=== block 1 ===
$ cat src/rtl/xaddrgen_n_if.sv
// xaddrgen_n_if: bundle of the configuration, control and address signals of xaddrgen_n.
//
// Parameters mirror the generator: MEM_ADDR_W (address / count width), PERIOD_W (period,
// duty and delay width), NUM_LEVELS (loop depth).
//
// Signals (direction as seen by the generator, i.e. the slave modport):
//   run_i         in   start pulse, samples the configuration below
//   pause_i       in   stall request (only honoured when XADDRGEN_N_PAUSE_EN is defined)
//   iterations_i  in   per-level iteration counts, level k at [k*MEM_ADDR_W +: MEM_ADDR_W]
//   shift_i       in   per-level signed base shifts, same packing
//   period_i      in   level-0 period length
//   duty_i        in   enabled cycles per period
//   delay_i       in   cycles between run_i and the first RUN cycle
//   start_i       in   start address
//   incr_i        in   signed level-0 address increment
//   addr_o        out  address
//   mem_en_o      out  address valid
//   done_o        out  idle / complete
interface xaddrgen_n_if #(
   parameter int unsigned MEM_ADDR_W = 10,
   parameter int unsigned PERIOD_W   = 10,
   parameter int unsigned NUM_LEVELS = 3
) ();
   logic                             run_i;
   logic                             pause_i;
   logic [NUM_LEVELS*MEM_ADDR_W-1:0] iterations_i;
   logic [NUM_LEVELS*MEM_ADDR_W-1:0] shift_i;
   logic [PERIOD_W-1:0]              period_i;
   logic [PERIOD_W-1:0]              duty_i;
   logic [PERIOD_W-1:0]              delay_i;
   logic [MEM_ADDR_W-1:0]            start_i;
   logic [MEM_ADDR_W-1:0]            incr_i;
   logic [MEM_ADDR_W-1:0]            addr_o;
   logic                             mem_en_o;
   logic                             done_o;

   modport master (
      output run_i, pause_i, iterations_i, shift_i, period_i, duty_i, delay_i, start_i, incr_i,
      input  addr_o, mem_en_o, done_o
   );

   modport slave (
      input  run_i, pause_i, iterations_i, shift_i, period_i, duty_i, delay_i, start_i, incr_i,
      output addr_o, mem_en_o, done_o
   );
endinterface

$ cat src/rtl/xaddrgen_n.sv
// xaddrgen_n: nested-loop memory address generator.
//
// A level-0 period of period_i cycles emits duty_i enabled addresses b[0] + p*incr_i. Each
// finished period moves b[0] by shift[0]; when level k has run its iteration count, b[k+1]
// moves by shift[k+1] and every lower base restarts from it. An optional start delay precedes
// the first period. All address arithmetic wraps modulo 2^MEM_ADDR_W.
//
// Optional feature: define XADDRGEN_N_PAUSE_EN to honour bus.pause_i (freezes the sequence,
// masks mem_en_o, holds addr_o). Without it pause_i is accepted and ignored.
//
// Ports:
//   clk_i  in   clock
//   rst_i  in   asynchronous active-high reset
//   bus    xaddrgen_n_if.slave: run/pause/configuration in, addr_o/mem_en_o/done_o out
module xaddrgen_n #(
   parameter int unsigned MEM_ADDR_W = 10,
   parameter int unsigned PERIOD_W   = 10,
   parameter int unsigned NUM_LEVELS = 3
) (
   input logic         clk_i,
   input logic         rst_i,
   xaddrgen_n_if.slave bus
);
   localparam int unsigned AW = MEM_ADDR_W;
   localparam int unsigned PW = PERIOD_W;
   localparam int unsigned LW = 3;  // counts completed levels, 0..NUM_LEVELS (max 4)

   typedef enum logic [1:0] {StIdle, StDelay, StRun} state_e;

   state_e        st_q, st_d;
   logic [PW-1:0] period_q, period_d;
   logic [PW-1:0] duty_q, duty_d;
   logic [PW-1:0] dly_q, dly_d;
   logic [PW-1:0] p_q, p_d;
   logic [AW-1:0] incr_q, incr_d;
   logic [AW-1:0] off_q, off_d;   // running p*incr, avoids a multiplier
   logic [AW-1:0] addr_q, addr_d;
   logic          mem_en_q, mem_en_d;
   logic          done_q;
   logic [AW-1:0] iter_q  [NUM_LEVELS];
   logic [AW-1:0] iter_d  [NUM_LEVELS];
   logic [AW-1:0] shift_q [NUM_LEVELS];
   logic [AW-1:0] shift_d [NUM_LEVELS];
   logic [AW-1:0] cnt_q   [NUM_LEVELS];
   logic [AW-1:0] cnt_d   [NUM_LEVELS];
   logic [AW-1:0] b_q     [NUM_LEVELS];
   logic [AW-1:0] b_d     [NUM_LEVELS];

   logic [NUM_LEVELS-1:0] wrap;
   logic [LW-1:0]         n_done;
   logic [AW-1:0]         nb;
   logic [PW-1:0]         duty_clamp;
   logic                  pause_act;

`ifdef XADDRGEN_N_PAUSE_EN
   // run_i wins over pause so a restart is never swallowed.
   assign pause_act = bus.pause_i & ~bus.run_i;
`else
   logic unused_pause;
   assign unused_pause = bus.pause_i;
   assign pause_act    = 1'b0;
`endif

   assign duty_clamp = (bus.duty_i > bus.period_i) ? bus.period_i : bus.duty_i;

   // wrap[k]: level k is on its last pass (a count of 0 behaves as 1).
   // n_done: number of consecutive levels, from level 0 up, that finish with this period.
   always_comb begin
      logic chain;
      chain  = 1'b1;
      n_done = '0;
      for (int k = 0; k < NUM_LEVELS; k++) begin
         wrap[k] = (iter_q[k] == '0) || (cnt_q[k] == iter_q[k] - AW'(1));
         chain   = chain & wrap[k];
         if (chain) n_done = LW'(k + 1);
      end
   end

   always_comb begin
      st_d     = st_q;
      period_d = period_q;
      duty_d   = duty_q;
      incr_d   = incr_q;
      dly_d    = dly_q;
      p_d      = p_q;
      off_d    = off_q;
      nb       = '0;
      for (int k = 0; k < NUM_LEVELS; k++) begin
         iter_d[k]  = iter_q[k];
         shift_d[k] = shift_q[k];
         cnt_d[k]   = cnt_q[k];
         b_d[k]     = b_q[k];
      end

      if (bus.run_i) begin
         period_d = bus.period_i;
         duty_d   = duty_clamp;
         incr_d   = bus.incr_i;
         p_d      = '0;
         off_d    = '0;
         dly_d    = '0;
         for (int k = 0; k < NUM_LEVELS; k++) begin
            iter_d[k]  = bus.iterations_i[k*AW +: AW];
            shift_d[k] = bus.shift_i[k*AW +: AW];
            cnt_d[k]   = '0;
            b_d[k]     = bus.start_i;
         end
         if (bus.delay_i != '0) begin
            st_d  = StDelay;
            dly_d = bus.delay_i - PW'(1);
         end else if (bus.period_i == '0) begin
            st_d = StIdle;  // nothing to emit
         end else begin
            st_d = StRun;
         end
      end else if (!pause_act) begin
         unique case (st_q)
            StDelay: begin
               if (dly_q == '0) st_d = (period_q == '0) ? StIdle : StRun;
               else dly_d = dly_q - PW'(1);
            end
            StRun: begin
               if (p_q != period_q - PW'(1)) begin
                  p_d   = p_q + PW'(1);
                  off_d = off_q + incr_q;
               end else begin
                  p_d   = '0;
                  off_d = '0;
                  if (n_done == LW'(NUM_LEVELS)) begin
                     st_d = StIdle;
                  end else begin
                     // Level n_done steps its base; all levels below restart from it.
                     for (int k = 0; k < NUM_LEVELS; k++) begin
                        if (LW'(k) == n_done) nb = b_q[k] + shift_q[k];
                     end
                     for (int k = 0; k < NUM_LEVELS; k++) begin
                        if (LW'(k) < n_done) begin
                           cnt_d[k] = '0;
                           b_d[k]   = nb;
                        end else if (LW'(k) == n_done) begin
                           cnt_d[k] = cnt_q[k] + AW'(1);
                           b_d[k]   = nb;
                        end
                     end
                  end
               end
            end
            default: ;
         endcase
      end

      mem_en_d = (st_d == StRun) && (p_d < duty_d) && !pause_act;
      addr_d   = mem_en_d ? (b_d[0] + off_d) : addr_q;
   end

   always_ff @(posedge clk_i or posedge rst_i) begin
      if (rst_i) begin
         st_q     <= StIdle;
         period_q <= '0;
         duty_q   <= '0;
         incr_q   <= '0;
         dly_q    <= '0;
         p_q      <= '0;
         off_q    <= '0;
         addr_q   <= '0;
         mem_en_q <= 1'b0;
         done_q   <= 1'b1;
         for (int k = 0; k < NUM_LEVELS; k++) begin
            iter_q[k]  <= '0;
            shift_q[k] <= '0;
            cnt_q[k]   <= '0;
            b_q[k]     <= '0;
         end
      end else begin
         st_q     <= st_d;
         period_q <= period_d;
         duty_q   <= duty_d;
         incr_q   <= incr_d;
         dly_q    <= dly_d;
         p_q      <= p_d;
         off_q    <= off_d;
         addr_q   <= addr_d;
         mem_en_q <= mem_en_d;
         done_q   <= (st_d == StIdle);
         for (int k = 0; k < NUM_LEVELS; k++) begin
            iter_q[k]  <= iter_d[k];
            shift_q[k] <= shift_d[k];
            cnt_q[k]   <= cnt_d[k];
            b_q[k]     <= b_d[k];
         end
      end
   end

   assign bus.addr_o   = addr_q;
   assign bus.mem_en_o = mem_en_q;
   assign bus.done_o   = done_q;
endmodule

$ cat src/flat_wrapper.sv
// flat-port wrapper written by rule: the top's interface ports become plain ports
module xaddrgen_n_flat 
#(
   parameter int unsigned MEM_ADDR_W = 10,
   parameter int unsigned PERIOD_W   = 10,
   parameter int unsigned NUM_LEVELS = 3
)
  (clk_i, rst_i, bus_run_i, bus_pause_i, bus_iterations_i, bus_shift_i, bus_period_i, bus_duty_i, bus_delay_i, bus_start_i, bus_incr_i, bus_addr_o, bus_mem_en_o, bus_done_o);
  xaddrgen_n_if #(.MEM_ADDR_W(MEM_ADDR_W), .PERIOD_W(PERIOD_W), .NUM_LEVELS(NUM_LEVELS)) bus_i ();
  input logic clk_i;
  input logic rst_i;
  input wire logic [$bits(bus_i.run_i)-1:0] bus_run_i;
  input wire logic [$bits(bus_i.pause_i)-1:0] bus_pause_i;
  input wire logic [$bits(bus_i.iterations_i)-1:0] bus_iterations_i;
  input wire logic [$bits(bus_i.shift_i)-1:0] bus_shift_i;
  input wire logic [$bits(bus_i.period_i)-1:0] bus_period_i;
  input wire logic [$bits(bus_i.duty_i)-1:0] bus_duty_i;
  input wire logic [$bits(bus_i.delay_i)-1:0] bus_delay_i;
  input wire logic [$bits(bus_i.start_i)-1:0] bus_start_i;
  input wire logic [$bits(bus_i.incr_i)-1:0] bus_incr_i;
  output wire logic [$bits(bus_i.addr_o)-1:0] bus_addr_o;
  output wire logic [$bits(bus_i.mem_en_o)-1:0] bus_mem_en_o;
  output wire logic [$bits(bus_i.done_o)-1:0] bus_done_o;
  assign bus_i.run_i = bus_run_i;
  assign bus_i.pause_i = bus_pause_i;
  assign bus_i.iterations_i = bus_iterations_i;
  assign bus_i.shift_i = bus_shift_i;
  assign bus_i.period_i = bus_period_i;
  assign bus_i.duty_i = bus_duty_i;
  assign bus_i.delay_i = bus_delay_i;
  assign bus_i.start_i = bus_start_i;
  assign bus_i.incr_i = bus_incr_i;
  assign bus_addr_o = bus_i.addr_o;
  assign bus_mem_en_o = bus_i.mem_en_o;
  assign bus_done_o = bus_i.done_o;
  xaddrgen_n #(.MEM_ADDR_W(MEM_ADDR_W), .PERIOD_W(PERIOD_W), .NUM_LEVELS(NUM_LEVELS)) u_core (.clk_i(clk_i), .rst_i(rst_i), .bus(bus_i));
endmodule
$ cat config.mk
export PLATFORM = sky130hd
export DESIGN_NAME = xaddrgen_n_flat
export DESIGN_NICKNAME = d
export VERILOG_FILES = /design/src/rtl/xaddrgen_n_if.sv /design/src/rtl/xaddrgen_n.sv /design/src/flat_wrapper.sv
export SDC_FILE = /design/constraint.sdc
export NUM_CORES = 1
export LEC_CHECK = 0
export CAP_MARGIN = 20
export CELL_PAD_IN_SITES_DETAIL_PLACEMENT = 1
export CELL_PAD_IN_SITES_GLOBAL_PLACEMENT = 1
export CORE_MARGIN = 10
export CORE_UTILIZATION = 50
export CTS_BUF_LIST = sky130_fd_sc_hd__clkbuf_2
export DETAILED_ROUTE_END_ITERATION = 10
export PLACE_DENSITY_LB_ADDON = 0.1
export REMOVE_ABC_BUFFERS = 1
export SLEW_MARGIN = 15
export SYNTH_ARGS = -nofsm -noshare
export SYNTH_HDL_FRONTEND = slang
export SYNTH_SLANG_ARGS = --single-unit
$ cat constraint.sdc
create_clock -name clk_i -period 17.3 [get_ports clk_i]
set_input_delay 3.46 -clock clk_i [delete_from_list [all_inputs] [get_ports clk_i]]
set_output_delay 3.46 -clock clk_i [all_outputs]
set_load 0.05 [all_outputs]
==> impl_metrics.tcl <==
# place-and-route summary
set metrics [dict create \
    die_w_um 178 \
    drtIter0Drc 500 \
    ant_nets 0 \
    fin_area_um2 14200 \
    syn_to_final_growth_pct 13.9 \
    path_max_fanout 13 \
    cp.arrival_ps 8110 \
    common_cells "dfrtp_1, nor2_1, ha_1, mux2_2, a21oi_1" \
    violations "DRC" \
    die.size.y_um 178 \
    row_count 57 \
    ys_warn_count 0 \
    outcome "finished, violations left" \
    grtUsageTotal 0.211 \
    htreeDepth 4 \
    synth-edff-count 0 \
    max_clock_freq_ghz 0.136 \
    clock_area_frac 0.0161 \
    drc 2 \
    cts_tree "yes" \
    p_clk_mw 0.231 \
]
==> logic make-up after synthesis <==
family / Yosys count / synth area share
compound gates: 273 / 0.151
xor+xnor: 130 / 0.0925
fa+ha+maj: 86 / 0.0892
buf+inv: 103 / 0.0341
flops: 194 / 0.390
mux: 95 / 0.0877
simple gates: 371 / 0.156
==> critical path: stages <==
cell,delay (ps)
clkdlybuf4s50_1,530
inv_1,70
ha_1,290
a211o_1,300
o211ai_1,100
a31oi_1,100
o21ai_1,430
buf_4,290
a21oi_1,80
a21o_1,200
ha_1,300
a21o_1,170
a21oi_1,160
nor2b_1,60
o21ai_0,140
nand2b_1,80
a21oi_1,140
nor2_1,60
a211oi_1,380
nand4b_4,360
mux2_4,400
==> registers in the layout (all words and copies together), names as in the netlist, 2 cells and up <==
| name | flops |
|---|---|
| u_core.shift_q | 30 |
| u_core.st_q | 2 |
| u_core.cnt_q | 30 |
| u_core.incr_q | 10 |
| u_core.period_q | 10 |
| u_core.b_q | 30 |
| u_core.duty_q | 10 |
| u_core.p_q | 10 |
| u_core.dly_q | 10 |
| u_core.bus.addr_o | 10 |
| u_core.iter_q | 30 |
| u_core.off_q | 10 |
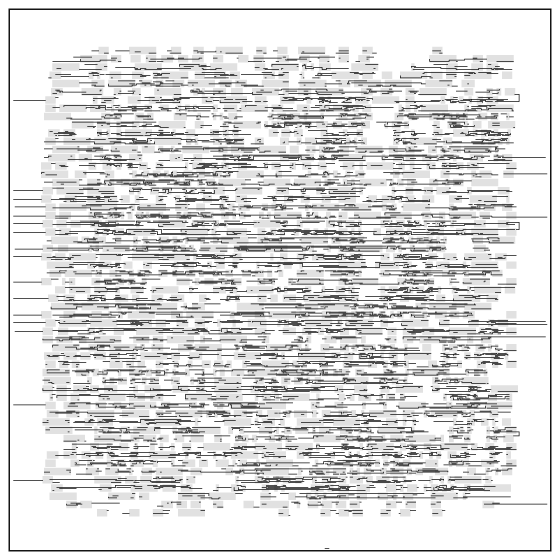
*Metal 1, block 1*
- wire length on this layer: 14600 um
- share of all routed wire: 44%
- nets with wire on the layer: 1434
final wirelength: 32900 um
routing usage on met1: 0.261
vias: 9923


=== block 2 ===
$ cat src/rtl/qconv_launcher_pkg.sv
// Shared types and defaults for the qconv_states launcher.
//   launcher_state_t : launcher FSM states
//   pass_count_t     : pass count at the default width
//   Default*         : default parameter values for the launcher
package qconv_pkg;

    localparam int unsigned DefaultPassBitWidth    = 8;
    localparam int unsigned DefaultTimeoutBitWidth = 16;
    localparam int unsigned DefaultTimeoutCycles   = 10000;
    localparam int unsigned DefaultGapCycles       = 1;

    typedef logic [DefaultPassBitWidth-1:0] pass_count_t;

    typedef enum logic [2:0] {
        IDLE,
        LAUNCH,
        WAIT,
        GAP,
        DONE,
        ERR
    } launcher_state_t;

endpackage

$ cat src/rtl/qconv_launcher_if.sv
// Command / start-finish / status bundle between the layer controller,
// the launcher and qconv_states.
//   master : layer controller + qconv_states side (drives command, finish, err_clear)
//   slave  : launcher side (drives cmd_ready, start and status)
interface qconv_launcher_if #(
    parameter int unsigned PassBitWidth = qconv_pkg::DefaultPassBitWidth
) ();

    logic                    cmd_valid;
    logic                    cmd_ready;
    logic [PassBitWidth-1:0] cmd_passes;
    logic                    start;
    logic                    finish;
    logic                    busy;
    logic                    done;
    logic                    error;
    logic                    err_clear;
    logic [PassBitWidth-1:0] pass_count;

    modport master (
        output cmd_valid, cmd_passes, finish, err_clear,
        input  cmd_ready, start, busy, done, error, pass_count
    );

    modport slave (
        input  cmd_valid, cmd_passes, finish, err_clear,
        output cmd_ready, start, busy, done, error, pass_count
    );

endinterface

$ cat src/rtl/qconv_launcher_watchdog.sv
// Clear/enable cycle counter with a terminal-count flag at TerminalCount-1.
//   clk, rst : clock, async active-high reset
//   clr      : synchronous clear (wins over en)
//   en       : count enable
//   tc_c     : count has reached TerminalCount-1
module qconv_watchdog #(
    parameter int unsigned Width         = qconv_pkg::DefaultTimeoutBitWidth,
    parameter int unsigned TerminalCount = qconv_pkg::DefaultTimeoutCycles
) (
    input  logic clk,
    input  logic rst,
    input  logic clr,
    input  logic en,
    output logic tc_c
);

    logic [Width-1:0] count;

    // Never overflows: the owner stops enabling once tc_c has been seen.
    always_ff @(posedge clk or posedge rst) begin
        if (rst) begin
            count <= '0;
        end else if (clr) begin
            count <= '0;
        end else if (en) begin
            count <= count + Width'(1);
        end
    end

    assign tc_c = (count == Width'(TerminalCount - 1));

endmodule

$ cat src/rtl/qconv_launcher.sv
// Initiator side of the qconv_states start/finish handshake. Accepts a job of
// N passes, fires one start pulse per pass, waits for finish between passes,
// and flags a sticky error if a pass exceeds the watchdog budget.
//   clk, rst : clock, async active-high reset
//   bus      : qconv_launcher_if.slave (command, start/finish, status)
module qconv_launcher
    import qconv_pkg::*;
#(
    parameter int unsigned PassBitWidth    = DefaultPassBitWidth,
    parameter int unsigned TimeoutBitWidth = DefaultTimeoutBitWidth,
    parameter int unsigned TimeoutCycles   = DefaultTimeoutCycles,
    parameter int unsigned GapCycles       = DefaultGapCycles
) (
    input  logic             clk,
    input  logic             rst,
    qconv_launcher_if.slave  bus
);

    localparam int unsigned GapW = (GapCycles > 1) ? $clog2(GapCycles) : 1;

    launcher_state_t         state, state_d;
    logic [PassBitWidth-1:0] passes_q, passes_d;
    logic [PassBitWidth-1:0] count_q, count_d;
    logic [GapW-1:0]         gap_q, gap_d;
    logic                    start_q, start_d;
    logic                    busy_q, busy_d;
    logic                    done_q, done_d;
    logic                    error_q, error_d;
    logic                    wd_tc;

    // Watchdog is cleared on entry to LAUNCH, so it measures cycles since start.
    qconv_watchdog #(
        .Width         (TimeoutBitWidth),
        .TerminalCount (TimeoutCycles)
    ) u_watchdog (
        .clk  (clk),
        .rst  (rst),
        .clr  (state_d == LAUNCH),
        .en   ((state == LAUNCH) || (state == WAIT)),
        .tc_c (wd_tc)
    );

    // State and registered outputs.
    always_ff @(posedge clk or posedge rst) begin
        if (rst) begin
            state    <= IDLE;
            passes_q <= '0;
            count_q  <= '0;
            gap_q    <= '0;
            start_q  <= 1'b0;
            busy_q   <= 1'b0;
            done_q   <= 1'b0;
            error_q  <= 1'b0;
        end else begin
            state    <= state_d;
            passes_q <= passes_d;
            count_q  <= count_d;
            gap_q    <= gap_d;
            start_q  <= start_d;
            busy_q   <= busy_d;
            done_q   <= done_d;
            error_q  <= error_d;
        end
    end

    // Next state; registered outputs are decoded from the next state so they
    // line up with the state they describe.
    always_comb begin
        state_d  = state;
        passes_d = passes_q;
        count_d  = count_q;
        gap_d    = gap_q;

        unique case (state)
            IDLE: begin
                if (bus.cmd_valid) begin
                    passes_d = bus.cmd_passes;
                    count_d  = '0;
                    state_d  = (bus.cmd_passes == '0) ? DONE : LAUNCH;
                end
            end
            LAUNCH: state_d = WAIT;
            WAIT: begin
                // finish takes priority over a coincident timeout
                if (bus.finish) begin
                    count_d = count_q + PassBitWidth'(1);
                    if (count_d == passes_q) begin
                        state_d = DONE;
                    end else if (GapCycles == 0) begin
                        state_d = LAUNCH;
                    end else begin
                        state_d = GAP;
                        gap_d   = '0;
                    end
                end else if (wd_tc) begin
                    state_d = ERR;
                end
            end
            GAP: begin
                if ((32'(gap_q) + 32'd1) >= GapCycles) begin
                    state_d = LAUNCH;
                end else begin
                    gap_d = gap_q + GapW'(1);
                end
            end
            DONE: state_d = IDLE;
            ERR: begin
                if (bus.err_clear) begin
                    state_d = IDLE;
                end
            end
            default: state_d = IDLE;
        endcase

        start_d = (state_d == LAUNCH);
        busy_d  = (state_d == LAUNCH) || (state_d == WAIT) || (state_d == GAP);
        done_d  = (state_d == DONE);
        error_d = (state_d == ERR);
    end

    assign bus.cmd_ready  = (state == IDLE);
    assign bus.start      = start_q;
    assign bus.busy       = busy_q;
    assign bus.done       = done_q;
    assign bus.error      = error_q;
    assign bus.pass_count = count_q;

endmodule

$ cat src/flat_wrapper.sv
// flat-port wrapper written by rule: the top's interface ports become plain ports
module qconv_launcher_flat import qconv_pkg::*;
#(
    parameter int unsigned PassBitWidth    = DefaultPassBitWidth,
    parameter int unsigned TimeoutBitWidth = DefaultTimeoutBitWidth,
    parameter int unsigned TimeoutCycles   = DefaultTimeoutCycles,
    parameter int unsigned GapCycles       = DefaultGapCycles
)
  (clk, rst, bus_cmd_valid, bus_cmd_passes, bus_finish, bus_err_clear, bus_cmd_ready, bus_start, bus_busy, bus_done, bus_error, bus_pass_count);
  qconv_launcher_if #(.PassBitWidth(PassBitWidth)) bus_i ();
  input  logic clk;
  input  logic rst;
  input wire logic [$bits(bus_i.cmd_valid)-1:0] bus_cmd_valid;
  input wire logic [$bits(bus_i.cmd_passes)-1:0] bus_cmd_passes;
  input wire logic [$bits(bus_i.finish)-1:0] bus_finish;
  input wire logic [$bits(bus_i.err_clear)-1:0] bus_err_clear;
  output wire logic [$bits(bus_i.cmd_ready)-1:0] bus_cmd_ready;
  output wire logic [$bits(bus_i.start)-1:0] bus_start;
  output wire logic [$bits(bus_i.busy)-1:0] bus_busy;
  output wire logic [$bits(bus_i.done)-1:0] bus_done;
  output wire logic [$bits(bus_i.error)-1:0] bus_error;
  output wire logic [$bits(bus_i.pass_count)-1:0] bus_pass_count;
  assign bus_i.cmd_valid = bus_cmd_valid;
  assign bus_i.cmd_passes = bus_cmd_passes;
  assign bus_i.finish = bus_finish;
  assign bus_i.err_clear = bus_err_clear;
  assign bus_cmd_ready = bus_i.cmd_ready;
  assign bus_start = bus_i.start;
  assign bus_busy = bus_i.busy;
  assign bus_done = bus_i.done;
  assign bus_error = bus_i.error;
  assign bus_pass_count = bus_i.pass_count;
  qconv_launcher #(.PassBitWidth(PassBitWidth), .TimeoutBitWidth(TimeoutBitWidth), .TimeoutCycles(TimeoutCycles), .GapCycles(GapCycles)) u_core (.clk(clk), .rst(rst), .bus(bus_i));
endmodule
$ cat config.mk
export PLATFORM = sky130hd
export DESIGN_NAME = qconv_launcher_flat
export DESIGN_NICKNAME = d
export VERILOG_FILES = /design/src/rtl/qconv_launcher_pkg.sv /design/src/rtl/qconv_launcher_if.sv /design/src/rtl/qconv_launcher_watchdog.sv /design/src/rtl/qconv_launcher.sv /design/src/flat_wrapper.sv
export SDC_FILE = /design/constraint.sdc
export NUM_CORES = 1
export LEC_CHECK = 0
export ABC_AREA = 1
export CAP_MARGIN = 20
export CORE_MARGIN = 5
export CORE_UTILIZATION = 35
export CTS_CLUSTER_DIAMETER = 60
export DETAILED_ROUTE_END_ITERATION = 8
export GPL_ROUTABILITY_DRIVEN = 0
export PLACE_DENSITY = 0.53
export REMOVE_ABC_BUFFERS = 1
export SYNTH_ARGS = -nofsm -noshare
export SYNTH_HDL_FRONTEND = slang
export SYNTH_SLANG_ARGS = --single-unit
$ cat constraint.sdc
create_clock -name clk -period 2.7 [get_ports clk]
set_clock_uncertainty 0.2 [all_clocks]
set_input_delay 0.405 -clock clk [delete_from_list [all_inputs] [get_ports clk]]
set_output_delay 0.405 -clock clk [all_outputs]
set_load 0.02 [all_outputs]
==> impl_metrics.tcl <==
# place-and-route summary
set metrics [dict create \
    htreeDepth 2 \
    numSynthFlops 39 \
    die.size.y_um 89.8 \
    place_hpwl_um 3470 \
    fillCellCount 636 \
    worst_path_most_repeated_cell "nand2_2" \
    wl_per_cell_um 12.3 \
    holdPathEnd "u_core.passes_q[4]" \
    placed_cells 371 \
    most_common_cell "nand2_1" \
    clock_area_frac 0.0379 \
    synth_area_um2 2230 \
    timing.rr.start "u_core.bus.pass_count[1]" \
    max_clock_freq_ghz 0.414 \
    buffer_area_frac 0.121 \
    worstPathRequired_ps 2680 \
    grtUsageTotal 0.122 \
    nNetsFinal 324 \
    grt-ovfl-total 0 \
    drive_gt1_frac 0.161 \
    outcome "completed" \
    ys_seq_frac 0.438 \
    min_path_cells 2 \
]
==> worst min-delay path: stages, from the launching register on <==
cell     delay [ps]
dfrtp_1         350
nand2_1          50
o21ai_0          60
==> metal layers <==
layer	part of all wire	up-vias	routed length (um)	track usage
li1	-	936	-	-
met4	0.017	0	80	0.0416
met1	0.50	819	2380	0.170
met5	0	-	0	0
met2	0.43	34	2070	0.183
met3	0.052	8	246	0.0326
==> cell families (layout without fill, tap and decap cells) <==
| logic type | Yosys count | count (layout) | share of synthesized area |
|---|---|---|---|
| and+or+nand+nor | 149 | 149 | 0.354 |
| buffers and inverters | 42 | 84 | 0.0780 |
| DFF | 39 | 39 | 0.438 |
| AOI/OAI and AO/OA | 20 | 20 | 0.0522 |
| xor gates and xnor gates | 15 | 15 | 0.0623 |
| adders and majority gates | 2 | 2 | 0.0112 |
| muxes | 1 | 1 | 0.00449 |
==> report_power, final <==
group          internal, mW  leakage (nW)  switching (mW)
Clock                 0.233        0.0505           0.214
Sequential            0.710         0.520          0.0868
Combinational         0.417         0.654           0.578
==> timing repair <==
item / 4_1_cts / 5_1_grt
resized: 0 / 2
buffers inserted: 0 / 8
endpoints found under the setup margin: 0 / 17
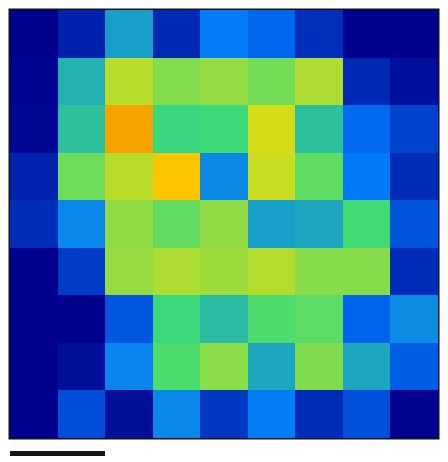
*Local utilization, block 2*
The bar under the picture is 20 um long. The die is cut into 9 by 9 equal tiles; dark blue is low, red is high, 0 to 100% covered.
- densest ninth of the die: centre
- nearly empty tiles: 14%
- fullest tile: 81%

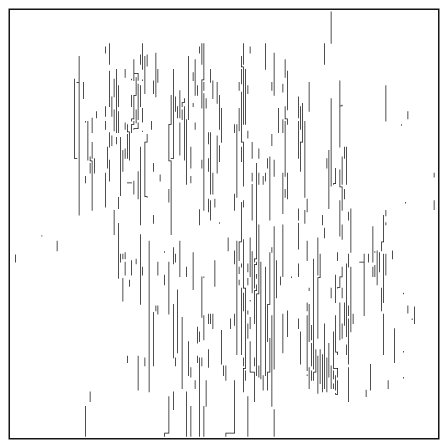
*Met2 routing, block 2*
- longest straight run: 33.3 um
- share of all routed wire: 43%
- wire length on this layer: 2070 um
- nets with wire on the layer: 262
- main direction: vertical


=== block 3 ===
### Metal 1, block 3

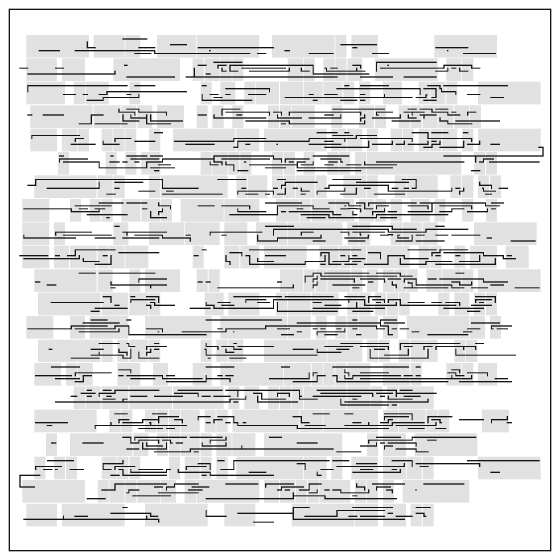
<file path="src/rtl/button_conditioner.sv">
// button_conditioner
//   Conditions a raw, bouncing pushbutton into a clean debounced level, a
//   single-cycle press strobe and a running press counter.
//
//   The raw input first passes through a two-flop synchronizer. A four-state
//   FSM then accepts a level change only after DEBOUNCE_CYCLES consecutive
//   agreeing synchronized samples.
//
// Ports
//   clock        in   1  single clock, rising-edge active
//   reset        in   1  synchronous active-high reset
//   btn_in       in   1  raw asynchronous button level (1 = pressed)
//   btn_level    out  1  debounced level, registered
//   btn_pulse    out  1  one-cycle strobe on each accepted press, registered
//   press_count  out  8  number of accepted presses, wraps 255 -> 0
module button_conditioner #(
  parameter int DEBOUNCE_CYCLES = 1000000,
  parameter int CNT_W           = 20
) (
  input  logic       clock,
  input  logic       reset,
  input  logic       btn_in,
  output logic       btn_level,
  output logic       btn_pulse,
  output logic [7:0] press_count
);

  typedef enum logic [1:0] {
    IDLE         = 2'd0,
    CONFIRM_HIGH = 2'd1,
    PRESSED      = 2'd2,
    CONFIRM_LOW  = 2'd3
  } state_t;

  localparam logic [CNT_W-1:0] CNT_LAST = CNT_W'(DEBOUNCE_CYCLES - 1);
  localparam logic [CNT_W-1:0] CNT_ONE  = CNT_W'(1);

  state_t           state;
  logic [CNT_W-1:0] count;
  logic             sync_p0;
  logic             btn_sync;

  // Synchronizer: btn_sync is the only internal consumer of btn_in.
  always_ff @(posedge clock) begin
    if (reset) begin
      sync_p0  <= 1'b0;
      btn_sync <= 1'b0;
    end else begin
      sync_p0  <= btn_in;
      btn_sync <= sync_p0;
    end
  end

  // Debounce FSM with registered outputs. Each CONFIRM state counts agreeing
  // samples; a disagreeing sample falls back to the stable state it came from.
  always_ff @(posedge clock) begin
    if (reset) begin
      state       <= IDLE;
      count       <= '0;
      btn_level   <= 1'b0;
      btn_pulse   <= 1'b0;
      press_count <= 8'd0;
    end else begin
      btn_pulse <= 1'b0;
      case (state)
        IDLE: begin
          btn_level <= 1'b0;
          if (btn_sync) begin
            state <= CONFIRM_HIGH;
            count <= '0;
          end
        end
        CONFIRM_HIGH: begin
          if (!btn_sync) begin
            state     <= IDLE;
            count     <= '0;
            btn_level <= 1'b0;
          end else if (count == CNT_LAST) begin
            // The only path that produces a press strobe.
            state       <= PRESSED;
            count       <= '0;
            btn_level   <= 1'b1;
            btn_pulse   <= 1'b1;
            press_count <= press_count + 8'd1;
          end else begin
            count     <= count + CNT_ONE;
            btn_level <= 1'b0;
          end
        end
        PRESSED: begin
          btn_level <= 1'b1;
          if (!btn_sync) begin
            state <= CONFIRM_LOW;
            count <= '0;
          end
        end
        CONFIRM_LOW: begin
          if (btn_sync) begin
            // Bounce during release: return to PRESSED without a strobe.
            state     <= PRESSED;
            count     <= '0;
            btn_level <= 1'b1;
          end else if (count == CNT_LAST) begin
            state     <= IDLE;
            count     <= '0;
            btn_level <= 1'b0;
          end else begin
            count     <= count + CNT_ONE;
            btn_level <= 1'b1;
          end
        end
        default: begin
          state     <= IDLE;
          count     <= '0;
          btn_level <= 1'b0;
        end
      endcase
    end
  end

endmodule
</file>
<file path="config.mk">
export PLATFORM = sky130hd
export DESIGN_NAME = button_conditioner
export DESIGN_NICKNAME = d
export VERILOG_FILES = /design/src/rtl/button_conditioner.sv
export SDC_FILE = /design/constraint.sdc
export NUM_CORES = 1
export LEC_CHECK = 0
export ABC_AREA = 1
export CAP_MARGIN = 20
export CORE_UTILIZATION = 53
export DETAILED_ROUTE_END_ITERATION = 8
export PLACE_DENSITY_LB_ADDON = 0.1
export REMOVE_ABC_BUFFERS = 1
export SLEW_MARGIN = 20
export SYNTH_ARGS = -nofsm -noshare
export SYNTH_HDL_FRONTEND = slang
export SYNTH_SLANG_ARGS = --single-unit
</file>
<file path="constraint.sdc">
create_clock -name clock -period 1.5 [get_ports clock]
set_input_delay 0.3 -clock clock [delete_from_list [all_inputs] [get_ports clock]]
set_output_delay 0.3 -clock clock [all_outputs]
set_load 0.01 [all_outputs]
</file>
==> impl_metrics.tcl <==
# place-and-route summary
set metrics [dict create \
    min_from "sync_p0" \
    fp_util 0.567 \
    most_common_cell "nand2_1" \
    portBuffers 12 \
    syn_avg_cell_area_um2 6.38 \
    setup_ws_ps 13.9 \
    path_cells "ha_4 > nand3_4 > nor2_8 > nand3_4 > nand2_4 > buf_4 > nor2_1 > o21a_1" \
    holdPathEnd "btn_sync" \
    cp.arrival_ps 1670 \
    crit_start "count[1]" \
    ant_nets 0 \
    synthAoiAreaFrac 0.0942 \
    hold_viol_final 0 \
    clk_pin_slew_ps 80 \
    max-cap-violations 0 \
    drive_gt1_frac 0.197 \
    vdd_ir_drop_max_v 0.000609 \
    io_pins 13 \
    outcome "completed" \
    grt-ovfl-total 0 \
    skew_ps 10.6 \
    synth_cells 306 \
    grt_pass1_wl_um 8150 \
    use_met3 0.0493 \
    clock_latency_ps 290 \
    place_hpwl_um 3270 \
    met2_length_um 2520 \
    clock_sink_count 34 \
    numSynthFlops 34 \
]
Notes on 'Metal 1' of block 3 above:
- longest straight run: 20.2 um
- nets with wire on the layer: 327
- main direction: horizontal
final wirelength: 5130 um
vias: 2073
routing usage on met1: 0.318

-- sequential cells by signal, indices dropped and copies added, names as in the netlist, named ones only --
name and cells:
count 20, sync_p0 1, press_count 8, btn_pulse 1
btn_level 1, btn_sync 1, state 1
-- layout make-up --
class,instances,area [um2],area share
flip-flops and latches,34,689,0.275
repair inverters,1,7.51,0.00300
clock inverters,1,30.0,0.0120
clock buffers,7,76.3,0.0305
repair buffers,38,320,0.128
multi-input cells,227,1180,0.470
well taps,46,57.6,0.0230
inverters,37,145,0.0580
-- through the flow --
step                      hold WS (ps)  area [um2]  setup TNS (ps)
after floorplan                    369        1910            -191
after global placement             404        2230               0
after detailed placement           402        2230               0
after CTS                          414        2360           -9.23
after global routing               447        2500            -575
final                              408        2500               0
-- report_power, final --
part	leakage, nW	internal (mW)	switching [mW]	total [mW]
Sequential	0.278	0.906	0.00194	0.908
Clock	0.0524	0.497	0.332	0.829
Combinational	0.678	0.0241	0.0516	0.0757
-- worst max-delay path, delay by kind of cell (launching register included) --
kind | cells | cell delay [ps]
AOI/OAI and AO/OA | 1 | 170
DFF | 1 | 350
adders and majority gates | 1 | 150
and+or+nand+nor | 5 | 550
buffers and inverters | 1 | 160

=== block 4 ===
[config.mk]
export PLATFORM = sky130hd
export DESIGN_NAME = ex_hazard_ctrl
export DESIGN_NICKNAME = d
export VERILOG_FILES = /design/src/rtl/ex_hazard_ctrl.sv
export SDC_FILE = /design/constraint.sdc
export NUM_CORES = 1
export LEC_CHECK = 0
export CORE_MARGIN = 3
export CORE_UTILIZATION = 35
export CTS_CLUSTER_SIZE = 40
export DETAILED_ROUTE_END_ITERATION = 8
export GPL_TIMING_DRIVEN = 1
export MAX_ROUTING_LAYER = met4
export PLACE_DENSITY = 0.66
export REMOVE_ABC_BUFFERS = 1
export SYNTH_ARGS = -nofsm -noshare
export SYNTH_HDL_FRONTEND = slang
export SYNTH_SLANG_ARGS = --single-unit
[constraint.sdc]
create_clock -name clk -period 1.9 [get_ports clk]
set_input_delay 0.19 -clock clk [delete_from_list [all_inputs] [get_ports clk]]
set_output_delay 0.19 -clock clk [all_outputs]
set_load 0.01 [all_outputs]
[src/rtl/ex_hazard_ctrl.sv]
// ============================================================================
// Module   : ex_hazard_ctrl
// Purpose  : Execute-stage forwarding, load-use and MULT/DIV stall control.
// Revision : 1.0
// ============================================================================
`default_nettype none

module ex_hazard_ctrl #(
    parameter int MD_CYCLES = 8,
    parameter int CNT_W     = 16
) (
    input  logic             clk,
    input  logic             reset,
    input  logic [4:0]       IfId_Rs,
    input  logic [4:0]       IfId_Rt,
    input  logic [4:0]       IdEx_Rs,
    input  logic [4:0]       IdEx_Rt,
    input  logic             IdEx_MemRead,
    input  logic             IdEx_MdStart,
    input  logic             ExMem_RegWrite,
    input  logic [4:0]       ExMem_Rd,
    input  logic             MemWb_RegWrite,
    input  logic [4:0]       MemWb_Rd,
    output logic [1:0]       FwdA,
    output logic [1:0]       FwdB,
    output logic             Stall,
    output logic             Bubble,
    output logic             MdBusy,
    output logic             MdDone,
    output logic [CNT_W-1:0] StallCnt
);

    typedef enum logic [1:0] {
        S_RUN      = 2'd0,
        S_LU_STALL = 2'd1,
        S_MD_BUSY  = 2'd2
    } state_t;

    localparam logic [7:0] c_MD_LOAD = 8'(MD_CYCLES - 1);

    state_t           r_state;
    state_t           w_state_next;
    logic [7:0]       r_md_cnt;
    logic [7:0]       w_md_cnt_next;
    logic [CNT_W-1:0] r_stall_cnt;
    logic             w_lu;
    logic             w_exmem_hit_a;
    logic             w_exmem_hit_b;
    logic             w_memwb_hit_a;
    logic             w_memwb_hit_b;

    // Forwarding: the younger (EX/MEM) producer wins; r0 is never forwarded.
    always_comb begin
        w_exmem_hit_a = ExMem_RegWrite && (ExMem_Rd != 5'd0) && (ExMem_Rd == IdEx_Rs);
        w_exmem_hit_b = ExMem_RegWrite && (ExMem_Rd != 5'd0) && (ExMem_Rd == IdEx_Rt);
        w_memwb_hit_a = MemWb_RegWrite && (MemWb_Rd != 5'd0) && (MemWb_Rd == IdEx_Rs);
        w_memwb_hit_b = MemWb_RegWrite && (MemWb_Rd != 5'd0) && (MemWb_Rd == IdEx_Rt);

        FwdA = 2'b00;
        if (w_exmem_hit_a)      FwdA = 2'b10;
        else if (w_memwb_hit_a) FwdA = 2'b01;

        FwdB = 2'b00;
        if (w_exmem_hit_b)      FwdB = 2'b10;
        else if (w_memwb_hit_b) FwdB = 2'b01;
    end

    assign w_lu = IdEx_MemRead && (IdEx_Rt != 5'd0) &&
                  ((IdEx_Rt == IfId_Rs) || (IdEx_Rt == IfId_Rt));

    always_comb begin
        w_state_next  = r_state;
        w_md_cnt_next = r_md_cnt;
        Stall         = 1'b0;
        Bubble        = 1'b0;
        MdBusy        = 1'b0;
        MdDone        = 1'b0;

        case (r_state)
            S_RUN: begin
                if (IdEx_MdStart) begin
                    Stall         = 1'b1;
                    Bubble        = 1'b1;
                    MdBusy        = 1'b1;
                    w_md_cnt_next = c_MD_LOAD;
                    w_state_next  = S_MD_BUSY;
                end else if (w_lu) begin
                    Stall        = 1'b1;
                    Bubble       = 1'b1;
                    w_state_next = S_LU_STALL;
                end
            end
            // The load has moved on; ignoring LU here bounds the stall to one cycle.
            S_LU_STALL: begin
                if (IdEx_MdStart) begin
                    Stall         = 1'b1;
                    Bubble        = 1'b1;
                    MdBusy        = 1'b1;
                    w_md_cnt_next = c_MD_LOAD;
                    w_state_next  = S_MD_BUSY;
                end else begin
                    w_state_next = S_RUN;
                end
            end
            S_MD_BUSY: begin
                Stall         = 1'b1;
                Bubble        = 1'b1;
                MdBusy        = 1'b1;
                w_md_cnt_next = r_md_cnt - 8'd1;
                if (r_md_cnt == 8'd1) begin
                    MdDone       = 1'b1;
                    w_state_next = S_RUN;
                end
            end
            default: begin
                w_state_next = S_RUN;
            end
        endcase
    end

    always_ff @(posedge clk) begin
        if (reset) begin
            r_state     <= S_RUN;
            r_md_cnt    <= 8'd0;
            r_stall_cnt <= '0;
        end else begin
            r_state  <= w_state_next;
            r_md_cnt <= w_md_cnt_next;
            if (Stall && (r_stall_cnt != {CNT_W{1'b1}}))
                r_stall_cnt <= r_stall_cnt + 1'b1;
        end
    end

    assign StallCnt = r_stall_cnt;

endmodule

`default_nettype wire

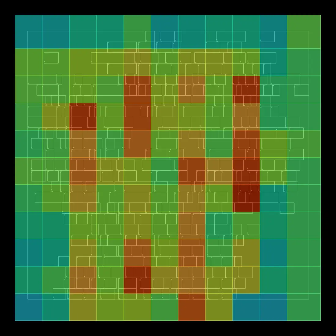
*Routing congestion map, block 4*
M3 GR Usage: 0.0290
average routed wire per standard cell: 13.2 um
routing usage on met1: 0.222
GRT Util Overall: 0.169
GR peak layer: met2

==> impl_metrics.tcl <==
# place-and-route summary
set metrics [dict create \
    outcome "completed" \
    vdd_ir_drop_max_v 0.000551 \
    holdPathEnd "r_state[0]" \
    timing.rr.start "StallCnt[7]" \
    ys_seq_frac 0.291 \
    drtIter0Drc 168 \
    synth_area_um2 1790 \
    fa_ha_area_frac 0.0210 \
    worst_setup_path_end_kind "output pin" \
    p_int_mw 1.12 \
    crit_start "MemWb_RegWrite" \
    fin_crit_ps 1870 \
    post_cts_buffers 1 \
    seqPwrFrac 0.384 \
    gp_congestion 0.869 \
    ys_chip_area_um2 1790 \
    syn_to_final_growth_pct 62.7 \
    placed_cells 372 \
]
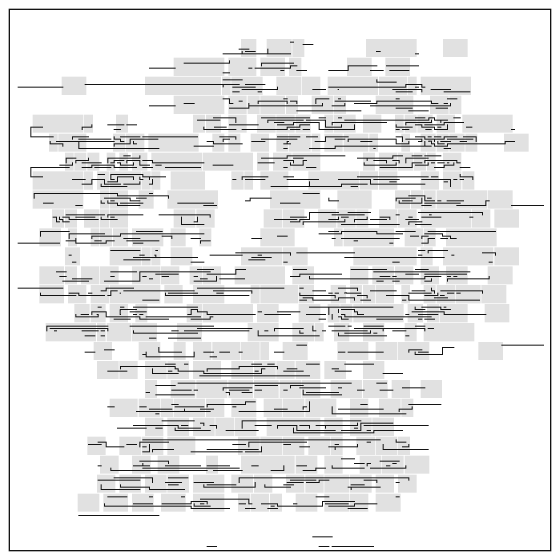
*Metal 1, block 4*
- longest straight run: 34.0 um
- nets with wire on the layer: 334
- wire length on this layer: 2360 um
- main direction: horizontal
- share of all routed wire: 46%
final wirelength: 5090 um
vias: 1929

metal layers:
metal | share of wire | up-vias | global-route usage
li1 | - | 993 | -
met1 | 0.46 | 897 | 0.222
met2 | 0.50 | 35 | 0.273
met3 | 0.031 | 4 | 0.0290
met4 | 0.0081 | 0 | 0.0338
met5 | 0 | - | -
stage by stage:
step | setup WS [ps] | power [mW] | util | TNS (ps) | hold WS [ps]
detailed placement | -630 | 1.03 | 0.556 | -8840 | 470
floorplan | -255 | 0.778 | - | -404 | 259
global route | -75.8 | 1.62 | 0.601 | -145 | 516
CTS | 2.35 | 1.49 | 0.571 | 0 | 482
global placement | -574 | 1.02 | 0.556 | -8270 | 464
finish | 32.5 | 1.53 | 0.601 | 0 | 450
critical path: stages:
cell             delay [ps]
clkdlybuf4s50_1         470
o21ai_2                  60
or4_1                   490
nor4_2                  290
buf_2                   180
layout make-up:
cell class	instances	area [um2]	share of cell area
multi-input cells	171	1240	0.425
flip-flops and latches	26	520	0.179
well taps	67	83.8	0.0288
inverters	5	18.8	0.00644
repair buffers	112	980	0.336
clock buffers	3	41.3	0.0142
clock inverters	1	30.0	0.0103

=== block 5 ===
--- src/rtl/control.sv ---
// control: ID-stage decode, branch resolution, operand forwarding and load-use stall
module control (
  input  logic       clk,
  input  logic       rst,
  input  logic [5:0] op,
  input  logic [4:0] rs,
  input  logic [4:0] rt,
  input  logic [5:0] func,
  input  logic       rsrtequ,
  input  logic [4:0] exe_regw_addr,
  input  logic [4:0] mem_regw_addr,
  input  logic [4:0] wb_regw_addr,
  input  logic       exe_mem2reg,
  input  logic       exe_wreg,
  input  logic       mem_wreg,
  input  logic       wb_wreg,
  output logic       jal,
  output logic       wreg,
  output logic       branch,
  output logic       mem2reg,
  output logic       wmem,
  output logic [3:0] aluc,
  output logic       aluimm,
  output logic       shift,
  output logic       sext,
  output logic       jr,
  output logic       regrt,
  output logic [1:0] fwda,
  output logic [1:0] fwdb,
  output logic       stall,
  output logic       jump,
  output logic       remain_pc
);
  logic run, r_type, go, hz;
  logic f_add, f_sub, f_and, f_or, f_xor, f_sll, f_srl, f_sra, f_jr;
  logic i_addi, i_andi, i_ori, i_xori, i_lui, i_lw, i_sw, i_beq, i_bne, i_j, i_jal;
  logic r_alu, i_alu, use_rs, use_rt;
  always_ff @(posedge clk) run <= ~rst;
  assign r_type = op == 6'b000000;
  assign f_add  = r_type & (func == 6'b100000);
  assign f_sub  = r_type & (func == 6'b100010);
  assign f_and  = r_type & (func == 6'b100100);
  assign f_or   = r_type & (func == 6'b100101);
  assign f_xor  = r_type & (func == 6'b100110);
  assign f_sll  = r_type & (func == 6'b000000);
  assign f_srl  = r_type & (func == 6'b000010);
  assign f_sra  = r_type & (func == 6'b000011);
  assign f_jr   = r_type & (func == 6'b001000);
  assign i_addi = op == 6'b001000;
  assign i_andi = op == 6'b001100;
  assign i_ori  = op == 6'b001101;
  assign i_xori = op == 6'b001110;
  assign i_lui  = op == 6'b001111;
  assign i_lw   = op == 6'b100011;
  assign i_sw   = op == 6'b101011;
  assign i_beq  = op == 6'b000100;
  assign i_bne  = op == 6'b000101;
  assign i_j    = op == 6'b000010;
  assign i_jal  = op == 6'b000011;
  assign r_alu  = f_add | f_sub | f_and | f_or | f_xor | f_sll | f_srl | f_sra;
  assign i_alu  = i_addi | i_andi | i_ori | i_xori | i_lui;
  assign use_rs = f_add | f_sub | f_and | f_or | f_xor | f_jr | i_addi | i_andi | i_ori | i_xori
                | i_lw | i_sw | i_beq | i_bne;
  assign use_rt = r_alu | f_jr | i_sw | i_beq | i_bne;
  // a load in EXE cannot forward yet, so a consumer must wait one cycle
  assign hz = run & exe_wreg & exe_mem2reg & (exe_regw_addr != 5'd0)
            & ((use_rs & (exe_regw_addr == rs)) | (use_rt & (exe_regw_addr == rt)));
  assign go = run & ~hz;
  function automatic logic [1:0] fwd(input logic [4:0] r);
    return (exe_wreg && exe_regw_addr != 5'd0 && exe_regw_addr == r && !exe_mem2reg) ? 2'b01 :
           (mem_wreg && mem_regw_addr != 5'd0 && mem_regw_addr == r) ? 2'b10 :
           (wb_wreg && wb_regw_addr != 5'd0 && wb_regw_addr == r) ? 2'b11 : 2'b00;
  endfunction
  assign stall     = hz;
  assign remain_pc = hz;
  assign wreg      = go & (r_alu | i_alu | i_lw | i_jal);
  assign wmem      = go & i_sw;
  assign branch    = go & ((i_beq & rsrtequ) | (i_bne & ~rsrtequ));
  assign jump      = go & (i_j | i_jal);
  assign jr        = go & f_jr;
  assign jal       = go & i_jal;
  assign regrt     = run & (i_alu | i_lw);
  assign aluimm    = run & (i_alu | i_lw | i_sw);
  assign sext      = run & (i_addi | i_lw | i_sw | i_beq | i_bne);
  assign shift     = run & (f_sll | f_srl | f_sra);
  assign mem2reg   = run & i_lw;
  assign aluc      = run ? {f_sra,
                            f_sub | f_or | i_ori | f_srl | f_sra | i_lui,
                            f_xor | i_xori | f_sll | f_srl | f_sra | i_lui,
                            f_and | i_andi | f_or | i_ori | f_sll | f_srl | f_sra} : 4'b0000;
  assign fwda      = run ? fwd(rs) : 2'b00;
  assign fwdb      = run ? fwd(rt) : 2'b00;
endmodule

--- config.mk ---
export PLATFORM = sky130hd
export DESIGN_NAME = control
export DESIGN_NICKNAME = d
export VERILOG_FILES = /design/src/rtl/control.sv
export SDC_FILE = /design/constraint.sdc
export NUM_CORES = 1
export LEC_CHECK = 0
export CORE_UTILIZATION = 39
export CTS_CLUSTER_DIAMETER = 60
export DETAILED_ROUTE_END_ITERATION = 8
export PLACE_DENSITY = 0.87
export SLEW_MARGIN = 10
export SYNTH_ARGS = -nofsm -noshare
export SYNTH_HDL_FRONTEND = slang
export SYNTH_SLANG_ARGS = --single-unit
export TNS_END_PERCENT = 10
--- constraint.sdc ---
create_clock -name clk -period 3.3 [get_ports clk]
set_input_delay 0.66 -clock clk [delete_from_list [all_inputs] [get_ports clk]]
set_output_delay 0.66 -clock clk [all_outputs]
set_load 0.1 [all_outputs]
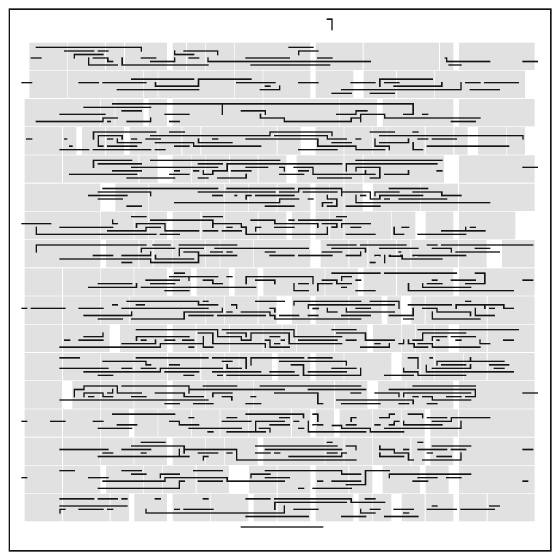
*Metal 1, block 5*
- share of all routed wire: 34%
- longest straight run: 29.0 um
- main direction: horizontal

==> impl_metrics.tcl <==
# place-and-route summary
set metrics [dict create \
    path_class "in -> out" \
    most_common_cell "xnor2_1" \
    p_leak_nw 0.896 \
    portBuffers 64 \
    nNetsFinal 274 \
    max_clock_freq_ghz 0.300 \
    syn_to_final_growth_pct 123 \
    finalNonFillerCells 256 \
    drtIter0Drc 129 \
    finish.utilization 0.955 \
    setup.worst_path.end "fwda[0]" \
    slew_viol_final 0 \
    relSlewSlack 0.690 \
    syn_nets 190 \
    grt_pass1_wl_um 6920 \
    synth-edff-count 0 \
    setup_ws_ps -30.3 \
    critPathMaxStageDelay_ps 500 \
    violations "setup timing" \
    drt_pass1_iterations 5 \
    comb_cells 132 \
    outcome "finished, violations left" \
    rsz0062_at_grt "yes" \
    finalSetupViolations 2 \
    drive_gt1_frac 0.298 \
    taps 28 \
    use_met2 0.632 \
    via_per_inst 6.48 \
    drc 0 \
]
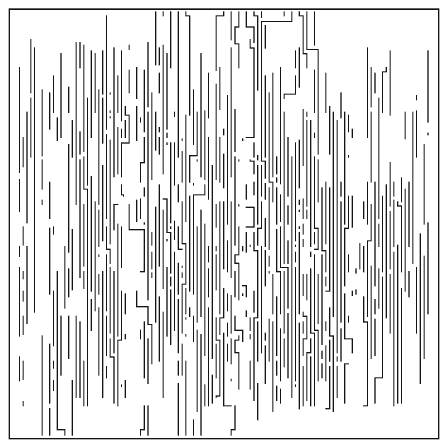
*Met2 routing, block 5*
- share of all routed wire: 50%
- wire length on this layer: 2650 um
- longest straight run: 32.1 um

## layout by cell type, fill, tap and decap left out, types with 7 or more instances in the layout
cell type | synthesis | final
xor2_1 | 11 | 11
inv_1 | 7 | 7
a21oi_1 | 9 | 9
nor2_1 | 8 | 8
buf_4 | 1 | 24
buf_12 | 0 | 21
nand3_1 | 8 | 8
nand2_1 | 10 | 10
clkdlybuf4s50_1 | 0 | 26
xnor2_1 | 20 | 20
dlymetal6s2s_1 | 0 | 12
## routing by layer
layer  vias up  share of wire
li1        704              -
met1       746           0.34
met2       159           0.50
met3        51          0.083
met4         0          0.082
met5         -              0
## how the worst min path moves through the flow
stage | endpoint | start | depth (start not counted) | slack [ps]
6_report | run | rst | 2 | 1160
3_3_place_gp | run | rst | 2 | 1130
5_1_grt | run | rst | 2 | 1180
3_5_place_dp | run | rst | 2 | 1150
4_1_cts | run | rst | 2 | 1150
2_1_floorplan | run | rst | 1 | 720
## power breakdown
part           internal [mW]  leakage (nW)  total (mW)  switching [mW]
Sequential            0.0130       0.00844      0.0150         0.00200
Combinational          0.111         0.887       0.236           0.125
Clock                      0             0           0               0
Total                  0.124         0.896       0.251           0.127

=== block 6 ===
### Metal 1, block 6

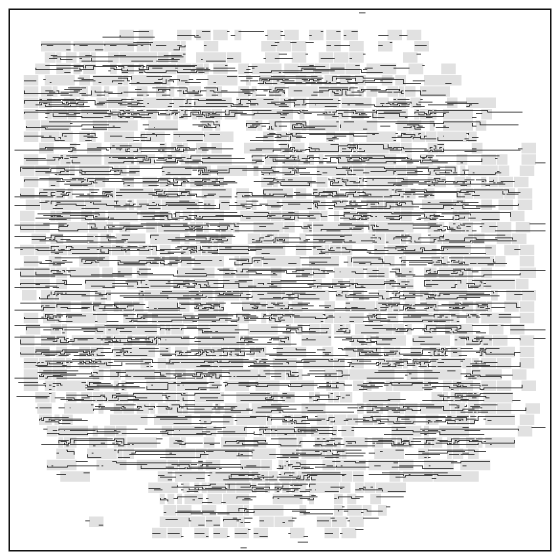
### src/rtl/poly_coeff_regbank_if.sv
// Bus bundle for poly_coeff_regbank: serial coefficient fill, mode control
// and the coefficient/degree status returned by the bank.
// Optional: POLY_REGBANK_ROTATE_EN adds the rot control line.
interface poly_coeff_regbank_if #(
  parameter int SYM_W = 8,
  parameter int DEPTH = 17,
  parameter int IDX_W = 5
);
  logic                   start;
  logic [SYM_W-1:0]       din;
  logic                   din_valid;
  logic                   din_ready;
  logic                   mode_en;
  logic [1:0]             mode;
`ifdef POLY_REGBANK_ROTATE_EN
  logic                   rot;
`endif
  logic [DEPTH*SYM_W-1:0] coef_out;
  logic                   load_done;
  logic [IDX_W-1:0]       deg;
  logic                   is_zero;

`ifdef POLY_REGBANK_ROTATE_EN
  modport master (
    output start, din, din_valid, mode_en, mode, rot,
    input  din_ready, coef_out, load_done, deg, is_zero
  );
  modport slave (
    input  start, din, din_valid, mode_en, mode, rot,
    output din_ready, coef_out, load_done, deg, is_zero
  );
`else
  modport master (
    output start, din, din_valid, mode_en, mode,
    input  din_ready, coef_out, load_done, deg, is_zero
  );
  modport slave (
    input  start, din, din_valid, mode_en, mode,
    output din_ready, coef_out, load_done, deg, is_zero
  );
`endif
endinterface

### src/rtl/poly_coeff_regbank.sv
// Bank of DEPTH GF(2^SYM_W) coefficient registers holding one polynomial.
// Filled serially (coef[0] first), then shifted by x / cleared on command.
// Degree and zero-polynomial status are derived from the registered bank.
// Optional: POLY_REGBANK_ROTATE_EN turns shifts into cyclic rotates when rot=1.
module poly_coeff_regbank #(
  parameter int SYM_W = 8,
  parameter int DEPTH = 17,
  parameter int IDX_W = 5
) (
  input  logic                   clk,
  input  logic                   reset,
  poly_coeff_regbank_if.slave    bus
);

  typedef enum logic [1:0] {
    IDLE   = 2'd0,
    FILL   = 2'd1,
    ACTIVE = 2'd2
  } state_t;

  localparam logic [1:0] MODE_HOLD  = 2'b00;
  localparam logic [1:0] MODE_UP    = 2'b01;
  localparam logic [1:0] MODE_DOWN  = 2'b10;
  localparam logic [1:0] MODE_CLEAR = 2'b11;

  state_t           state_q, state_d;
  logic [IDX_W-1:0] wr_ptr_q, wr_ptr_d;
  logic             load_done_q, load_done_d;
  logic [SYM_W-1:0] coef_q [DEPTH];
  logic [SYM_W-1:0] coef_d [DEPTH];
  logic             rot_sel;

`ifdef POLY_REGBANK_ROTATE_EN
  assign rot_sel = bus.rot;
`else
  assign rot_sel = 1'b0;
`endif

  // State, write pointer, done pulse and coefficient registers
  always_ff @(posedge clk) begin
    if (reset) begin
      state_q     <= IDLE;
      wr_ptr_q    <= '0;
      load_done_q <= 1'b0;
      for (int i = 0; i < DEPTH; i++) coef_q[i] <= '0;
    end else begin
      state_q     <= state_d;
      wr_ptr_q    <= wr_ptr_d;
      load_done_q <= load_done_d;
      for (int i = 0; i < DEPTH; i++) coef_q[i] <= coef_d[i];
    end
  end

  // Next-state logic: start wins over everything, then fill or mode ops
  always_comb begin
    state_d     = state_q;
    wr_ptr_d    = wr_ptr_q;
    load_done_d = 1'b0;
    for (int i = 0; i < DEPTH; i++) coef_d[i] = coef_q[i];

    if (bus.start) begin
      state_d  = FILL;
      wr_ptr_d = '0;
      for (int i = 0; i < DEPTH; i++) coef_d[i] = '0;
    end else begin
      unique case (state_q)
        FILL: begin
          if (bus.din_valid) begin
            for (int i = 0; i < DEPTH; i++) begin
              if (wr_ptr_q == IDX_W'(i)) coef_d[i] = bus.din;
            end
            if (wr_ptr_q == IDX_W'(DEPTH-1)) begin
              state_d     = ACTIVE;
              wr_ptr_d    = '0;
              load_done_d = 1'b1;
            end else begin
              wr_ptr_d = wr_ptr_q + IDX_W'(1);
            end
          end
        end
        ACTIVE: begin
          if (bus.mode_en) begin
            unique case (bus.mode)
              MODE_UP: begin
                for (int i = 1; i < DEPTH; i++) coef_d[i] = coef_q[i-1];
                coef_d[0] = rot_sel ? coef_q[DEPTH-1] : '0;
              end
              MODE_DOWN: begin
                for (int i = 0; i < DEPTH-1; i++) coef_d[i] = coef_q[i+1];
                coef_d[DEPTH-1] = rot_sel ? coef_q[0] : '0;
              end
              MODE_CLEAR: begin
                for (int i = 0; i < DEPTH; i++) coef_d[i] = '0;
              end
              MODE_HOLD: ;
              default: ;
            endcase
          end
        end
        default: ;
      endcase
    end
  end

  // Degree / zero detect: scanning upward lets the highest nonzero index win
  always_comb begin
    bus.deg     = '0;
    bus.is_zero = 1'b1;
    for (int i = 0; i < DEPTH; i++) begin
      if (coef_q[i] != '0) begin
        bus.deg     = IDX_W'(i);
        bus.is_zero = 1'b0;
      end
    end
  end

  for (genvar g = 0; g < DEPTH; g++) begin : g_out
    assign bus.coef_out[g*SYM_W +: SYM_W] = coef_q[g];
  end

  assign bus.din_ready = (state_q == FILL);
  assign bus.load_done = load_done_q;

endmodule
### src/flat_wrapper.sv
// flat-port wrapper written by rule: the top's interface ports become plain ports
module poly_coeff_regbank_flat 
#(
  parameter int SYM_W = 8,
  parameter int DEPTH = 17,
  parameter int IDX_W = 5
)
  (clk, reset, bus_start, bus_din, bus_din_valid, bus_mode_en, bus_mode, bus_din_ready, bus_coef_out, bus_load_done, bus_deg, bus_is_zero);
  poly_coeff_regbank_if #(.SYM_W(SYM_W), .DEPTH(DEPTH), .IDX_W(IDX_W)) bus_i ();
  input  logic clk;
  input  logic reset;
  input wire logic [$bits(bus_i.start)-1:0] bus_start;
  input wire logic [$bits(bus_i.din)-1:0] bus_din;
  input wire logic [$bits(bus_i.din_valid)-1:0] bus_din_valid;
  input wire logic [$bits(bus_i.mode_en)-1:0] bus_mode_en;
  input wire logic [$bits(bus_i.mode)-1:0] bus_mode;
  output wire logic [$bits(bus_i.din_ready)-1:0] bus_din_ready;
  output wire logic [$bits(bus_i.coef_out)-1:0] bus_coef_out;
  output wire logic [$bits(bus_i.load_done)-1:0] bus_load_done;
  output wire logic [$bits(bus_i.deg)-1:0] bus_deg;
  output wire logic [$bits(bus_i.is_zero)-1:0] bus_is_zero;
  assign bus_i.start = bus_start;
  assign bus_i.din = bus_din;
  assign bus_i.din_valid = bus_din_valid;
  assign bus_i.mode_en = bus_mode_en;
  assign bus_i.mode = bus_mode;
  assign bus_din_ready = bus_i.din_ready;
  assign bus_coef_out = bus_i.coef_out;
  assign bus_load_done = bus_i.load_done;
  assign bus_deg = bus_i.deg;
  assign bus_is_zero = bus_i.is_zero;
  poly_coeff_regbank #(.SYM_W(SYM_W), .DEPTH(DEPTH), .IDX_W(IDX_W)) u_core (.clk(clk), .reset(reset), .bus(bus_i));
endmodule
### config.mk
export PLATFORM = sky130hd
export DESIGN_NAME = poly_coeff_regbank_flat
export DESIGN_NICKNAME = d
export VERILOG_FILES = /design/src/rtl/poly_coeff_regbank_if.sv /design/src/rtl/poly_coeff_regbank.sv /design/src/flat_wrapper.sv
export SDC_FILE = /design/constraint.sdc
export NUM_CORES = 1
export LEC_CHECK = 0
export CORE_MARGIN = 2
export CORE_UTILIZATION = 45
export DETAILED_ROUTE_END_ITERATION = 8
export HOLD_SLACK_MARGIN = 0.12
export PLACE_DENSITY = 0.75
export SLEW_MARGIN = 20
export SYNTH_ARGS = -nofsm -noshare
export SYNTH_HDL_FRONTEND = slang
export SYNTH_SLANG_ARGS = --single-unit
### constraint.sdc
create_clock -name clk -period 3.2 [get_ports clk]
set_clock_uncertainty 0.1 [all_clocks]
set_input_delay 0.64 -clock clk [delete_from_list [all_inputs] [get_ports clk]]
set_output_delay 0.64 -clock clk [all_outputs]
set_load 0.02 [all_outputs]
==> impl_metrics.tcl <==
# place-and-route summary
set metrics [dict create \
    met2_length_um 12900 \
    fin_crit_ps 3190 \
    outcome "completed" \
    p_total_mw 4.80 \
    via_per_inst 6.52 \
    nNetsFinal 1041 \
    htreeDepth 4 \
    simple_gate_area_frac 0.162 \
    cts_inserted_buffers 17 \
    finalSetupViolations 0 \
    mostFrequentLayoutCells "clkdlybuf4s50_1, nor2_1, dfxtp_1" \
    post_cts_resized 24 \
    coreArea_um2 15300 \
    grt_max_degree 51 \
    drt_pass1_iterations 8 \
]
## Picture notes: 'Metal 1' of block 6
- longest straight run: 39.1 um
- share of all routed wire: 39%
final wirelength: 27000 um
routing usage on met1: 0.393
vias: 8100

## worst max-delay path: stages (launching register included)
cell	delay [ps]
dfxtp_1	300
or4_1	620
nor4bb_2	440
nand3_1	160
a21oi_2	210
o31ai_1	110
buf_4	180
## worst paths after layout
path                   startpoint                   end  slack, ps  depth (start not counted)
max reg2reg     u_core.state_q[0]  u_core.coef_q[0][27]        730                          7
min reg2reg     u_core.state_q[1]     u_core.state_q[1]        380                          2
min             u_core.state_q[1]     u_core.state_q[1]        380                          2
max          u_core.coef_q[0][91]            bus_deg[0]          6                          6
## cell type report
cell class	count	share of cell area
multi-input combinational	567	0.379
sequential	144	0.279
timing repair buffer	282	0.254
clock buffer	18	0.0415
tap	211	0.0255
clock inverter	14	0.0185
inverter	7	0.00254
## sequential cells by signal, summed over array words and instances, names as in the netlist
register,cells
u_core.state_q,2
u_core.wr_ptr_q,5
u_core.coef_q,136
u_core.bus.load_done,1
## cells by family (layout without fill, tap and decap cells)
group | count (synthesis) | after routing
compound gates | 309 | 309
simple gates | 250 | 250
flops | 144 | 144
buf+inv | 89 | 321
fa+ha+maj | 7 | 7
xor+xnor | 1 | 1

=== block 7 ===
### Metal 1, block 7

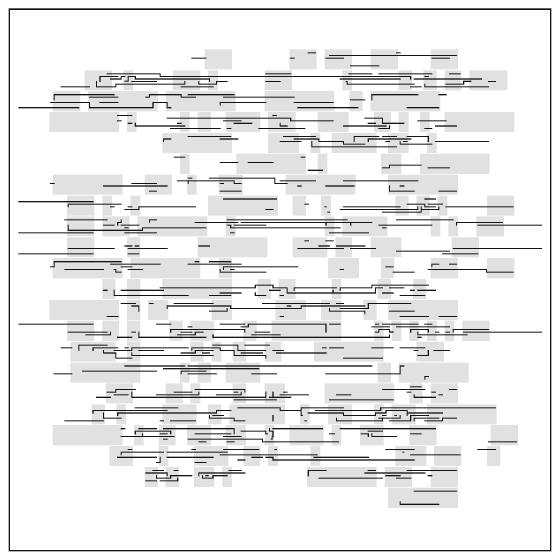
### Routing congestion map, block 7

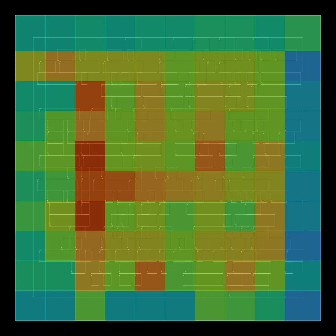
## src/rtl/div_if.sv

```systemverilog
// div_if: load strobe, operands and result/status bundle for the divider.
interface div_if #(parameter int WIDTH = 4);
  logic ld;
  logic [WIDTH-1:0] a, b, rq, rr;
  logic busy, done, dz;
  modport master(output ld, a, b, input rq, rr, busy, done, dz);
  modport slave(input ld, a, b, output rq, rr, busy, done, dz);
endinterface

```

## src/rtl/div.sv

```systemverilog
// div: sequential restoring divider, one quotient bit per clock via shift-and-subtract.
// Define DIV_SIGNED_EN for two's-complement operands with truncating division.
module div #(parameter int WIDTH = 4) (
  input logic clk,
  input logic rst,
  div_if.slave bus
);
  localparam int CW = $clog2(WIDTH + 1);
  typedef enum logic [1:0] {IDLE, RUN, DONE} state_t;
  state_t state, state_nxt;
  logic [CW-1:0] cnt;
  logic [WIDTH-1:0] p, d, q, bd, a_mag, b_mag, p_nxt, q_nxt, q_fin, r_fin;
  logic [WIDTH:0] ps;
  logic ge, ld_ok, last;
  assign ld_ok = bus.ld && state != RUN;
  assign last = state == RUN && cnt == CW'(WIDTH - 1);
  // remainder always stays below the divisor, so WIDTH bits hold it between steps
  assign ps = {p, d[WIDTH-1]};
  assign ge = ps >= {1'b0, bd};
  assign p_nxt = ge ? WIDTH'(ps - {1'b0, bd}) : ps[WIDTH-1:0];
  assign q_nxt = {q[WIDTH-2:0], ge};
`ifdef DIV_SIGNED_EN
  logic neg_q, neg_r;
  assign a_mag = bus.a[WIDTH-1] ? -bus.a : bus.a;
  assign b_mag = bus.b[WIDTH-1] ? -bus.b : bus.b;
  assign q_fin = neg_q ? -q_nxt : q_nxt;
  assign r_fin = neg_r ? -p_nxt : p_nxt;
  always_ff @(posedge clk or negedge rst)
    if (!rst) begin
      neg_q <= 1'b0;
      neg_r <= 1'b0;
    end else if (ld_ok) begin
      neg_q <= bus.a[WIDTH-1] ^ bus.b[WIDTH-1];
      neg_r <= bus.a[WIDTH-1];
    end
`else
  assign a_mag = bus.a;
  assign b_mag = bus.b;
  assign q_fin = q_nxt;
  assign r_fin = p_nxt;
`endif
  always_ff @(posedge clk or negedge rst)
    if (!rst) state <= IDLE;
    else state <= state_nxt;
  always_comb begin
    bus.busy = state == RUN;
    bus.done = state == DONE;
    state_nxt = ld_ok ? (bus.b == '0 ? DONE : RUN) : state == DONE ? IDLE : last ? DONE : state;
  end
  always_ff @(posedge clk or negedge rst)
    if (!rst) begin
      cnt <= '0;
      p <= '0;
      d <= '0;
      q <= '0;
      bd <= '0;
      bus.rq <= '0;
      bus.rr <= '0;
      bus.dz <= 1'b0;
    end else if (ld_ok) begin
      bus.dz <= bus.b == '0;
      if (bus.b == '0) begin
        bus.rq <= '1;
        bus.rr <= bus.a;
      end else begin
        p <= '0;
        d <= a_mag;
        bd <= b_mag;
        cnt <= '0;
      end
    end else if (state == RUN) begin
      p <= p_nxt;
      d <= d << 1;
      q <= q_nxt;
      cnt <= cnt + 1'b1;
      if (last) begin
        bus.rq <= q_fin;
        bus.rr <= r_fin;
      end
    end
endmodule

```

## src/flat_wrapper.sv

```systemverilog
// flat-port wrapper written by rule: the top's interface ports become plain ports
module div_flat 
#(parameter int WIDTH = 4)
  (clk, rst, bus_ld, bus_a, bus_b, bus_rq, bus_rr, bus_busy, bus_done, bus_dz);
  div_if #(.WIDTH(WIDTH)) bus_i ();
  input logic clk;
  input logic rst;
  input wire logic [$bits(bus_i.ld)-1:0] bus_ld;
  input wire logic [$bits(bus_i.a)-1:0] bus_a;
  input wire logic [$bits(bus_i.b)-1:0] bus_b;
  output wire logic [$bits(bus_i.rq)-1:0] bus_rq;
  output wire logic [$bits(bus_i.rr)-1:0] bus_rr;
  output wire logic [$bits(bus_i.busy)-1:0] bus_busy;
  output wire logic [$bits(bus_i.done)-1:0] bus_done;
  output wire logic [$bits(bus_i.dz)-1:0] bus_dz;
  assign bus_i.ld = bus_ld;
  assign bus_i.a = bus_a;
  assign bus_i.b = bus_b;
  assign bus_rq = bus_i.rq;
  assign bus_rr = bus_i.rr;
  assign bus_busy = bus_i.busy;
  assign bus_done = bus_i.done;
  assign bus_dz = bus_i.dz;
  div #(.WIDTH(WIDTH)) u_core (.clk(clk), .rst(rst), .bus(bus_i));
endmodule
```

## config.mk

```make
export PLATFORM = sky130hd
export DESIGN_NAME = div_flat
export DESIGN_NICKNAME = d
export VERILOG_FILES = /design/src/rtl/div_if.sv /design/src/rtl/div.sv /design/src/flat_wrapper.sv
export SDC_FILE = /design/constraint.sdc
export NUM_CORES = 1
export LEC_CHECK = 0
export CELL_PAD_IN_SITES_DETAIL_PLACEMENT = 1
export CELL_PAD_IN_SITES_GLOBAL_PLACEMENT = 2
export CORE_MARGIN = 4
export CORE_UTILIZATION = 38
export CTS_BUF_LIST = sky130_fd_sc_hd__clkbuf_2
export DETAILED_ROUTE_END_ITERATION = 12
export GPL_TIMING_DRIVEN = 0
export PLACE_DENSITY_LB_ADDON = 0.05
export SYNTH_ARGS = -nofsm -noshare
export SYNTH_HDL_FRONTEND = slang
export SYNTH_SLANG_ARGS = --single-unit
```

## constraint.sdc

```tcl
create_clock -name clk -period 4.75 [get_ports clk]
set_clock_uncertainty 0.15 [all_clocks]
set_input_delay 0.475 -clock clk [delete_from_list [all_inputs] [get_ports clk]]
set_output_delay 0.475 -clock clk [all_outputs]
set_load 0.01 [all_outputs]
```

==> impl_metrics.tcl <==
# place-and-route summary
set metrics [dict create \
    max-cap-violations 0 \
    pwr-share-clk 0.088 \
    ff2ff_setup_slack_ps 2490 \
    most_common_cell "dfrtp_1" \
    via_per_inst 5.18 \
    placed_cells 210 \
    simple_gate_area_frac 0.145 \
    antenna_cells 0 \
    ant_nets 0 \
    die_w_um 70.4 \
    outcome "completed" \
    antenna_found_initial 0 \
    cp_slowest_cell "clkdlybuf4s50_1" \
    fin_area_um2 1800 \
    nNetsFinal 188 \
    sh_comb_area 0.380 \
    common_cells "dfrtp_1, nand2_1, o21ai_0, inv_1, a21oi_1" \
    hp-class "reg -> reg" \
    synth_area_um2 1480 \
    p_int_mw 0.801 \
    cts_hold_buffers 0 \
    synth_area_leader_cell "dfrtp_1" \
]
Notes on 'Metal 1' of block 7 above:
- longest straight run: 32.7 um
- share of all routed wire: 49%

Notes on 'Routing congestion map' of block 7 above:
GRT Util Overall: 0.159
routing usage on met1: 0.225
M3 GR Usage: 0.0388
GR Util met2: 0.234

[placed cells by master (no fill, tap or decap), types with 2 or more instances in the layout]
cell | synthesis | final
dfrtp_1 | 29 | 29
nand2_1 | 25 | 25
clkdlybuf4s50_1 | 0 | 20
o21ai_0 | 13 | 13
inv_1 | 8 | 8
a21oi_1 | 7 | 7
nor2_1 | 6 | 6
ha_1 | 6 | 6
o22a_2 | 5 | 5
clkbuf_2 | 0 | 5
a22o_1 | 4 | 4
buf_6 | 3 | 3
mux2i_1 | 3 | 3
nand3_1 | 3 | 3
a21o_1 | 3 | 3
nor2b_1 | 2 | 2
and2_1 | 2 | 2
mux2_2 | 2 | 2
buf_2 | 1 | 2
clkinv_2 | 0 | 2
[state kept, by name, summed over array words and instances, names as in the netlist]
signal,cells
u_core.p,4
u_core.bus.rq,4
u_core.cnt,3
u_core.state,2
u_core.q,3
u_core.d,4
u_core.bus.dz,1
u_core.bd,4
u_core.bus.rr,4

=== block 8 ===
## src/rtl/seq_adder_pkg.sv

```systemverilog
// Shared types and sizing helpers for the multi-cycle chunked adder.
// Optional build macro used by the design: SEQ_ADDER_OVF_EN.
package seq_adder_pkg;

    typedef enum logic [0:0] {
        IDLE = 1'b0,
        RUN  = 1'b1
    } state_e;

    // Number of chunk additions needed to cover the full operand width.
    function automatic int calc_nstep(input int width, input int chunk);
        return width / chunk;
    endfunction

    // Step counter width; a single-step adder still keeps a 1-bit counter.
    function automatic int calc_step_w(input int nstep);
        return (nstep <= 1) ? 1 : $clog2(nstep);
    endfunction

endpackage

```

## src/rtl/fulladder_chunk.sv

```systemverilog
// Combinational CHUNK-bit ripple adder made of 1-bit full-adder cells.
// With SEQ_ADDER_OVF_EN defined it also exposes the carry into the MSB cell.
module fulladder_chunk #(
    parameter int CHUNK = 2
) (
    input  logic [CHUNK-1:0] a_i,
    input  logic [CHUNK-1:0] b_i,
    input  logic             cin_i,
    output logic [CHUNK-1:0] s_o,
`ifdef SEQ_ADDER_OVF_EN
    output logic             c_msb_o,
`endif
    output logic             cout_o
);

    logic [CHUNK:0] c;

    // NOTE: combinational logic uses blocking '=' so each cell sees the carry
    // produced by the cell below it within the same evaluation.
    always_comb begin
        c    = '0;
        s_o  = '0;
        c[0] = cin_i;
        for (int i = 0; i < CHUNK; i++) begin
            s_o[i]  = a_i[i] ^ b_i[i] ^ c[i];
            c[i+1]  = (a_i[i] & b_i[i]) | (c[i] & (a_i[i] ^ b_i[i]));
        end
    end

    assign cout_o = c[CHUNK];

`ifdef SEQ_ADDER_OVF_EN
    assign c_msb_o = c[CHUNK-1];
`endif

endmodule

```

## src/rtl/seq_adder_nbit.sv

```systemverilog
// Multi-cycle adder: x1 + x2 + ripin, CHUNK bits per clock through a registered carry.
// Defining SEQ_ADDER_OVF_EN adds the two's-complement overflow output ovf.
module seq_adder_nbit
    import seq_adder_pkg::*;
#(
    parameter int WIDTH = 8,
    parameter int CHUNK = 2
) (
    input  logic             clk,
    input  logic             reset,
    input  logic             start,
    input  logic [WIDTH-1:0] x1,
    input  logic [WIDTH-1:0] x2,
    input  logic             ripin,
    output logic             busy,
    output logic             done,
    output logic [WIDTH-1:0] somma,
`ifdef SEQ_ADDER_OVF_EN
    output logic             ovf,
`endif
    output logic             ripout
);

    localparam int NSTEP = calc_nstep(WIDTH, CHUNK);
    localparam int SW    = calc_step_w(NSTEP);
    localparam logic [SW-1:0] LAST_STEP = SW'(NSTEP - 1);
    localparam logic [SW-1:0] STEP_ONE  = SW'(1);

    state_e           state_q, state_d;
    logic [SW-1:0]    step_q, step_d;
    logic [WIDTH-1:0] a_q, a_d;
    logic [WIDTH-1:0] b_q, b_d;
    logic             carry_q, carry_d;
    logic [WIDTH-1:0] psum_q, psum_d;
    logic [WIDTH-1:0] somma_q, somma_d;
    logic             ripout_q, ripout_d;
    logic             done_q, done_d;

    logic [CHUNK-1:0] chunk_a, chunk_b, chunk_s;
    logic             chunk_cout;
    int               chunk_base;

    assign chunk_base = int'(step_q) * CHUNK;
    assign chunk_a    = a_q[chunk_base +: CHUNK];
    assign chunk_b    = b_q[chunk_base +: CHUNK];

`ifdef SEQ_ADDER_OVF_EN
    logic chunk_c_msb;
    logic ovf_q, ovf_d;
`endif

    fulladder_chunk #(
        .CHUNK (CHUNK)
    ) u_chunk (
        .a_i     (chunk_a),
        .b_i     (chunk_b),
        .cin_i   (carry_q),
        .s_o     (chunk_s),
`ifdef SEQ_ADDER_OVF_EN
        .c_msb_o (chunk_c_msb),
`endif
        .cout_o  (chunk_cout)
    );

    // NOTE: every variable gets its hold value first, so no path through the
    // case statement leaves one unassigned and no latch is inferred.
    always_comb begin
        state_d  = state_q;
        step_d   = step_q;
        a_d      = a_q;
        b_d      = b_q;
        carry_d  = carry_q;
        psum_d   = psum_q;
        somma_d  = somma_q;
        ripout_d = ripout_q;
        done_d   = 1'b0;
`ifdef SEQ_ADDER_OVF_EN
        ovf_d    = ovf_q;
`endif
        case (state_q)
            IDLE: begin
                if (start) begin
                    a_d     = x1;
                    b_d     = x2;
                    carry_d = ripin;
                    step_d  = '0;
                    state_d = RUN;
                end
            end
            RUN: begin
                psum_d[chunk_base +: CHUNK] = chunk_s;
                carry_d = chunk_cout;
                step_d  = step_q + STEP_ONE;
                // The last chunk holds the MSB, so its carries are the final ones.
                if (step_q == LAST_STEP) begin
                    somma_d  = psum_d;
                    ripout_d = chunk_cout;
`ifdef SEQ_ADDER_OVF_EN
                    ovf_d    = chunk_c_msb ^ chunk_cout;
`endif
                    done_d   = 1'b1;
                    step_d   = '0;
                    state_d  = IDLE;
                end
            end
            default: state_d = IDLE;
        endcase
    end

    // NOTE: the operand and partial-sum registers are plain flops, not a
    // memory array, so they are reset along with the control state.
    always_ff @(posedge clk or posedge reset) begin
        if (reset) begin
            state_q  <= IDLE;
            step_q   <= '0;
            a_q      <= '0;
            b_q      <= '0;
            carry_q  <= 1'b0;
            psum_q   <= '0;
            somma_q  <= '0;
            ripout_q <= 1'b0;
            done_q   <= 1'b0;
        end else begin
            state_q  <= state_d;
            step_q   <= step_d;
            a_q      <= a_d;
            b_q      <= b_d;
            carry_q  <= carry_d;
            psum_q   <= psum_d;
            somma_q  <= somma_d;
            ripout_q <= ripout_d;
            done_q   <= done_d;
        end
    end

`ifdef SEQ_ADDER_OVF_EN
    always_ff @(posedge clk or posedge reset) begin
        if (reset) begin
            ovf_q <= 1'b0;
        end else begin
            ovf_q <= ovf_d;
        end
    end

    assign ovf = ovf_q;
`endif

    assign busy   = (state_q == RUN);
    assign done   = done_q;
    assign somma  = somma_q;
    assign ripout = ripout_q;

endmodule

```

## config.mk

```make
export PLATFORM = sky130hd
export DESIGN_NAME = seq_adder_nbit
export DESIGN_NICKNAME = d
export VERILOG_FILES = /design/src/rtl/seq_adder_pkg.sv /design/src/rtl/fulladder_chunk.sv /design/src/rtl/seq_adder_nbit.sv
export SDC_FILE = /design/constraint.sdc
export NUM_CORES = 1
export LEC_CHECK = 0
export CAP_MARGIN = 40
export CORE_UTILIZATION = 45
export DETAILED_ROUTE_END_ITERATION = 10
export HOLD_SLACK_MARGIN = 0.05
export PLACE_DENSITY = 0.7
export SLEW_MARGIN = 5
export SYNTH_ARGS = -nofsm -noshare
export SYNTH_HDL_FRONTEND = slang
export SYNTH_SLANG_ARGS = --single-unit
```

## constraint.sdc

```tcl
create_clock -name clk -period 3.64 [get_ports clk]
set_input_delay 0.364 -clock clk [delete_from_list [all_inputs] [get_ports clk]]
set_output_delay 0.364 -clock clk [all_outputs]
set_load 0.01 [all_outputs]
```

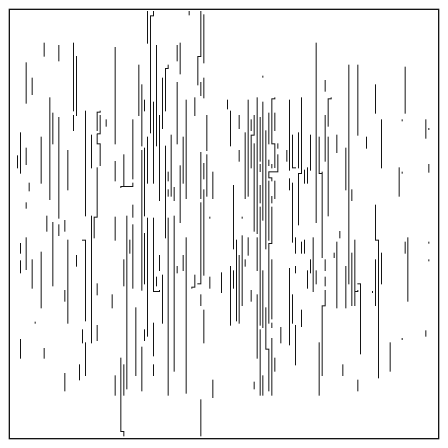
*Met2 routing, block 8*
- wire length on this layer: 1570 um
- main direction: vertical

==> impl_metrics.tcl <==
# place-and-route summary
set metrics [dict create \
    synth_area_um2 1870 \
    finalNonFillerCells 221 \
    drc 0 \
    numSynthFlops 38 \
    path_class "reg -> reg" \
    outcome "completed" \
    p_sw_mw 0.773 \
    top_cells_by_area "dfrtp_1, mux2_4, mux2_2" \
    max-cap-violations 0 \
    p_comb_frac 0.489 \
    wl_um 3260 \
    setup_tns_ps 0 \
    finalSetupViolations 0 \
    finish.utilization 0.565 \
    grt-ovfl-total 0 \
    startpoint_type "flip-flop" \
    worstPathRequired_ps 3810 \
    p_total_mw 2.11 \
    hold_viol_final 0 \
    worst_setup_path_end_kind "flip-flop" \
    htreeDepth 2 \
]
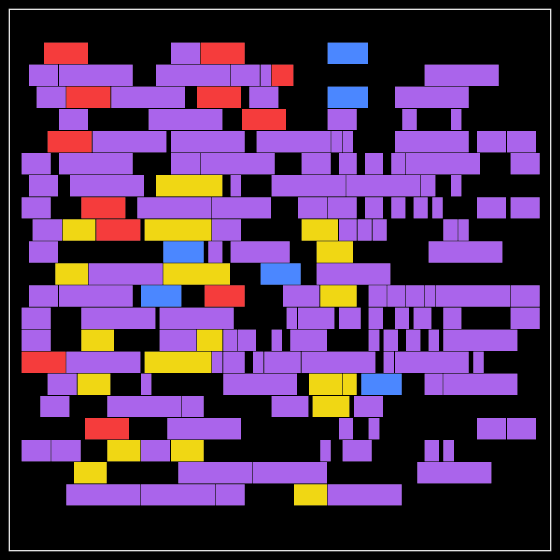
*Cell sizes after repair, block 8*
- red: _3 and _4 cells (cells 12; share 7.0%)
- yellow: _2 cells (cells 19; share 11%)
- purple: _0 and _1 cells (cells 134; share 78%)
- blue: _6 and larger (cells 6; share 3.5%)

[final timing paths]
path | start | to | slack [ps] | cells after the start
worst max-delay path | step_q[0] | psum_q[7] | 760 | 5
worst min-delay path | reset | b_q[5] | 480 | 3
worst min register to register | psum_q[5] | psum_q[5] | 490 | 1
worst max register to register | step_q[0] | psum_q[7] | 760 | 5
min in group clk | psum_q[5] | psum_q[5] | 490 | 1
max in group asynchronous | reset | psum_q[6] | 2830 | 3
[layer usage]
layer  up-vias  track usage
met5         -            0
met4         0       0.0798
met3         5       0.0411
met2        38        0.296
met1       556        0.229
li1        557            -
[worst max-delay path: stages (launching register included)]
cell,delay [ps]
dfrtp_1,650
mux4_2,590
fa_1,420
fa_1,560
and4bb_2,290
mux2_2,250
[cell type report]
type,count,share of cell area
sequential,38,0.421
timing repair buffer,31,0.136
tap,50,0.0277
clock inverter,1,0.00222
clock buffer,7,0.0382
multi-input combinational,90,0.368
inverter,4,0.00665
[registers in the layout, indices dropped and copies added (netlist names)]
| signal | cells |
|---|---|
| a_q | 8 |
| busy | 1 |
| psum_q | 8 |
| step_q | 2 |
| ripout | 1 |
| somma | 8 |
| done | 1 |
| carry_q | 1 |
| b_q | 8 |

=== block 9 ===
**src/rtl/adf4351_spi_writer.sv**
```systemverilog
// ADF4351 3-wire register writer: shifts R4,R0 (update) or R5..R0 (init)
// MSB-first on SCLK/SDATA with one LE pulse per 32-bit word.
module adf4351_spi_writer #(
  parameter int unsigned HALF_PERIOD = 4,
  parameter int unsigned LE_CYCLES   = 4,
  parameter logic [31:0] R1_VAL      = 32'h08008011,
  parameter logic [31:0] R2_VAL      = 32'h00004E42,
  parameter logic [31:0] R3_VAL      = 32'h000004B3,
  parameter logic [31:0] R5_VAL      = 32'h00580005
) (
  input  logic        clk_i,
  input  logic        rst_i,
  input  logic        start_i,
  input  logic        init_i,
  input  logic [31:0] r0_i,
  input  logic [31:0] r4_i,
  output logic        busy_o,
  output logic        done_o,
  output logic        sclk_o,
  output logic        sdata_o,
  output logic        le_o
);

  localparam int unsigned PH_MAX = (HALF_PERIOD > LE_CYCLES) ? HALF_PERIOD : LE_CYCLES;
  localparam int unsigned PH_W   = (PH_MAX > 1) ? $clog2(PH_MAX) : 1;
  localparam logic [PH_W-1:0] HP_LAST = PH_W'(HALF_PERIOD - 1);
  localparam logic [PH_W-1:0] LE_LAST = PH_W'(LE_CYCLES - 1);

  typedef enum logic [2:0] {
    IDLE     = 3'd0,
    SHIFT_LO = 3'd1,
    SHIFT_HI = 3'd2,
    LE_SETUP = 3'd3,
    LE_HIGH  = 3'd4,
    GAP      = 3'd5
  } state_e;

  state_e          state_q, state_d;
  logic [PH_W-1:0] phase_q, phase_d;
  logic [4:0]      bit_q,   bit_d;
  logic [2:0]      widx_q,  widx_d;
  logic [31:0]     sreg_q,  sreg_d;
  logic [31:0]     r0_q,    r0_d;
  logic [31:0]     r4_q,    r4_d;
  logic            init_q,  init_d;
  logic            busy_q,  busy_d;
  logic            done_q,  done_d;
  logic            sclk_q,  sclk_d;
  logic            sdata_q, sdata_d;
  logic            le_q,    le_d;
  logic            hp_end,  le_end;
  logic [2:0]      last_idx;

  // Word list: R0 always last so the device's double-buffered update fires at the end.
  function automatic logic [31:0] pick_word(input logic        is_init,
                                            input logic [2:0]  idx,
                                            input logic [31:0] r0,
                                            input logic [31:0] r4);
    logic [31:0] w;
    if (is_init) begin
      case (idx)
        3'd0:    w = R5_VAL;
        3'd1:    w = r4;
        3'd2:    w = R3_VAL;
        3'd3:    w = R2_VAL;
        3'd4:    w = R1_VAL;
        default: w = r0;
      endcase
    end else begin
      w = (idx == 3'd0) ? r4 : r0;
    end
    return w;
  endfunction

  // State and output registers; reset abandons any partial word without LE.
  always_ff @(posedge clk_i or posedge rst_i) begin
    if (rst_i) begin
      state_q <= IDLE;
      phase_q <= '0;
      bit_q   <= '0;
      widx_q  <= '0;
      sreg_q  <= '0;
      r0_q    <= '0;
      r4_q    <= '0;
      init_q  <= 1'b0;
      busy_q  <= 1'b0;
      done_q  <= 1'b0;
      sclk_q  <= 1'b0;
      sdata_q <= 1'b0;
      le_q    <= 1'b0;
    end else begin
      state_q <= state_d;
      phase_q <= phase_d;
      bit_q   <= bit_d;
      widx_q  <= widx_d;
      sreg_q  <= sreg_d;
      r0_q    <= r0_d;
      r4_q    <= r4_d;
      init_q  <= init_d;
      busy_q  <= busy_d;
      done_q  <= done_d;
      sclk_q  <= sclk_d;
      sdata_q <= sdata_d;
      le_q    <= le_d;
    end
  end

  // Next-state logic; outputs are derived from the next state so they land registered.
  always_comb begin
    state_d  = state_q;
    phase_d  = phase_q;
    bit_d    = bit_q;
    widx_d   = widx_q;
    sreg_d   = sreg_q;
    r0_d     = r0_q;
    r4_d     = r4_q;
    init_d   = init_q;
    done_d   = 1'b0;
    hp_end   = (phase_q == HP_LAST);
    le_end   = (phase_q == LE_LAST);
    last_idx = init_q ? 3'd5 : 3'd1;

    case (state_q)
      IDLE: begin
        if (init_i || start_i) begin
          init_d  = init_i;
          r0_d    = r0_i;
          r4_d    = r4_i;
          widx_d  = 3'd0;
          bit_d   = 5'd31;
          phase_d = '0;
          sreg_d  = pick_word(init_i, 3'd0, r0_i, r4_i);
          state_d = SHIFT_LO;
        end
      end
      SHIFT_LO: begin
        if (hp_end) begin
          phase_d = '0;
          state_d = SHIFT_HI;
        end else begin
          phase_d = phase_q + PH_W'(1);
        end
      end
      SHIFT_HI: begin
        if (hp_end) begin
          phase_d = '0;
          if (bit_q != 5'd0) begin
            bit_d   = bit_q - 5'd1;
            sreg_d  = {sreg_q[30:0], 1'b0};
            state_d = SHIFT_LO;
          end else begin
            state_d = LE_SETUP;
          end
        end else begin
          phase_d = phase_q + PH_W'(1);
        end
      end
      LE_SETUP: begin
        if (hp_end) begin
          phase_d = '0;
          state_d = LE_HIGH;
        end else begin
          phase_d = phase_q + PH_W'(1);
        end
      end
      LE_HIGH: begin
        if (le_end) begin
          phase_d = '0;
          state_d = GAP;
        end else begin
          phase_d = phase_q + PH_W'(1);
        end
      end
      GAP: begin
        if (hp_end) begin
          phase_d = '0;
          if (widx_q != last_idx) begin
            widx_d  = widx_q + 3'd1;
            sreg_d  = pick_word(init_q, widx_q + 3'd1, r0_q, r4_q);
            bit_d   = 5'd31;
            state_d = SHIFT_LO;
          end else begin
            done_d  = 1'b1;
            state_d = IDLE;
          end
        end else begin
          phase_d = phase_q + PH_W'(1);
        end
      end
      default: begin
        phase_d = '0;
        state_d = IDLE;
      end
    endcase

    busy_d  = (state_d != IDLE);
    sclk_d  = (state_d == SHIFT_HI);
    sdata_d = ((state_d == SHIFT_LO) || (state_d == SHIFT_HI)) ? sreg_d[31] : 1'b0;
    le_d    = (state_d == LE_HIGH);
  end

  assign busy_o  = busy_q;
  assign done_o  = done_q;
  assign sclk_o  = sclk_q;
  assign sdata_o = sdata_q;
  assign le_o    = le_q;

endmodule

```
**config.mk**
```make
export PLATFORM = sky130hd
export DESIGN_NAME = adf4351_spi_writer
export DESIGN_NICKNAME = d
export VERILOG_FILES = /design/src/rtl/adf4351_spi_writer.sv
export SDC_FILE = /design/constraint.sdc
export NUM_CORES = 1
export LEC_CHECK = 0
export ABC_AREA = 1
export CELL_PAD_IN_SITES_DETAIL_PLACEMENT = 1
export CELL_PAD_IN_SITES_GLOBAL_PLACEMENT = 1
export CORE_MARGIN = 4
export CORE_UTILIZATION = 38
export DETAILED_ROUTE_END_ITERATION = 10
export GPL_ROUTABILITY_DRIVEN = 0
export PLACE_DENSITY_LB_ADDON = 0.05
export REMOVE_ABC_BUFFERS = 1
export SYNTH_ARGS = -nofsm -noshare
export SYNTH_HDL_FRONTEND = slang
export SYNTH_SLANG_ARGS = --single-unit
export TNS_END_PERCENT = 20
```
**constraint.sdc**
```tcl
create_clock -name clk_i -period 4.2 [get_ports clk_i]
set_input_delay 1.26 -clock clk_i [delete_from_list [all_inputs] [get_ports clk_i]]
set_output_delay 1.26 -clock clk_i [all_outputs]
set_load 0.05 [all_outputs]
```
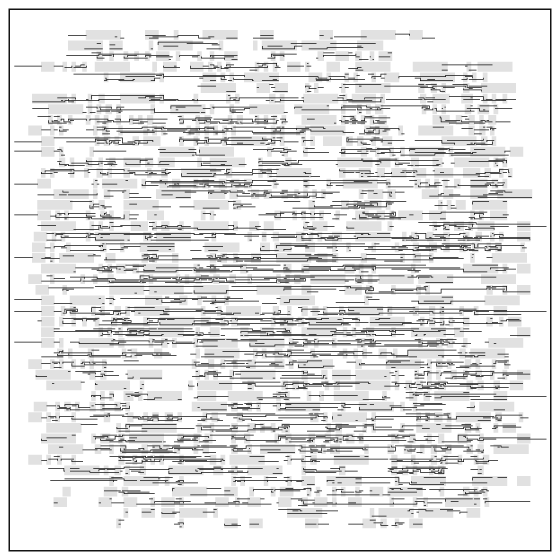
*Metal 1, block 9*
- share of all routed wire: 45%
- nets with wire on the layer: 914
- main direction: horizontal
routing usage on met1: 0.282
vias: 6003

==> impl_metrics.tcl <==
# place-and-route summary
set metrics [dict create \
    top_cells_by_area "dfrtp_1, nand2_1, o21ai_0" \
    path_cells "ha_1 > ha_1 > nand2_1 > buf_4 > nand2_1 > nor2_2 > inv_1 > o21ai_0 > a21oi_1 > nand2_1" \
    grt-ovfl-total 0 \
    path_class "reg -> reg" \
    synthAoiAreaFrac 0.140 \
    row_count 47 \
    mux_share 0 \
    comb_cells 621 \
    worst_pin_slew_ps 1140 \
    r2r_cells 10 \
    met2_length_um 10000 \
    skew_ps 10.1 \
    post_cts_buffers 0 \
    flop_area_um2 2880 \
    cp.arrival_ps 3400 \
    critPathMaxStageDelay_ps 630 \
    relSlewSlack 0.237 \
    clk_pin_slew_ps 60 \
    p_total_mw 2.69 \
    clock_latency_ps 420 \
    powerSeq_mw 1.18 \
    cp_slowest_cell "nor2_2" \
    p_leak_nw 3.63 \
    outcome "completed" \
    rsz0062_at_grt "no" \
]
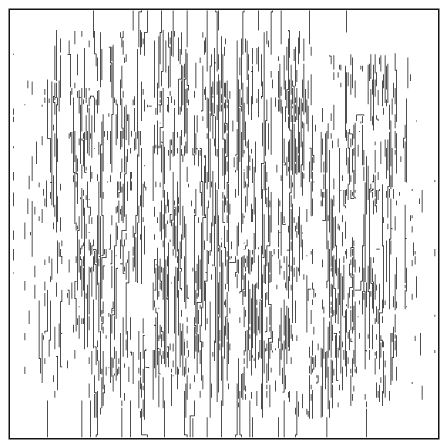
*Met2 routing, block 9*
- main direction: vertical
- nets with wire on the layer: 818
- share of all routed wire: 49%
- wire length on this layer: 10000 um

## routing by layer
metal / vias up / global-route usage
met2: 132 / 0.375
met4: 0 / 0.0614
met1: 2965 / 0.282
li1: 2879 / -
met3: 27 / 0.0539
met5: - / 0
## sequential cells by signal, indices dropped and copies added, names as in the netlist
name	count
bit_q	5
busy_o	1
done_o	1
init_q	1
le_o	1
phase_q	2
r0_q	32
r4_q	32
sclk_o	1
sdata_o	1
sreg_q	32
state_q	3
widx_q	3
## path summary, 6_finish.rpt
check                      startpoint         end  slack, ps
setup / recovery            widx_q[0]  sreg_q[10]       1160
hold / removal              sreg_q[6]   sreg_q[6]        490
setup reg to reg            widx_q[0]  sreg_q[10]       1160
hold reg to reg             sreg_q[6]   sreg_q[6]        490
max in group asynchronous       rst_i   widx_q[1]       2050
min in group asynchronous       rst_i    r0_q[21]       1330
## per-stage QoR
step	hold slack, ps	cell area, um2	util	cells	setup TNS, ps
after global placement	465	7310	0.441	1120	0
after global routing	501	7830	0.472	1150	0
after CTS	489	7830	0.472	1150	0
final	488	7830	0.472	1150	0
after detailed placement	471	7310	0.441	1120	0
after floorplan	449	6170	-	811	-11970

=== block 10 ===
===== src/rtl/mem_rw_pkg.sv =====
// Shared widths, FSM state encodings and status codes for the memory command master.
package mem_rw_pkg;

   localparam int unsigned ADDR_W    = 6;
   localparam int unsigned NUM_W     = 4;
   localparam int unsigned DATA_W    = 8;
   localparam int unsigned BUF_DEPTH = 16;
   localparam int unsigned TMR_W     = 5;
   localparam int unsigned TMO_CYC   = 31;

   localparam logic [3:0] HDR   = 4'd0;
   localparam logic [3:0] ADDR  = 4'd1;
   localparam logic [3:0] WFILL = 4'd2;
   localparam logic [3:0] WREQ  = 4'd3;
   localparam logic [3:0] WSEND = 4'd4;
   localparam logic [3:0] WWAIT = 4'd5;
   localparam logic [3:0] RREQ  = 4'd6;
   localparam logic [3:0] RRECV = 4'd7;
   localparam logic [3:0] DRAIN = 4'd8;
   localparam logic [3:0] STAT  = 4'd9;

   localparam logic [7:0] ST_OK     = 8'h00;
   localparam logic [7:0] ST_ERR    = 8'h80;
   localparam logic [7:0] ST_BADLEN = 8'h90;
   localparam logic [7:0] ST_TMO    = 8'hA0;

   function automatic logic [7:0] err_status(input logic [2:0] code);
      return ST_ERR | {5'b00000, code};
   endfunction

endpackage


===== src/rtl/mem_xfer_buf.sv =====
// 16x8 register FIFO shared by write payload staging and read data return.
module mem_xfer_buf
   import mem_rw_pkg::*;
(
   input  logic              clk,
   input  logic              rst_n,
   input  logic              flush,
   input  logic              push,
   input  logic [DATA_W-1:0] wdata,
   input  logic              pop,
   output logic [DATA_W-1:0] rdata,
   output logic [NUM_W-1:0]  count,
   output logic              empty
);

   logic [DATA_W-1:0] mem_q [BUF_DEPTH];
   logic [NUM_W-1:0]  wr_ptr_q;
   logic [NUM_W-1:0]  rd_ptr_q;
   logic [NUM_W-1:0]  cnt_q;
   logic              do_pop;

   assign do_pop = pop && (cnt_q != '0);

   // Storage is not reset; pointers and count define what is valid.
   always_ff @(posedge clk) begin
      if (push && !flush) begin
         mem_q[wr_ptr_q] <= wdata;
      end
   end

   always_ff @(posedge clk) begin
      if (!rst_n) begin
         wr_ptr_q <= '0;
         rd_ptr_q <= '0;
         cnt_q    <= '0;
      end else if (flush) begin
         wr_ptr_q <= '0;
         rd_ptr_q <= '0;
         cnt_q    <= '0;
      end else begin
         if (push) begin
            wr_ptr_q <= wr_ptr_q + NUM_W'(1);
         end
         if (do_pop) begin
            rd_ptr_q <= rd_ptr_q + NUM_W'(1);
         end
         case ({push, do_pop})
            2'b10:   cnt_q <= cnt_q + NUM_W'(1);
            2'b01:   cnt_q <= cnt_q - NUM_W'(1);
            default: cnt_q <= cnt_q;
         endcase
      end
   end

   assign rdata = mem_q[rd_ptr_q];
   assign count = cnt_q;
   assign empty = (cnt_q == '0);

endmodule


===== src/rtl/mem_cmd_master.sv =====
// Parses a byte-serial command stream, drives one controller burst per command and
// returns read data plus a status byte on the response stream.
module mem_cmd_master
   import mem_rw_pkg::*;
(
   input  logic              i_clk,
   input  logic              i_reset,
   input  logic [DATA_W-1:0] i_cmd_data,
   input  logic              i_cmd_valid,
   output logic              o_cmd_ready,
   output logic [DATA_W-1:0] o_rsp_data,
   output logic              o_rsp_valid,
   input  logic              i_rsp_ready,
   output logic              o_wr_req,
   output logic [ADDR_W-1:0] o_wr_addr,
   output logic [NUM_W-1:0]  o_wr_num_b,
   output logic [DATA_W-1:0] o_wr_data,
   output logic              o_wr_valid,
   input  logic              i_wr_ack,
   input  logic              i_wr_done,
   output logic              o_rd_req,
   output logic [ADDR_W-1:0] o_rd_addr,
   output logic [NUM_W-1:0]  o_rd_num_b,
   output logic              o_rd_done,
   input  logic              i_rd_ack,
   input  logic              i_rd_valid,
   input  logic [DATA_W-1:0] i_rd_data,
   input  logic              i_err,
   input  logic [2:0]        i_err_code,
   output logic              o_err_ack,
   output logic              o_busy
);

   logic [3:0]        state_q, state_d;
   logic              op_q, op_d;
   logic [NUM_W-1:0]  len_q, len_d;
   logic [ADDR_W-1:0] addr_q, addr_d;
   logic [7:0]        status_q, status_d;
   logic [TMR_W-1:0]  tmr_q, tmr_d;
   logic              err_ack_q, err_ack_d;
   logic              rd_done_q, rd_done_d;
   logic              ready_en_q;

   logic              buf_push, buf_pop, buf_flush;
   logic [DATA_W-1:0] buf_wdata, buf_rdata;
   logic [NUM_W-1:0]  buf_cnt;
   logic              buf_empty;

   logic              cmd_hs;
   logic              err_zone;
   logic              tmo_hit;
   logic              tmo_take;

   mem_xfer_buf u_buf (
      .clk   (i_clk),
      .rst_n (i_reset),
      .flush (buf_flush),
      .push  (buf_push),
      .wdata (buf_wdata),
      .pop   (buf_pop),
      .rdata (buf_rdata),
      .count (buf_cnt),
      .empty (buf_empty)
   );

   // ready_en_q keeps o_cmd_ready low for the first cycle after reset is sampled.
   assign o_cmd_ready = ready_en_q &&
                        ((state_q == HDR) || (state_q == ADDR) || (state_q == WFILL));
   assign cmd_hs      = i_cmd_valid && o_cmd_ready;
   assign err_zone    = (state_q == WREQ) || (state_q == WSEND) || (state_q == WWAIT) ||
                        (state_q == RREQ) || (state_q == RRECV);
   assign tmo_hit     = (tmr_q == TMR_W'(TMO_CYC - 1));

   always_comb begin
      state_d   = state_q;
      op_d      = op_q;
      len_d     = len_q;
      addr_d    = addr_q;
      status_d  = status_q;
      tmr_d     = '0;
      err_ack_d = 1'b0;
      rd_done_d = 1'b0;
      buf_push  = 1'b0;
      buf_pop   = 1'b0;
      buf_flush = 1'b0;
      buf_wdata = i_cmd_data;
      tmo_take  = 1'b0;

      case (state_q)
         HDR: begin
            if (cmd_hs) begin
               op_d    = i_cmd_data[7];
               len_d   = i_cmd_data[NUM_W-1:0];
               state_d = ADDR;
            end
         end
         ADDR: begin
            if (cmd_hs) begin
               addr_d = i_cmd_data[ADDR_W-1:0];
               if (len_q == '0) begin
                  status_d = ST_BADLEN;
                  state_d  = STAT;
               end else begin
                  state_d = op_q ? WFILL : RREQ;
               end
            end
         end
         WFILL: begin
            if (cmd_hs) begin
               buf_push = 1'b1;
               if ((buf_cnt + NUM_W'(1)) == len_q) begin
                  state_d = WREQ;
               end
            end
         end
         WREQ: begin
            if (i_wr_ack) begin
               state_d = WSEND;
            end else if (tmo_hit) begin
               tmo_take = 1'b1;
            end else begin
               tmr_d = tmr_q + TMR_W'(1);
            end
         end
         WSEND: begin
            buf_pop = 1'b1;
            if (buf_cnt == NUM_W'(1)) begin
               state_d = WWAIT;
            end
         end
         WWAIT: begin
            if (i_wr_done) begin
               status_d = ST_OK;
               state_d  = STAT;
            end else if (tmo_hit) begin
               tmo_take = 1'b1;
            end else begin
               tmr_d = tmr_q + TMR_W'(1);
            end
         end
         RREQ: begin
            if (i_rd_ack) begin
               state_d = RRECV;
            end else if (tmo_hit) begin
               tmo_take = 1'b1;
            end else begin
               tmr_d = tmr_q + TMR_W'(1);
            end
         end
         RRECV: begin
            if (i_rd_valid) begin
               buf_push  = 1'b1;
               buf_wdata = i_rd_data;
               if ((buf_cnt + NUM_W'(1)) == len_q) begin
                  rd_done_d = 1'b1;
                  state_d   = DRAIN;
               end
            end else if (tmo_hit) begin
               tmo_take = 1'b1;
            end else begin
               tmr_d = tmr_q + TMR_W'(1);
            end
         end
         DRAIN: begin
            if (i_rsp_ready && !buf_empty) begin
               buf_pop = 1'b1;
               if (buf_cnt == NUM_W'(1)) begin
                  status_d = ST_OK;
                  state_d  = STAT;
               end
            end
         end
         STAT: begin
            if (i_rsp_ready) begin
               state_d = HDR;
            end
         end
         default: state_d = HDR;
      endcase

      if (tmo_take) begin
         status_d  = ST_TMO;
         state_d   = STAT;
         buf_flush = 1'b1;
      end

      // Controller error overrides any ack/done/valid seen in the same cycle.
      if (err_zone && i_err) begin
         status_d  = err_status(i_err_code);
         state_d   = STAT;
         err_ack_d = 1'b1;
         rd_done_d = 1'b0;
         buf_push  = 1'b0;
         buf_pop   = 1'b0;
         buf_flush = 1'b1;
         tmr_d     = '0;
      end
   end

   always_ff @(posedge i_clk) begin
      if (!i_reset) begin
         state_q    <= HDR;
         op_q       <= 1'b0;
         len_q      <= '0;
         addr_q     <= '0;
         status_q   <= '0;
         tmr_q      <= '0;
         err_ack_q  <= 1'b0;
         rd_done_q  <= 1'b0;
         ready_en_q <= 1'b0;
      end else begin
         state_q    <= state_d;
         op_q       <= op_d;
         len_q      <= len_d;
         addr_q     <= addr_d;
         status_q   <= status_d;
         tmr_q      <= tmr_d;
         err_ack_q  <= err_ack_d;
         rd_done_q  <= rd_done_d;
         ready_en_q <= 1'b1;
      end
   end

   assign o_wr_req    = (state_q == WREQ);
   assign o_wr_addr   = addr_q;
   assign o_wr_num_b  = len_q;
   assign o_wr_valid  = (state_q == WSEND);
   assign o_wr_data   = (state_q == WSEND) ? buf_rdata : '0;

   assign o_rd_req    = (state_q == RREQ);
   assign o_rd_addr   = addr_q;
   assign o_rd_num_b  = len_q;
   assign o_rd_done   = rd_done_q;

   assign o_rsp_valid = ((state_q == DRAIN) && !buf_empty) || (state_q == STAT);
   assign o_rsp_data  = (state_q == DRAIN) ? buf_rdata :
                        (state_q == STAT)  ? status_q  : '0;

   assign o_err_ack   = err_ack_q;
   assign o_busy      = (state_q != HDR);

endmodule

===== config.mk =====
export PLATFORM = sky130hd
export DESIGN_NAME = mem_cmd_master
export DESIGN_NICKNAME = d
export VERILOG_FILES = /design/src/rtl/mem_rw_pkg.sv /design/src/rtl/mem_xfer_buf.sv /design/src/rtl/mem_cmd_master.sv
export SDC_FILE = /design/constraint.sdc
export NUM_CORES = 1
export LEC_CHECK = 0
export CAP_MARGIN = 0
export CORE_MARGIN = 5
export CORE_UTILIZATION = 47
export CTS_CLUSTER_DIAMETER = 60
export DETAILED_ROUTE_END_ITERATION = 16
export PLACE_DENSITY = 0.73
export SLEW_MARGIN = 20
export SYNTH_ARGS = -nofsm -noshare
export SYNTH_HDL_FRONTEND = slang
export SYNTH_HIERARCHICAL = 1
export SYNTH_SLANG_ARGS = --single-unit

===== constraint.sdc =====
create_clock -name i_clk -period 8.95 [get_ports i_clk]
set_input_delay 1.79 -clock i_clk [delete_from_list [all_inputs] [get_ports i_clk]]
set_output_delay 1.79 -clock i_clk [all_outputs]
set_load 0.05 [all_outputs]

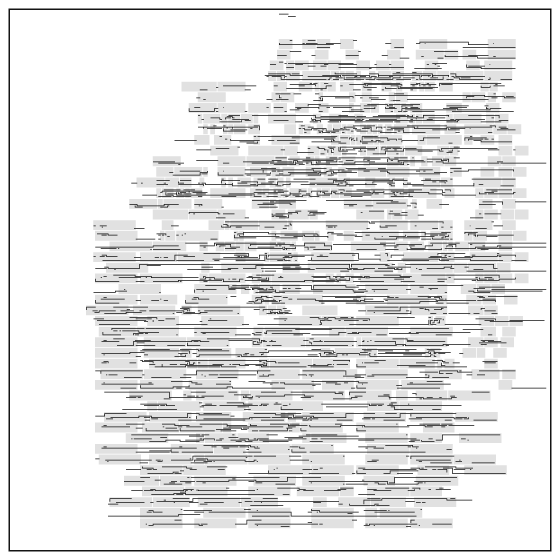
*Metal 1, block 10*
- nets with wire on the layer: 568
- share of all routed wire: 42%
- wire length on this layer: 7290 um
- longest straight run: 77.3 um

==> impl_metrics.tcl <==
# place-and-route summary
set metrics [dict create \
    yosysUniqueCellTypes 60 \
    worstPathRequired_ps 7160 \
    slew_viol_final 0 \
    lay_top_count "edfxtp_1" \
    p_leak_nw 3.09 \
    taps 216 \
    syn_to_final_growth_pct 17.5 \
    n_all_buffers 73 \
    clk_path_buf_depth 2 \
    path_max_fanout 32 \
    grt_max_degree 33 \
    vias 4594 \
    clk_pin_slew_ps 60 \
    post_cts_buffers 0 \
    drc 0 \
    outcome "completed" \
    fin_crit_ps 5070 \
    ff_type "edfxtp_1" \
    vdd_ir_drop_max_v 0.000124 \
    synth-edff-count 128 \
    ant_nets 0 \
    cts_inserted_buffers 17 \
    p_total_mw 1.99 \
    timing.rr.start "state_q[2]" \
    row_count 46 \
]
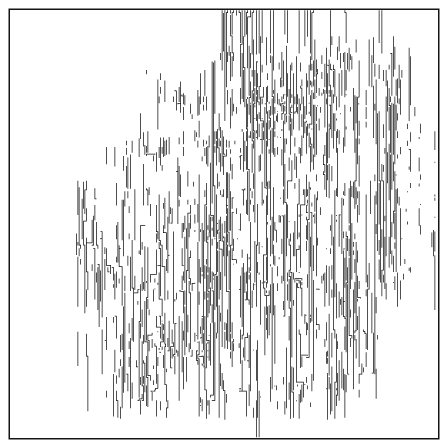
*Met2 routing, block 10*
- wire length on this layer: 8310 um
- share of all routed wire: 48%
- main direction: vertical
- nets with wire on the layer: 535

-- registers in the layout (all words and copies together), names as in the netlist, named ones only --
name and count:
o_err_ack 1, o_rd_done 1, u_buf/count 4, u_buf/wr_ptr_q 4, u_buf/rd_ptr_q 4, ready_en_q 1
op_q 1, o_rd_addr 6, status_q 6, o_rd_num_b 4, u_buf/mem_q 128, tmr_q 5
state_q 4
-- logic make-up (layout without fill, tap and decap cells) --
kind of cell | Yosys count | after routing | share of synthesized area
adder cells (fa/ha/maj) | 12 | 12 | 0.0195
XOR/XNOR | 19 | 19 | 0.0216
AND/OR/NAND/NOR | 150 | 150 | 0.111
multiplexers | 63 | 63 | 0.142
buffers and inverters | 39 | 115 | 0.0373
AND-OR/OR-AND | 55 | 55 | 0.0514
flip-flops | 173 | 173 | 0.617
-- critical path, delay by kind of cell (launching register included) --
family | cells | cell delay, ps
flip-flops | 1 | 730
AND-OR/OR-AND | 1 | 370
buffers and inverters | 1 | 720
multiplexers | 2 | 810
AND/OR/NAND/NOR | 2 | 210
-- power breakdown --
group | internal, mW | switching (mW)
logic | 0.131 | 0.223
clock network | 0.397 | 0.335
registers | 0.875 | 0.0253

=== block 11 ===
### Metal 1, block 11

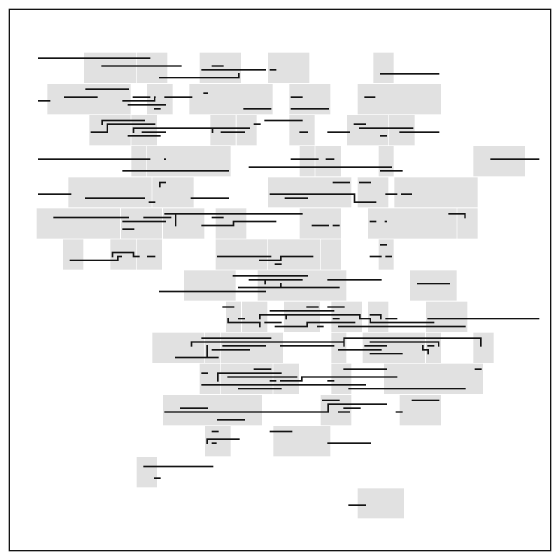
### Routing congestion map, block 11

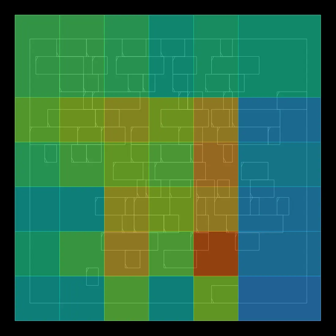
--- config.mk ---
export PLATFORM = sky130hd
export DESIGN_NAME = tdm_demux
export DESIGN_NICKNAME = d
export VERILOG_FILES = /design/src/rtl/tdm_pkg.sv /design/src/rtl/tdm_demux_slot_counter.sv /design/src/rtl/tdm_demux.sv
export SDC_FILE = /design/constraint.sdc
export NUM_CORES = 1
export LEC_CHECK = 0
export ABC_AREA = 0
export CORE_MARGIN = 2
export CORE_UTILIZATION = 30
export CTS_CLUSTER_SIZE = 28
export DETAILED_ROUTE_END_ITERATION = 7
export GPL_TIMING_DRIVEN = 0
export HOLD_SLACK_MARGIN = 0.15
export MAX_ROUTING_LAYER = met4
export RECOVER_POWER = 100
export SKIP_CTS_REPAIR_TIMING = 1
export SLEW_MARGIN = 20
export SYNTH_ARGS = -nofsm -noshare
export SYNTH_HDL_FRONTEND = slang
export SYNTH_SLANG_ARGS = --single-unit
--- constraint.sdc ---
create_clock -name clk -period 1.5 [get_ports clk]
set_clock_uncertainty 0.15 [all_clocks]
set_input_delay 0.3 -clock clk [delete_from_list [all_inputs] [get_ports clk]]
set_output_delay 0.3 -clock clk [all_outputs]
set_load 0.05 [all_outputs]
--- src/rtl/tdm_pkg.sv ---
`default_nettype none
// +------------------------------------------------------------------+
// | Package : tdm_pkg                                                |
// | Shared constants for the TDM receive demultiplexer: FSM state    |
// | encoding and the default channel count.                          |
// | Rev 1.0 : initial release                                        |
// +------------------------------------------------------------------+
package tdm_pkg;

  // Default number of slots (channels) per frame
  localparam int TDM_N_CH_DEFAULT = 4;

  // Frame-alignment FSM encoding
  localparam logic [0:0] ST_HUNT   = 1'b0;
  localparam logic [0:0] ST_LOCKED = 1'b1;

endpackage : tdm_pkg
`default_nettype wire

--- src/rtl/tdm_demux_slot_counter.sv ---
`default_nettype none
// +------------------------------------------------------------------+
// | Module  : slot_counter                                           |
// | Modulo-N_CH slot index counter. clr has priority over load1,     |
// | load1 over inc. Wrap is exact for non-power-of-two N_CH.         |
// | Rev 1.0 : initial release                                        |
// +------------------------------------------------------------------+
module slot_counter
  import tdm_pkg::*;
#(
  parameter  int N_CH  = TDM_N_CH_DEFAULT,
  localparam int CNT_W = $clog2(N_CH)
) (
  input  logic             clk,
  input  logic             rst,
  input  logic             inc,
  input  logic             load1,
  input  logic             clr,
  output logic [CNT_W-1:0] cnt
);

  localparam logic [CNT_W-1:0] C_LAST = CNT_W'(N_CH - 1);
  localparam logic [CNT_W-1:0] C_ONE  = CNT_W'(1);

  logic [CNT_W-1:0] cnt_q;
  logic [CNT_W-1:0] cnt_d;

  // Next count: clear, reload to slot 1, or advance with wrap at N_CH-1
  always_comb begin
    cnt_d = cnt_q;
    if (clr) begin
      cnt_d = '0;
    end else if (load1) begin
      cnt_d = C_ONE;
    end else if (inc) begin
      cnt_d = (cnt_q == C_LAST) ? '0 : cnt_q + C_ONE;
    end
  end

  // Count register
  always_ff @(posedge clk) begin
    if (rst) begin
      cnt_q <= '0;
    end else begin
      cnt_q <= cnt_d;
    end
  end

  assign cnt = cnt_q;

endmodule : slot_counter
`default_nettype wire

--- src/rtl/tdm_demux.sv ---
`default_nettype none
// +------------------------------------------------------------------+
// | Module  : tdm_demux                                              |
// | TDM serial receive demux: locks to the slot-0 sync pulse, routes |
// | each slot bit into a shadow register and publishes a complete    |
// | frame on y with a one-cycle frame_valid pulse.                   |
// | Option  : TDM_FRAME_ERR_EN adds frame_err, a pulse on every      |
// |           misaligned sync seen while locked.                     |
// | Rev 1.0 : initial release                                        |
// +------------------------------------------------------------------+
module tdm_demux
  import tdm_pkg::*;
#(
  parameter  int N_CH  = TDM_N_CH_DEFAULT,
  localparam int CNT_W = $clog2(N_CH)
) (
  input  logic             clk,
  input  logic             rst,
  input  logic             en,
  input  logic             sync,
  input  logic             din,
  output logic [N_CH-1:0]  y,
  output logic [CNT_W-1:0] sel,
  output logic             frame_valid,
  output logic             locked
`ifdef TDM_FRAME_ERR_EN
  ,
  output logic             frame_err
`endif
);

  localparam logic [CNT_W-1:0] C_LAST = CNT_W'(N_CH - 1);

  logic [0:0]      state_q;
  logic [0:0]      state_d;
  logic [N_CH-2:0] shadow_q;
  logic [N_CH-2:0] shadow_d;
  logic [N_CH-1:0] y_q;
  logic [N_CH-1:0] y_d;
  logic            frame_valid_q;
  logic            frame_valid_d;

  // Control decoded from state and strobe
  logic wr_slot0;    // capture din as slot 0 of a new frame
  logic wr_sel;      // capture din at the current slot index
  logic frame_done;  // last slot of an aligned frame is being sampled
  logic cnt_inc;
  logic cnt_load1;
  logic cnt_clr;
  logic resync;      // sync arrived while locked but not at slot 0

  logic [CNT_W-1:0] sel_w;

  slot_counter #(
    .N_CH (N_CH)
  ) u_slot_counter (
    .clk   (clk),
    .rst   (rst),
    .inc   (cnt_inc),
    .load1 (cnt_load1),
    .clr   (cnt_clr),
    .cnt   (sel_w)
  );

  // FSM state register
  always_ff @(posedge clk) begin
    if (rst) begin
      state_q <= ST_HUNT;
    end else begin
      state_q <= state_d;
    end
  end

  // FSM next state: first sync acquires lock; lock is only lost on reset
  always_comb begin
    state_d = state_q;
    case (state_q)
      ST_HUNT:   if (en && sync) state_d = ST_LOCKED;
      ST_LOCKED: state_d = ST_LOCKED;
      default:   state_d = ST_HUNT;
    endcase
  end

  // FSM outputs: per-strobe datapath and counter controls
  always_comb begin
    wr_slot0   = 1'b0;
    wr_sel     = 1'b0;
    frame_done = 1'b0;
    cnt_inc    = 1'b0;
    cnt_load1  = 1'b0;
    cnt_clr    = 1'b0;
    resync     = 1'b0;
    case (state_q)
      ST_HUNT: begin
        if (en && sync) begin
          wr_slot0  = 1'b1;
          cnt_load1 = 1'b1;
        end else if (en) begin
          cnt_clr = 1'b1;
        end
      end
      ST_LOCKED: begin
        if (en) begin
          if (sync && (sel_w != '0)) begin
            // Sync out of place, including at the last slot: drop the
            // partial frame and restart at slot 1.
            resync    = 1'b1;
            wr_slot0  = 1'b1;
            cnt_load1 = 1'b1;
          end else if (sel_w == C_LAST) begin
            frame_done = 1'b1;
            cnt_inc    = 1'b1;
          end else begin
            wr_sel  = 1'b1;
            cnt_inc = 1'b1;
          end
        end
      end
      default: ;
    endcase
  end

  // Datapath next values: shadow capture and whole-frame publish
  always_comb begin
    shadow_d = shadow_q;
    if (wr_slot0) begin
      shadow_d[0] = din;
    end
    for (int k = 0; k < N_CH - 1; k++) begin
      if (wr_sel && (sel_w == CNT_W'(k))) begin
        shadow_d[k] = din;
      end
    end
    y_d           = frame_done ? {din, shadow_q} : y_q;
    frame_valid_d = frame_done;
  end

  // Datapath registers
  always_ff @(posedge clk) begin
    if (rst) begin
      shadow_q      <= '0;
      y_q           <= '0;
      frame_valid_q <= 1'b0;
    end else begin
      shadow_q      <= shadow_d;
      y_q           <= y_d;
      frame_valid_q <= frame_valid_d;
    end
  end

`ifdef TDM_FRAME_ERR_EN
  logic frame_err_q;
  logic frame_err_d;

  // Misaligned-sync pulse, coincident with the resync edge
  always_comb begin
    frame_err_d = resync;
  end

  // Frame error register
  always_ff @(posedge clk) begin
    if (rst) begin
      frame_err_q <= 1'b0;
    end else begin
      frame_err_q <= frame_err_d;
    end
  end

  assign frame_err = frame_err_q;
`endif

  assign y           = y_q;
  assign sel         = sel_w;
  assign frame_valid = frame_valid_q;
  assign locked      = (state_q == ST_LOCKED);

endmodule : tdm_demux
`default_nettype wire

==> impl_metrics.tcl <==
# place-and-route summary
set metrics [dict create \
    fin_area_um2 741 \
    ys_warn_count 0 \
    xor_share 0 \
    p_leak_nw 0.355 \
    die.size.y_um 47.2 \
    netlist_logic_family_top "simple AND/OR/NAND/NOR gates" \
    fillCellCount 184 \
    worst-path-stages 1 \
    fa_ha_area_frac 0.0893 \
    clock_sink_count 11 \
    outcome "completed" \
    synth_cells 54 \
    drive_gt1_frac 0.329 \
    coreArea_um2 1750 \
    rsz0062_at_grt "yes" \
    mux_share 0.125 \
    ff2ff_setup_slack_ps 70 \
    dr_wl_met3_um 53 \
    finalClockPeriodUsage 0.979 \
]
About 'Metal 1' of block 11:
- longest straight run: 14.3 um
- nets with wire on the layer: 69
- main direction: horizontal
- wire length on this layer: 500 um
- share of all routed wire: 48%

About 'Routing congestion map' of block 11:
GR Util met2: 0.138
GR peak layer: met2
routing usage on met1: 0.133
M3 GR Usage: 0.0577
average routed wire per standard cell: 11.0 um

## synthesized netlist by cell type, types with 2 or more instances
cell	count	area (um2)
dfxtp_1	11	220
nand2b_1	10	62.6
mux2i_1	7	70.1
ha_1	4	50.1
nor2_1	3	11.3
a21oi_1	2	10.0
and4bb_2	2	25.0
buf_6	2	22.5
inv_1	2	7.51
o21ai_1	2	10.0
## stage by stage
step	hold slack (ps)	power [mW]	instances	TNS, ps	setup WS [ps]
2_1_floorplan	287	0.369	54	0	24.1
3_3_place_gp	315	0.395	90	-1810	-182
3_5_place_dp	323	0.395	90	-1590	-155
4_1_cts	73.6	0.602	94	-2960	-413
5_1_grt	184	0.620	95	-39.4	-21.0
6_report	163	0.591	95	0	31.1
## final cells by class
cell class              count  area (um2)  area share
repair buffers             12        95.1       0.128
plain buffers               3        26.3      0.0355
flip-flops and latches     11         229       0.309
clock buffers               4        26.3      0.0355
inverters                   2        7.51      0.0101
multi-input cells          38         325       0.439
well taps                  25        31.3      0.0422
## report_power, final
part	leakage [nW]	internal (mW)	switching, mW
combinational	0.249	0.0389	0.0485
clock	0.0150	0.103	0.0977
sequential	0.0909	0.297	0.00624


==> notes/layouts.md <==
Pictures saved along the way, in no particular order.

Met2 routing.
shot_01.png
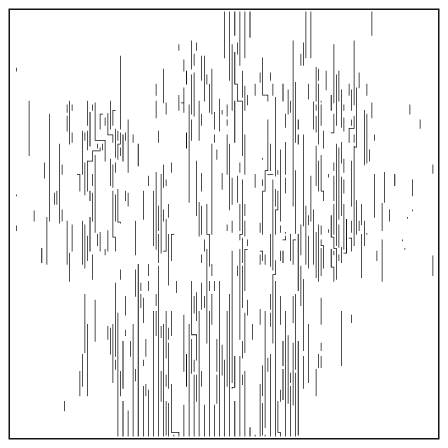
shot_02.png
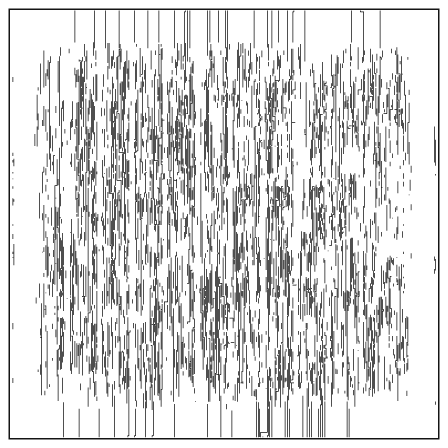
shot_03.png
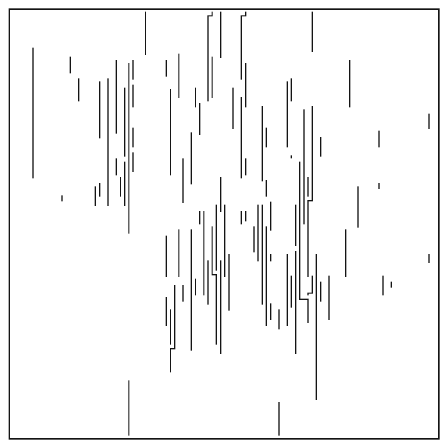
shot_04.png
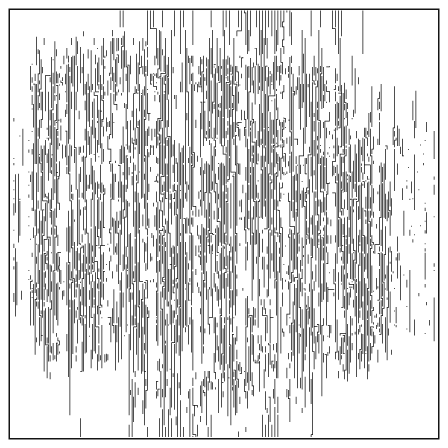
shot_05.png
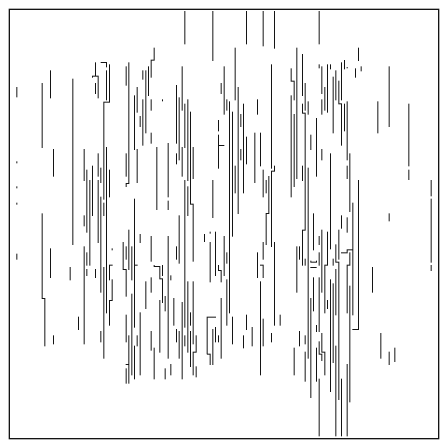
shot_06.png
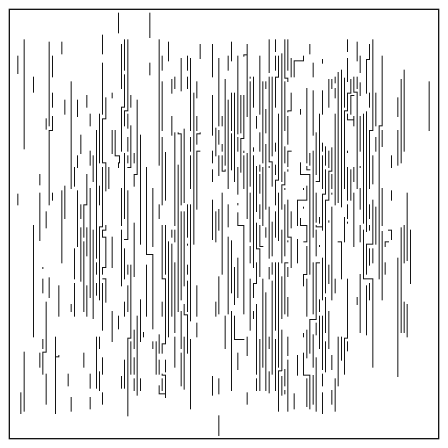
- block 7 = shot_05.png
- block 11 = shot_03.png
- block 1 = shot_02.png
- block 4 = shot_01.png
- block 3 = shot_06.png
- block 6 = shot_04.png

Key to shot_02.png:
- wire length on this layer: 16400 um
- nets with wire on the layer: 1387
- share of all routed wire: 50%
- main direction: vertical


==> gallery <==
Cell sizes after repair.
Plate I
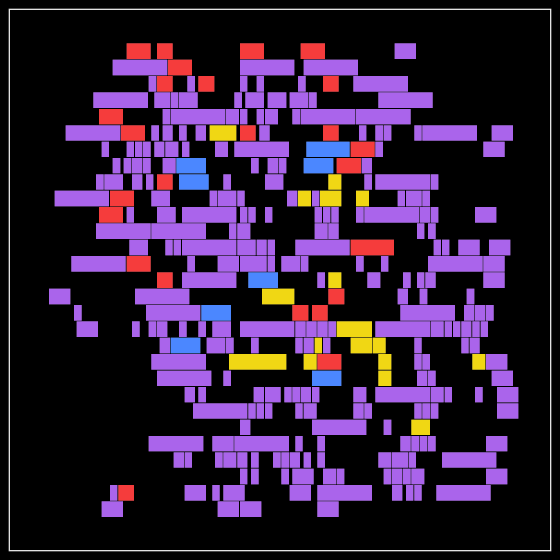
Plate II
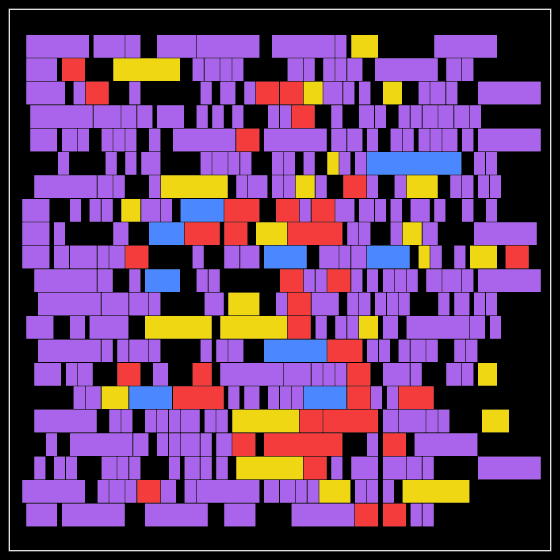
Plate III
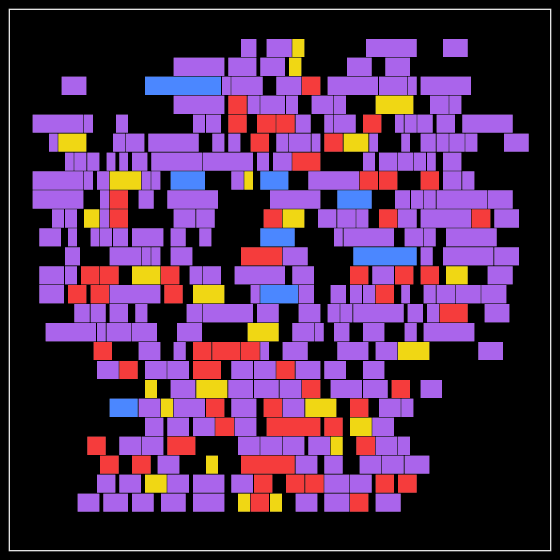
Plate IV
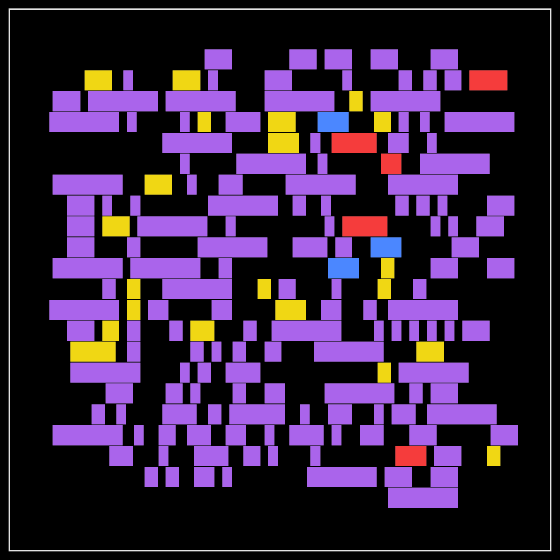
Plate V
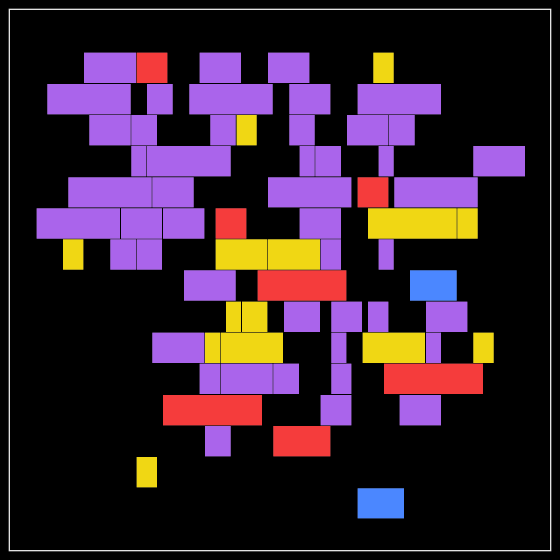
Plate II is block 3.
Plate IV is block 7.
Plate I is block 2.
Plate V is block 11.
Plate III is block 4.

Key to Plate I:
- yellow: _2 cells (cells 17; share 5.5%)
- blue: _6 and larger (cells 8; share 2.6%)
- purple: _0 and _1 cells (cells 260; share 84%)
- red: _3 and _4 cells (cells 25; share 8.1%)

Power figures rest on the tool's default switching activity, not on a simulated workload.
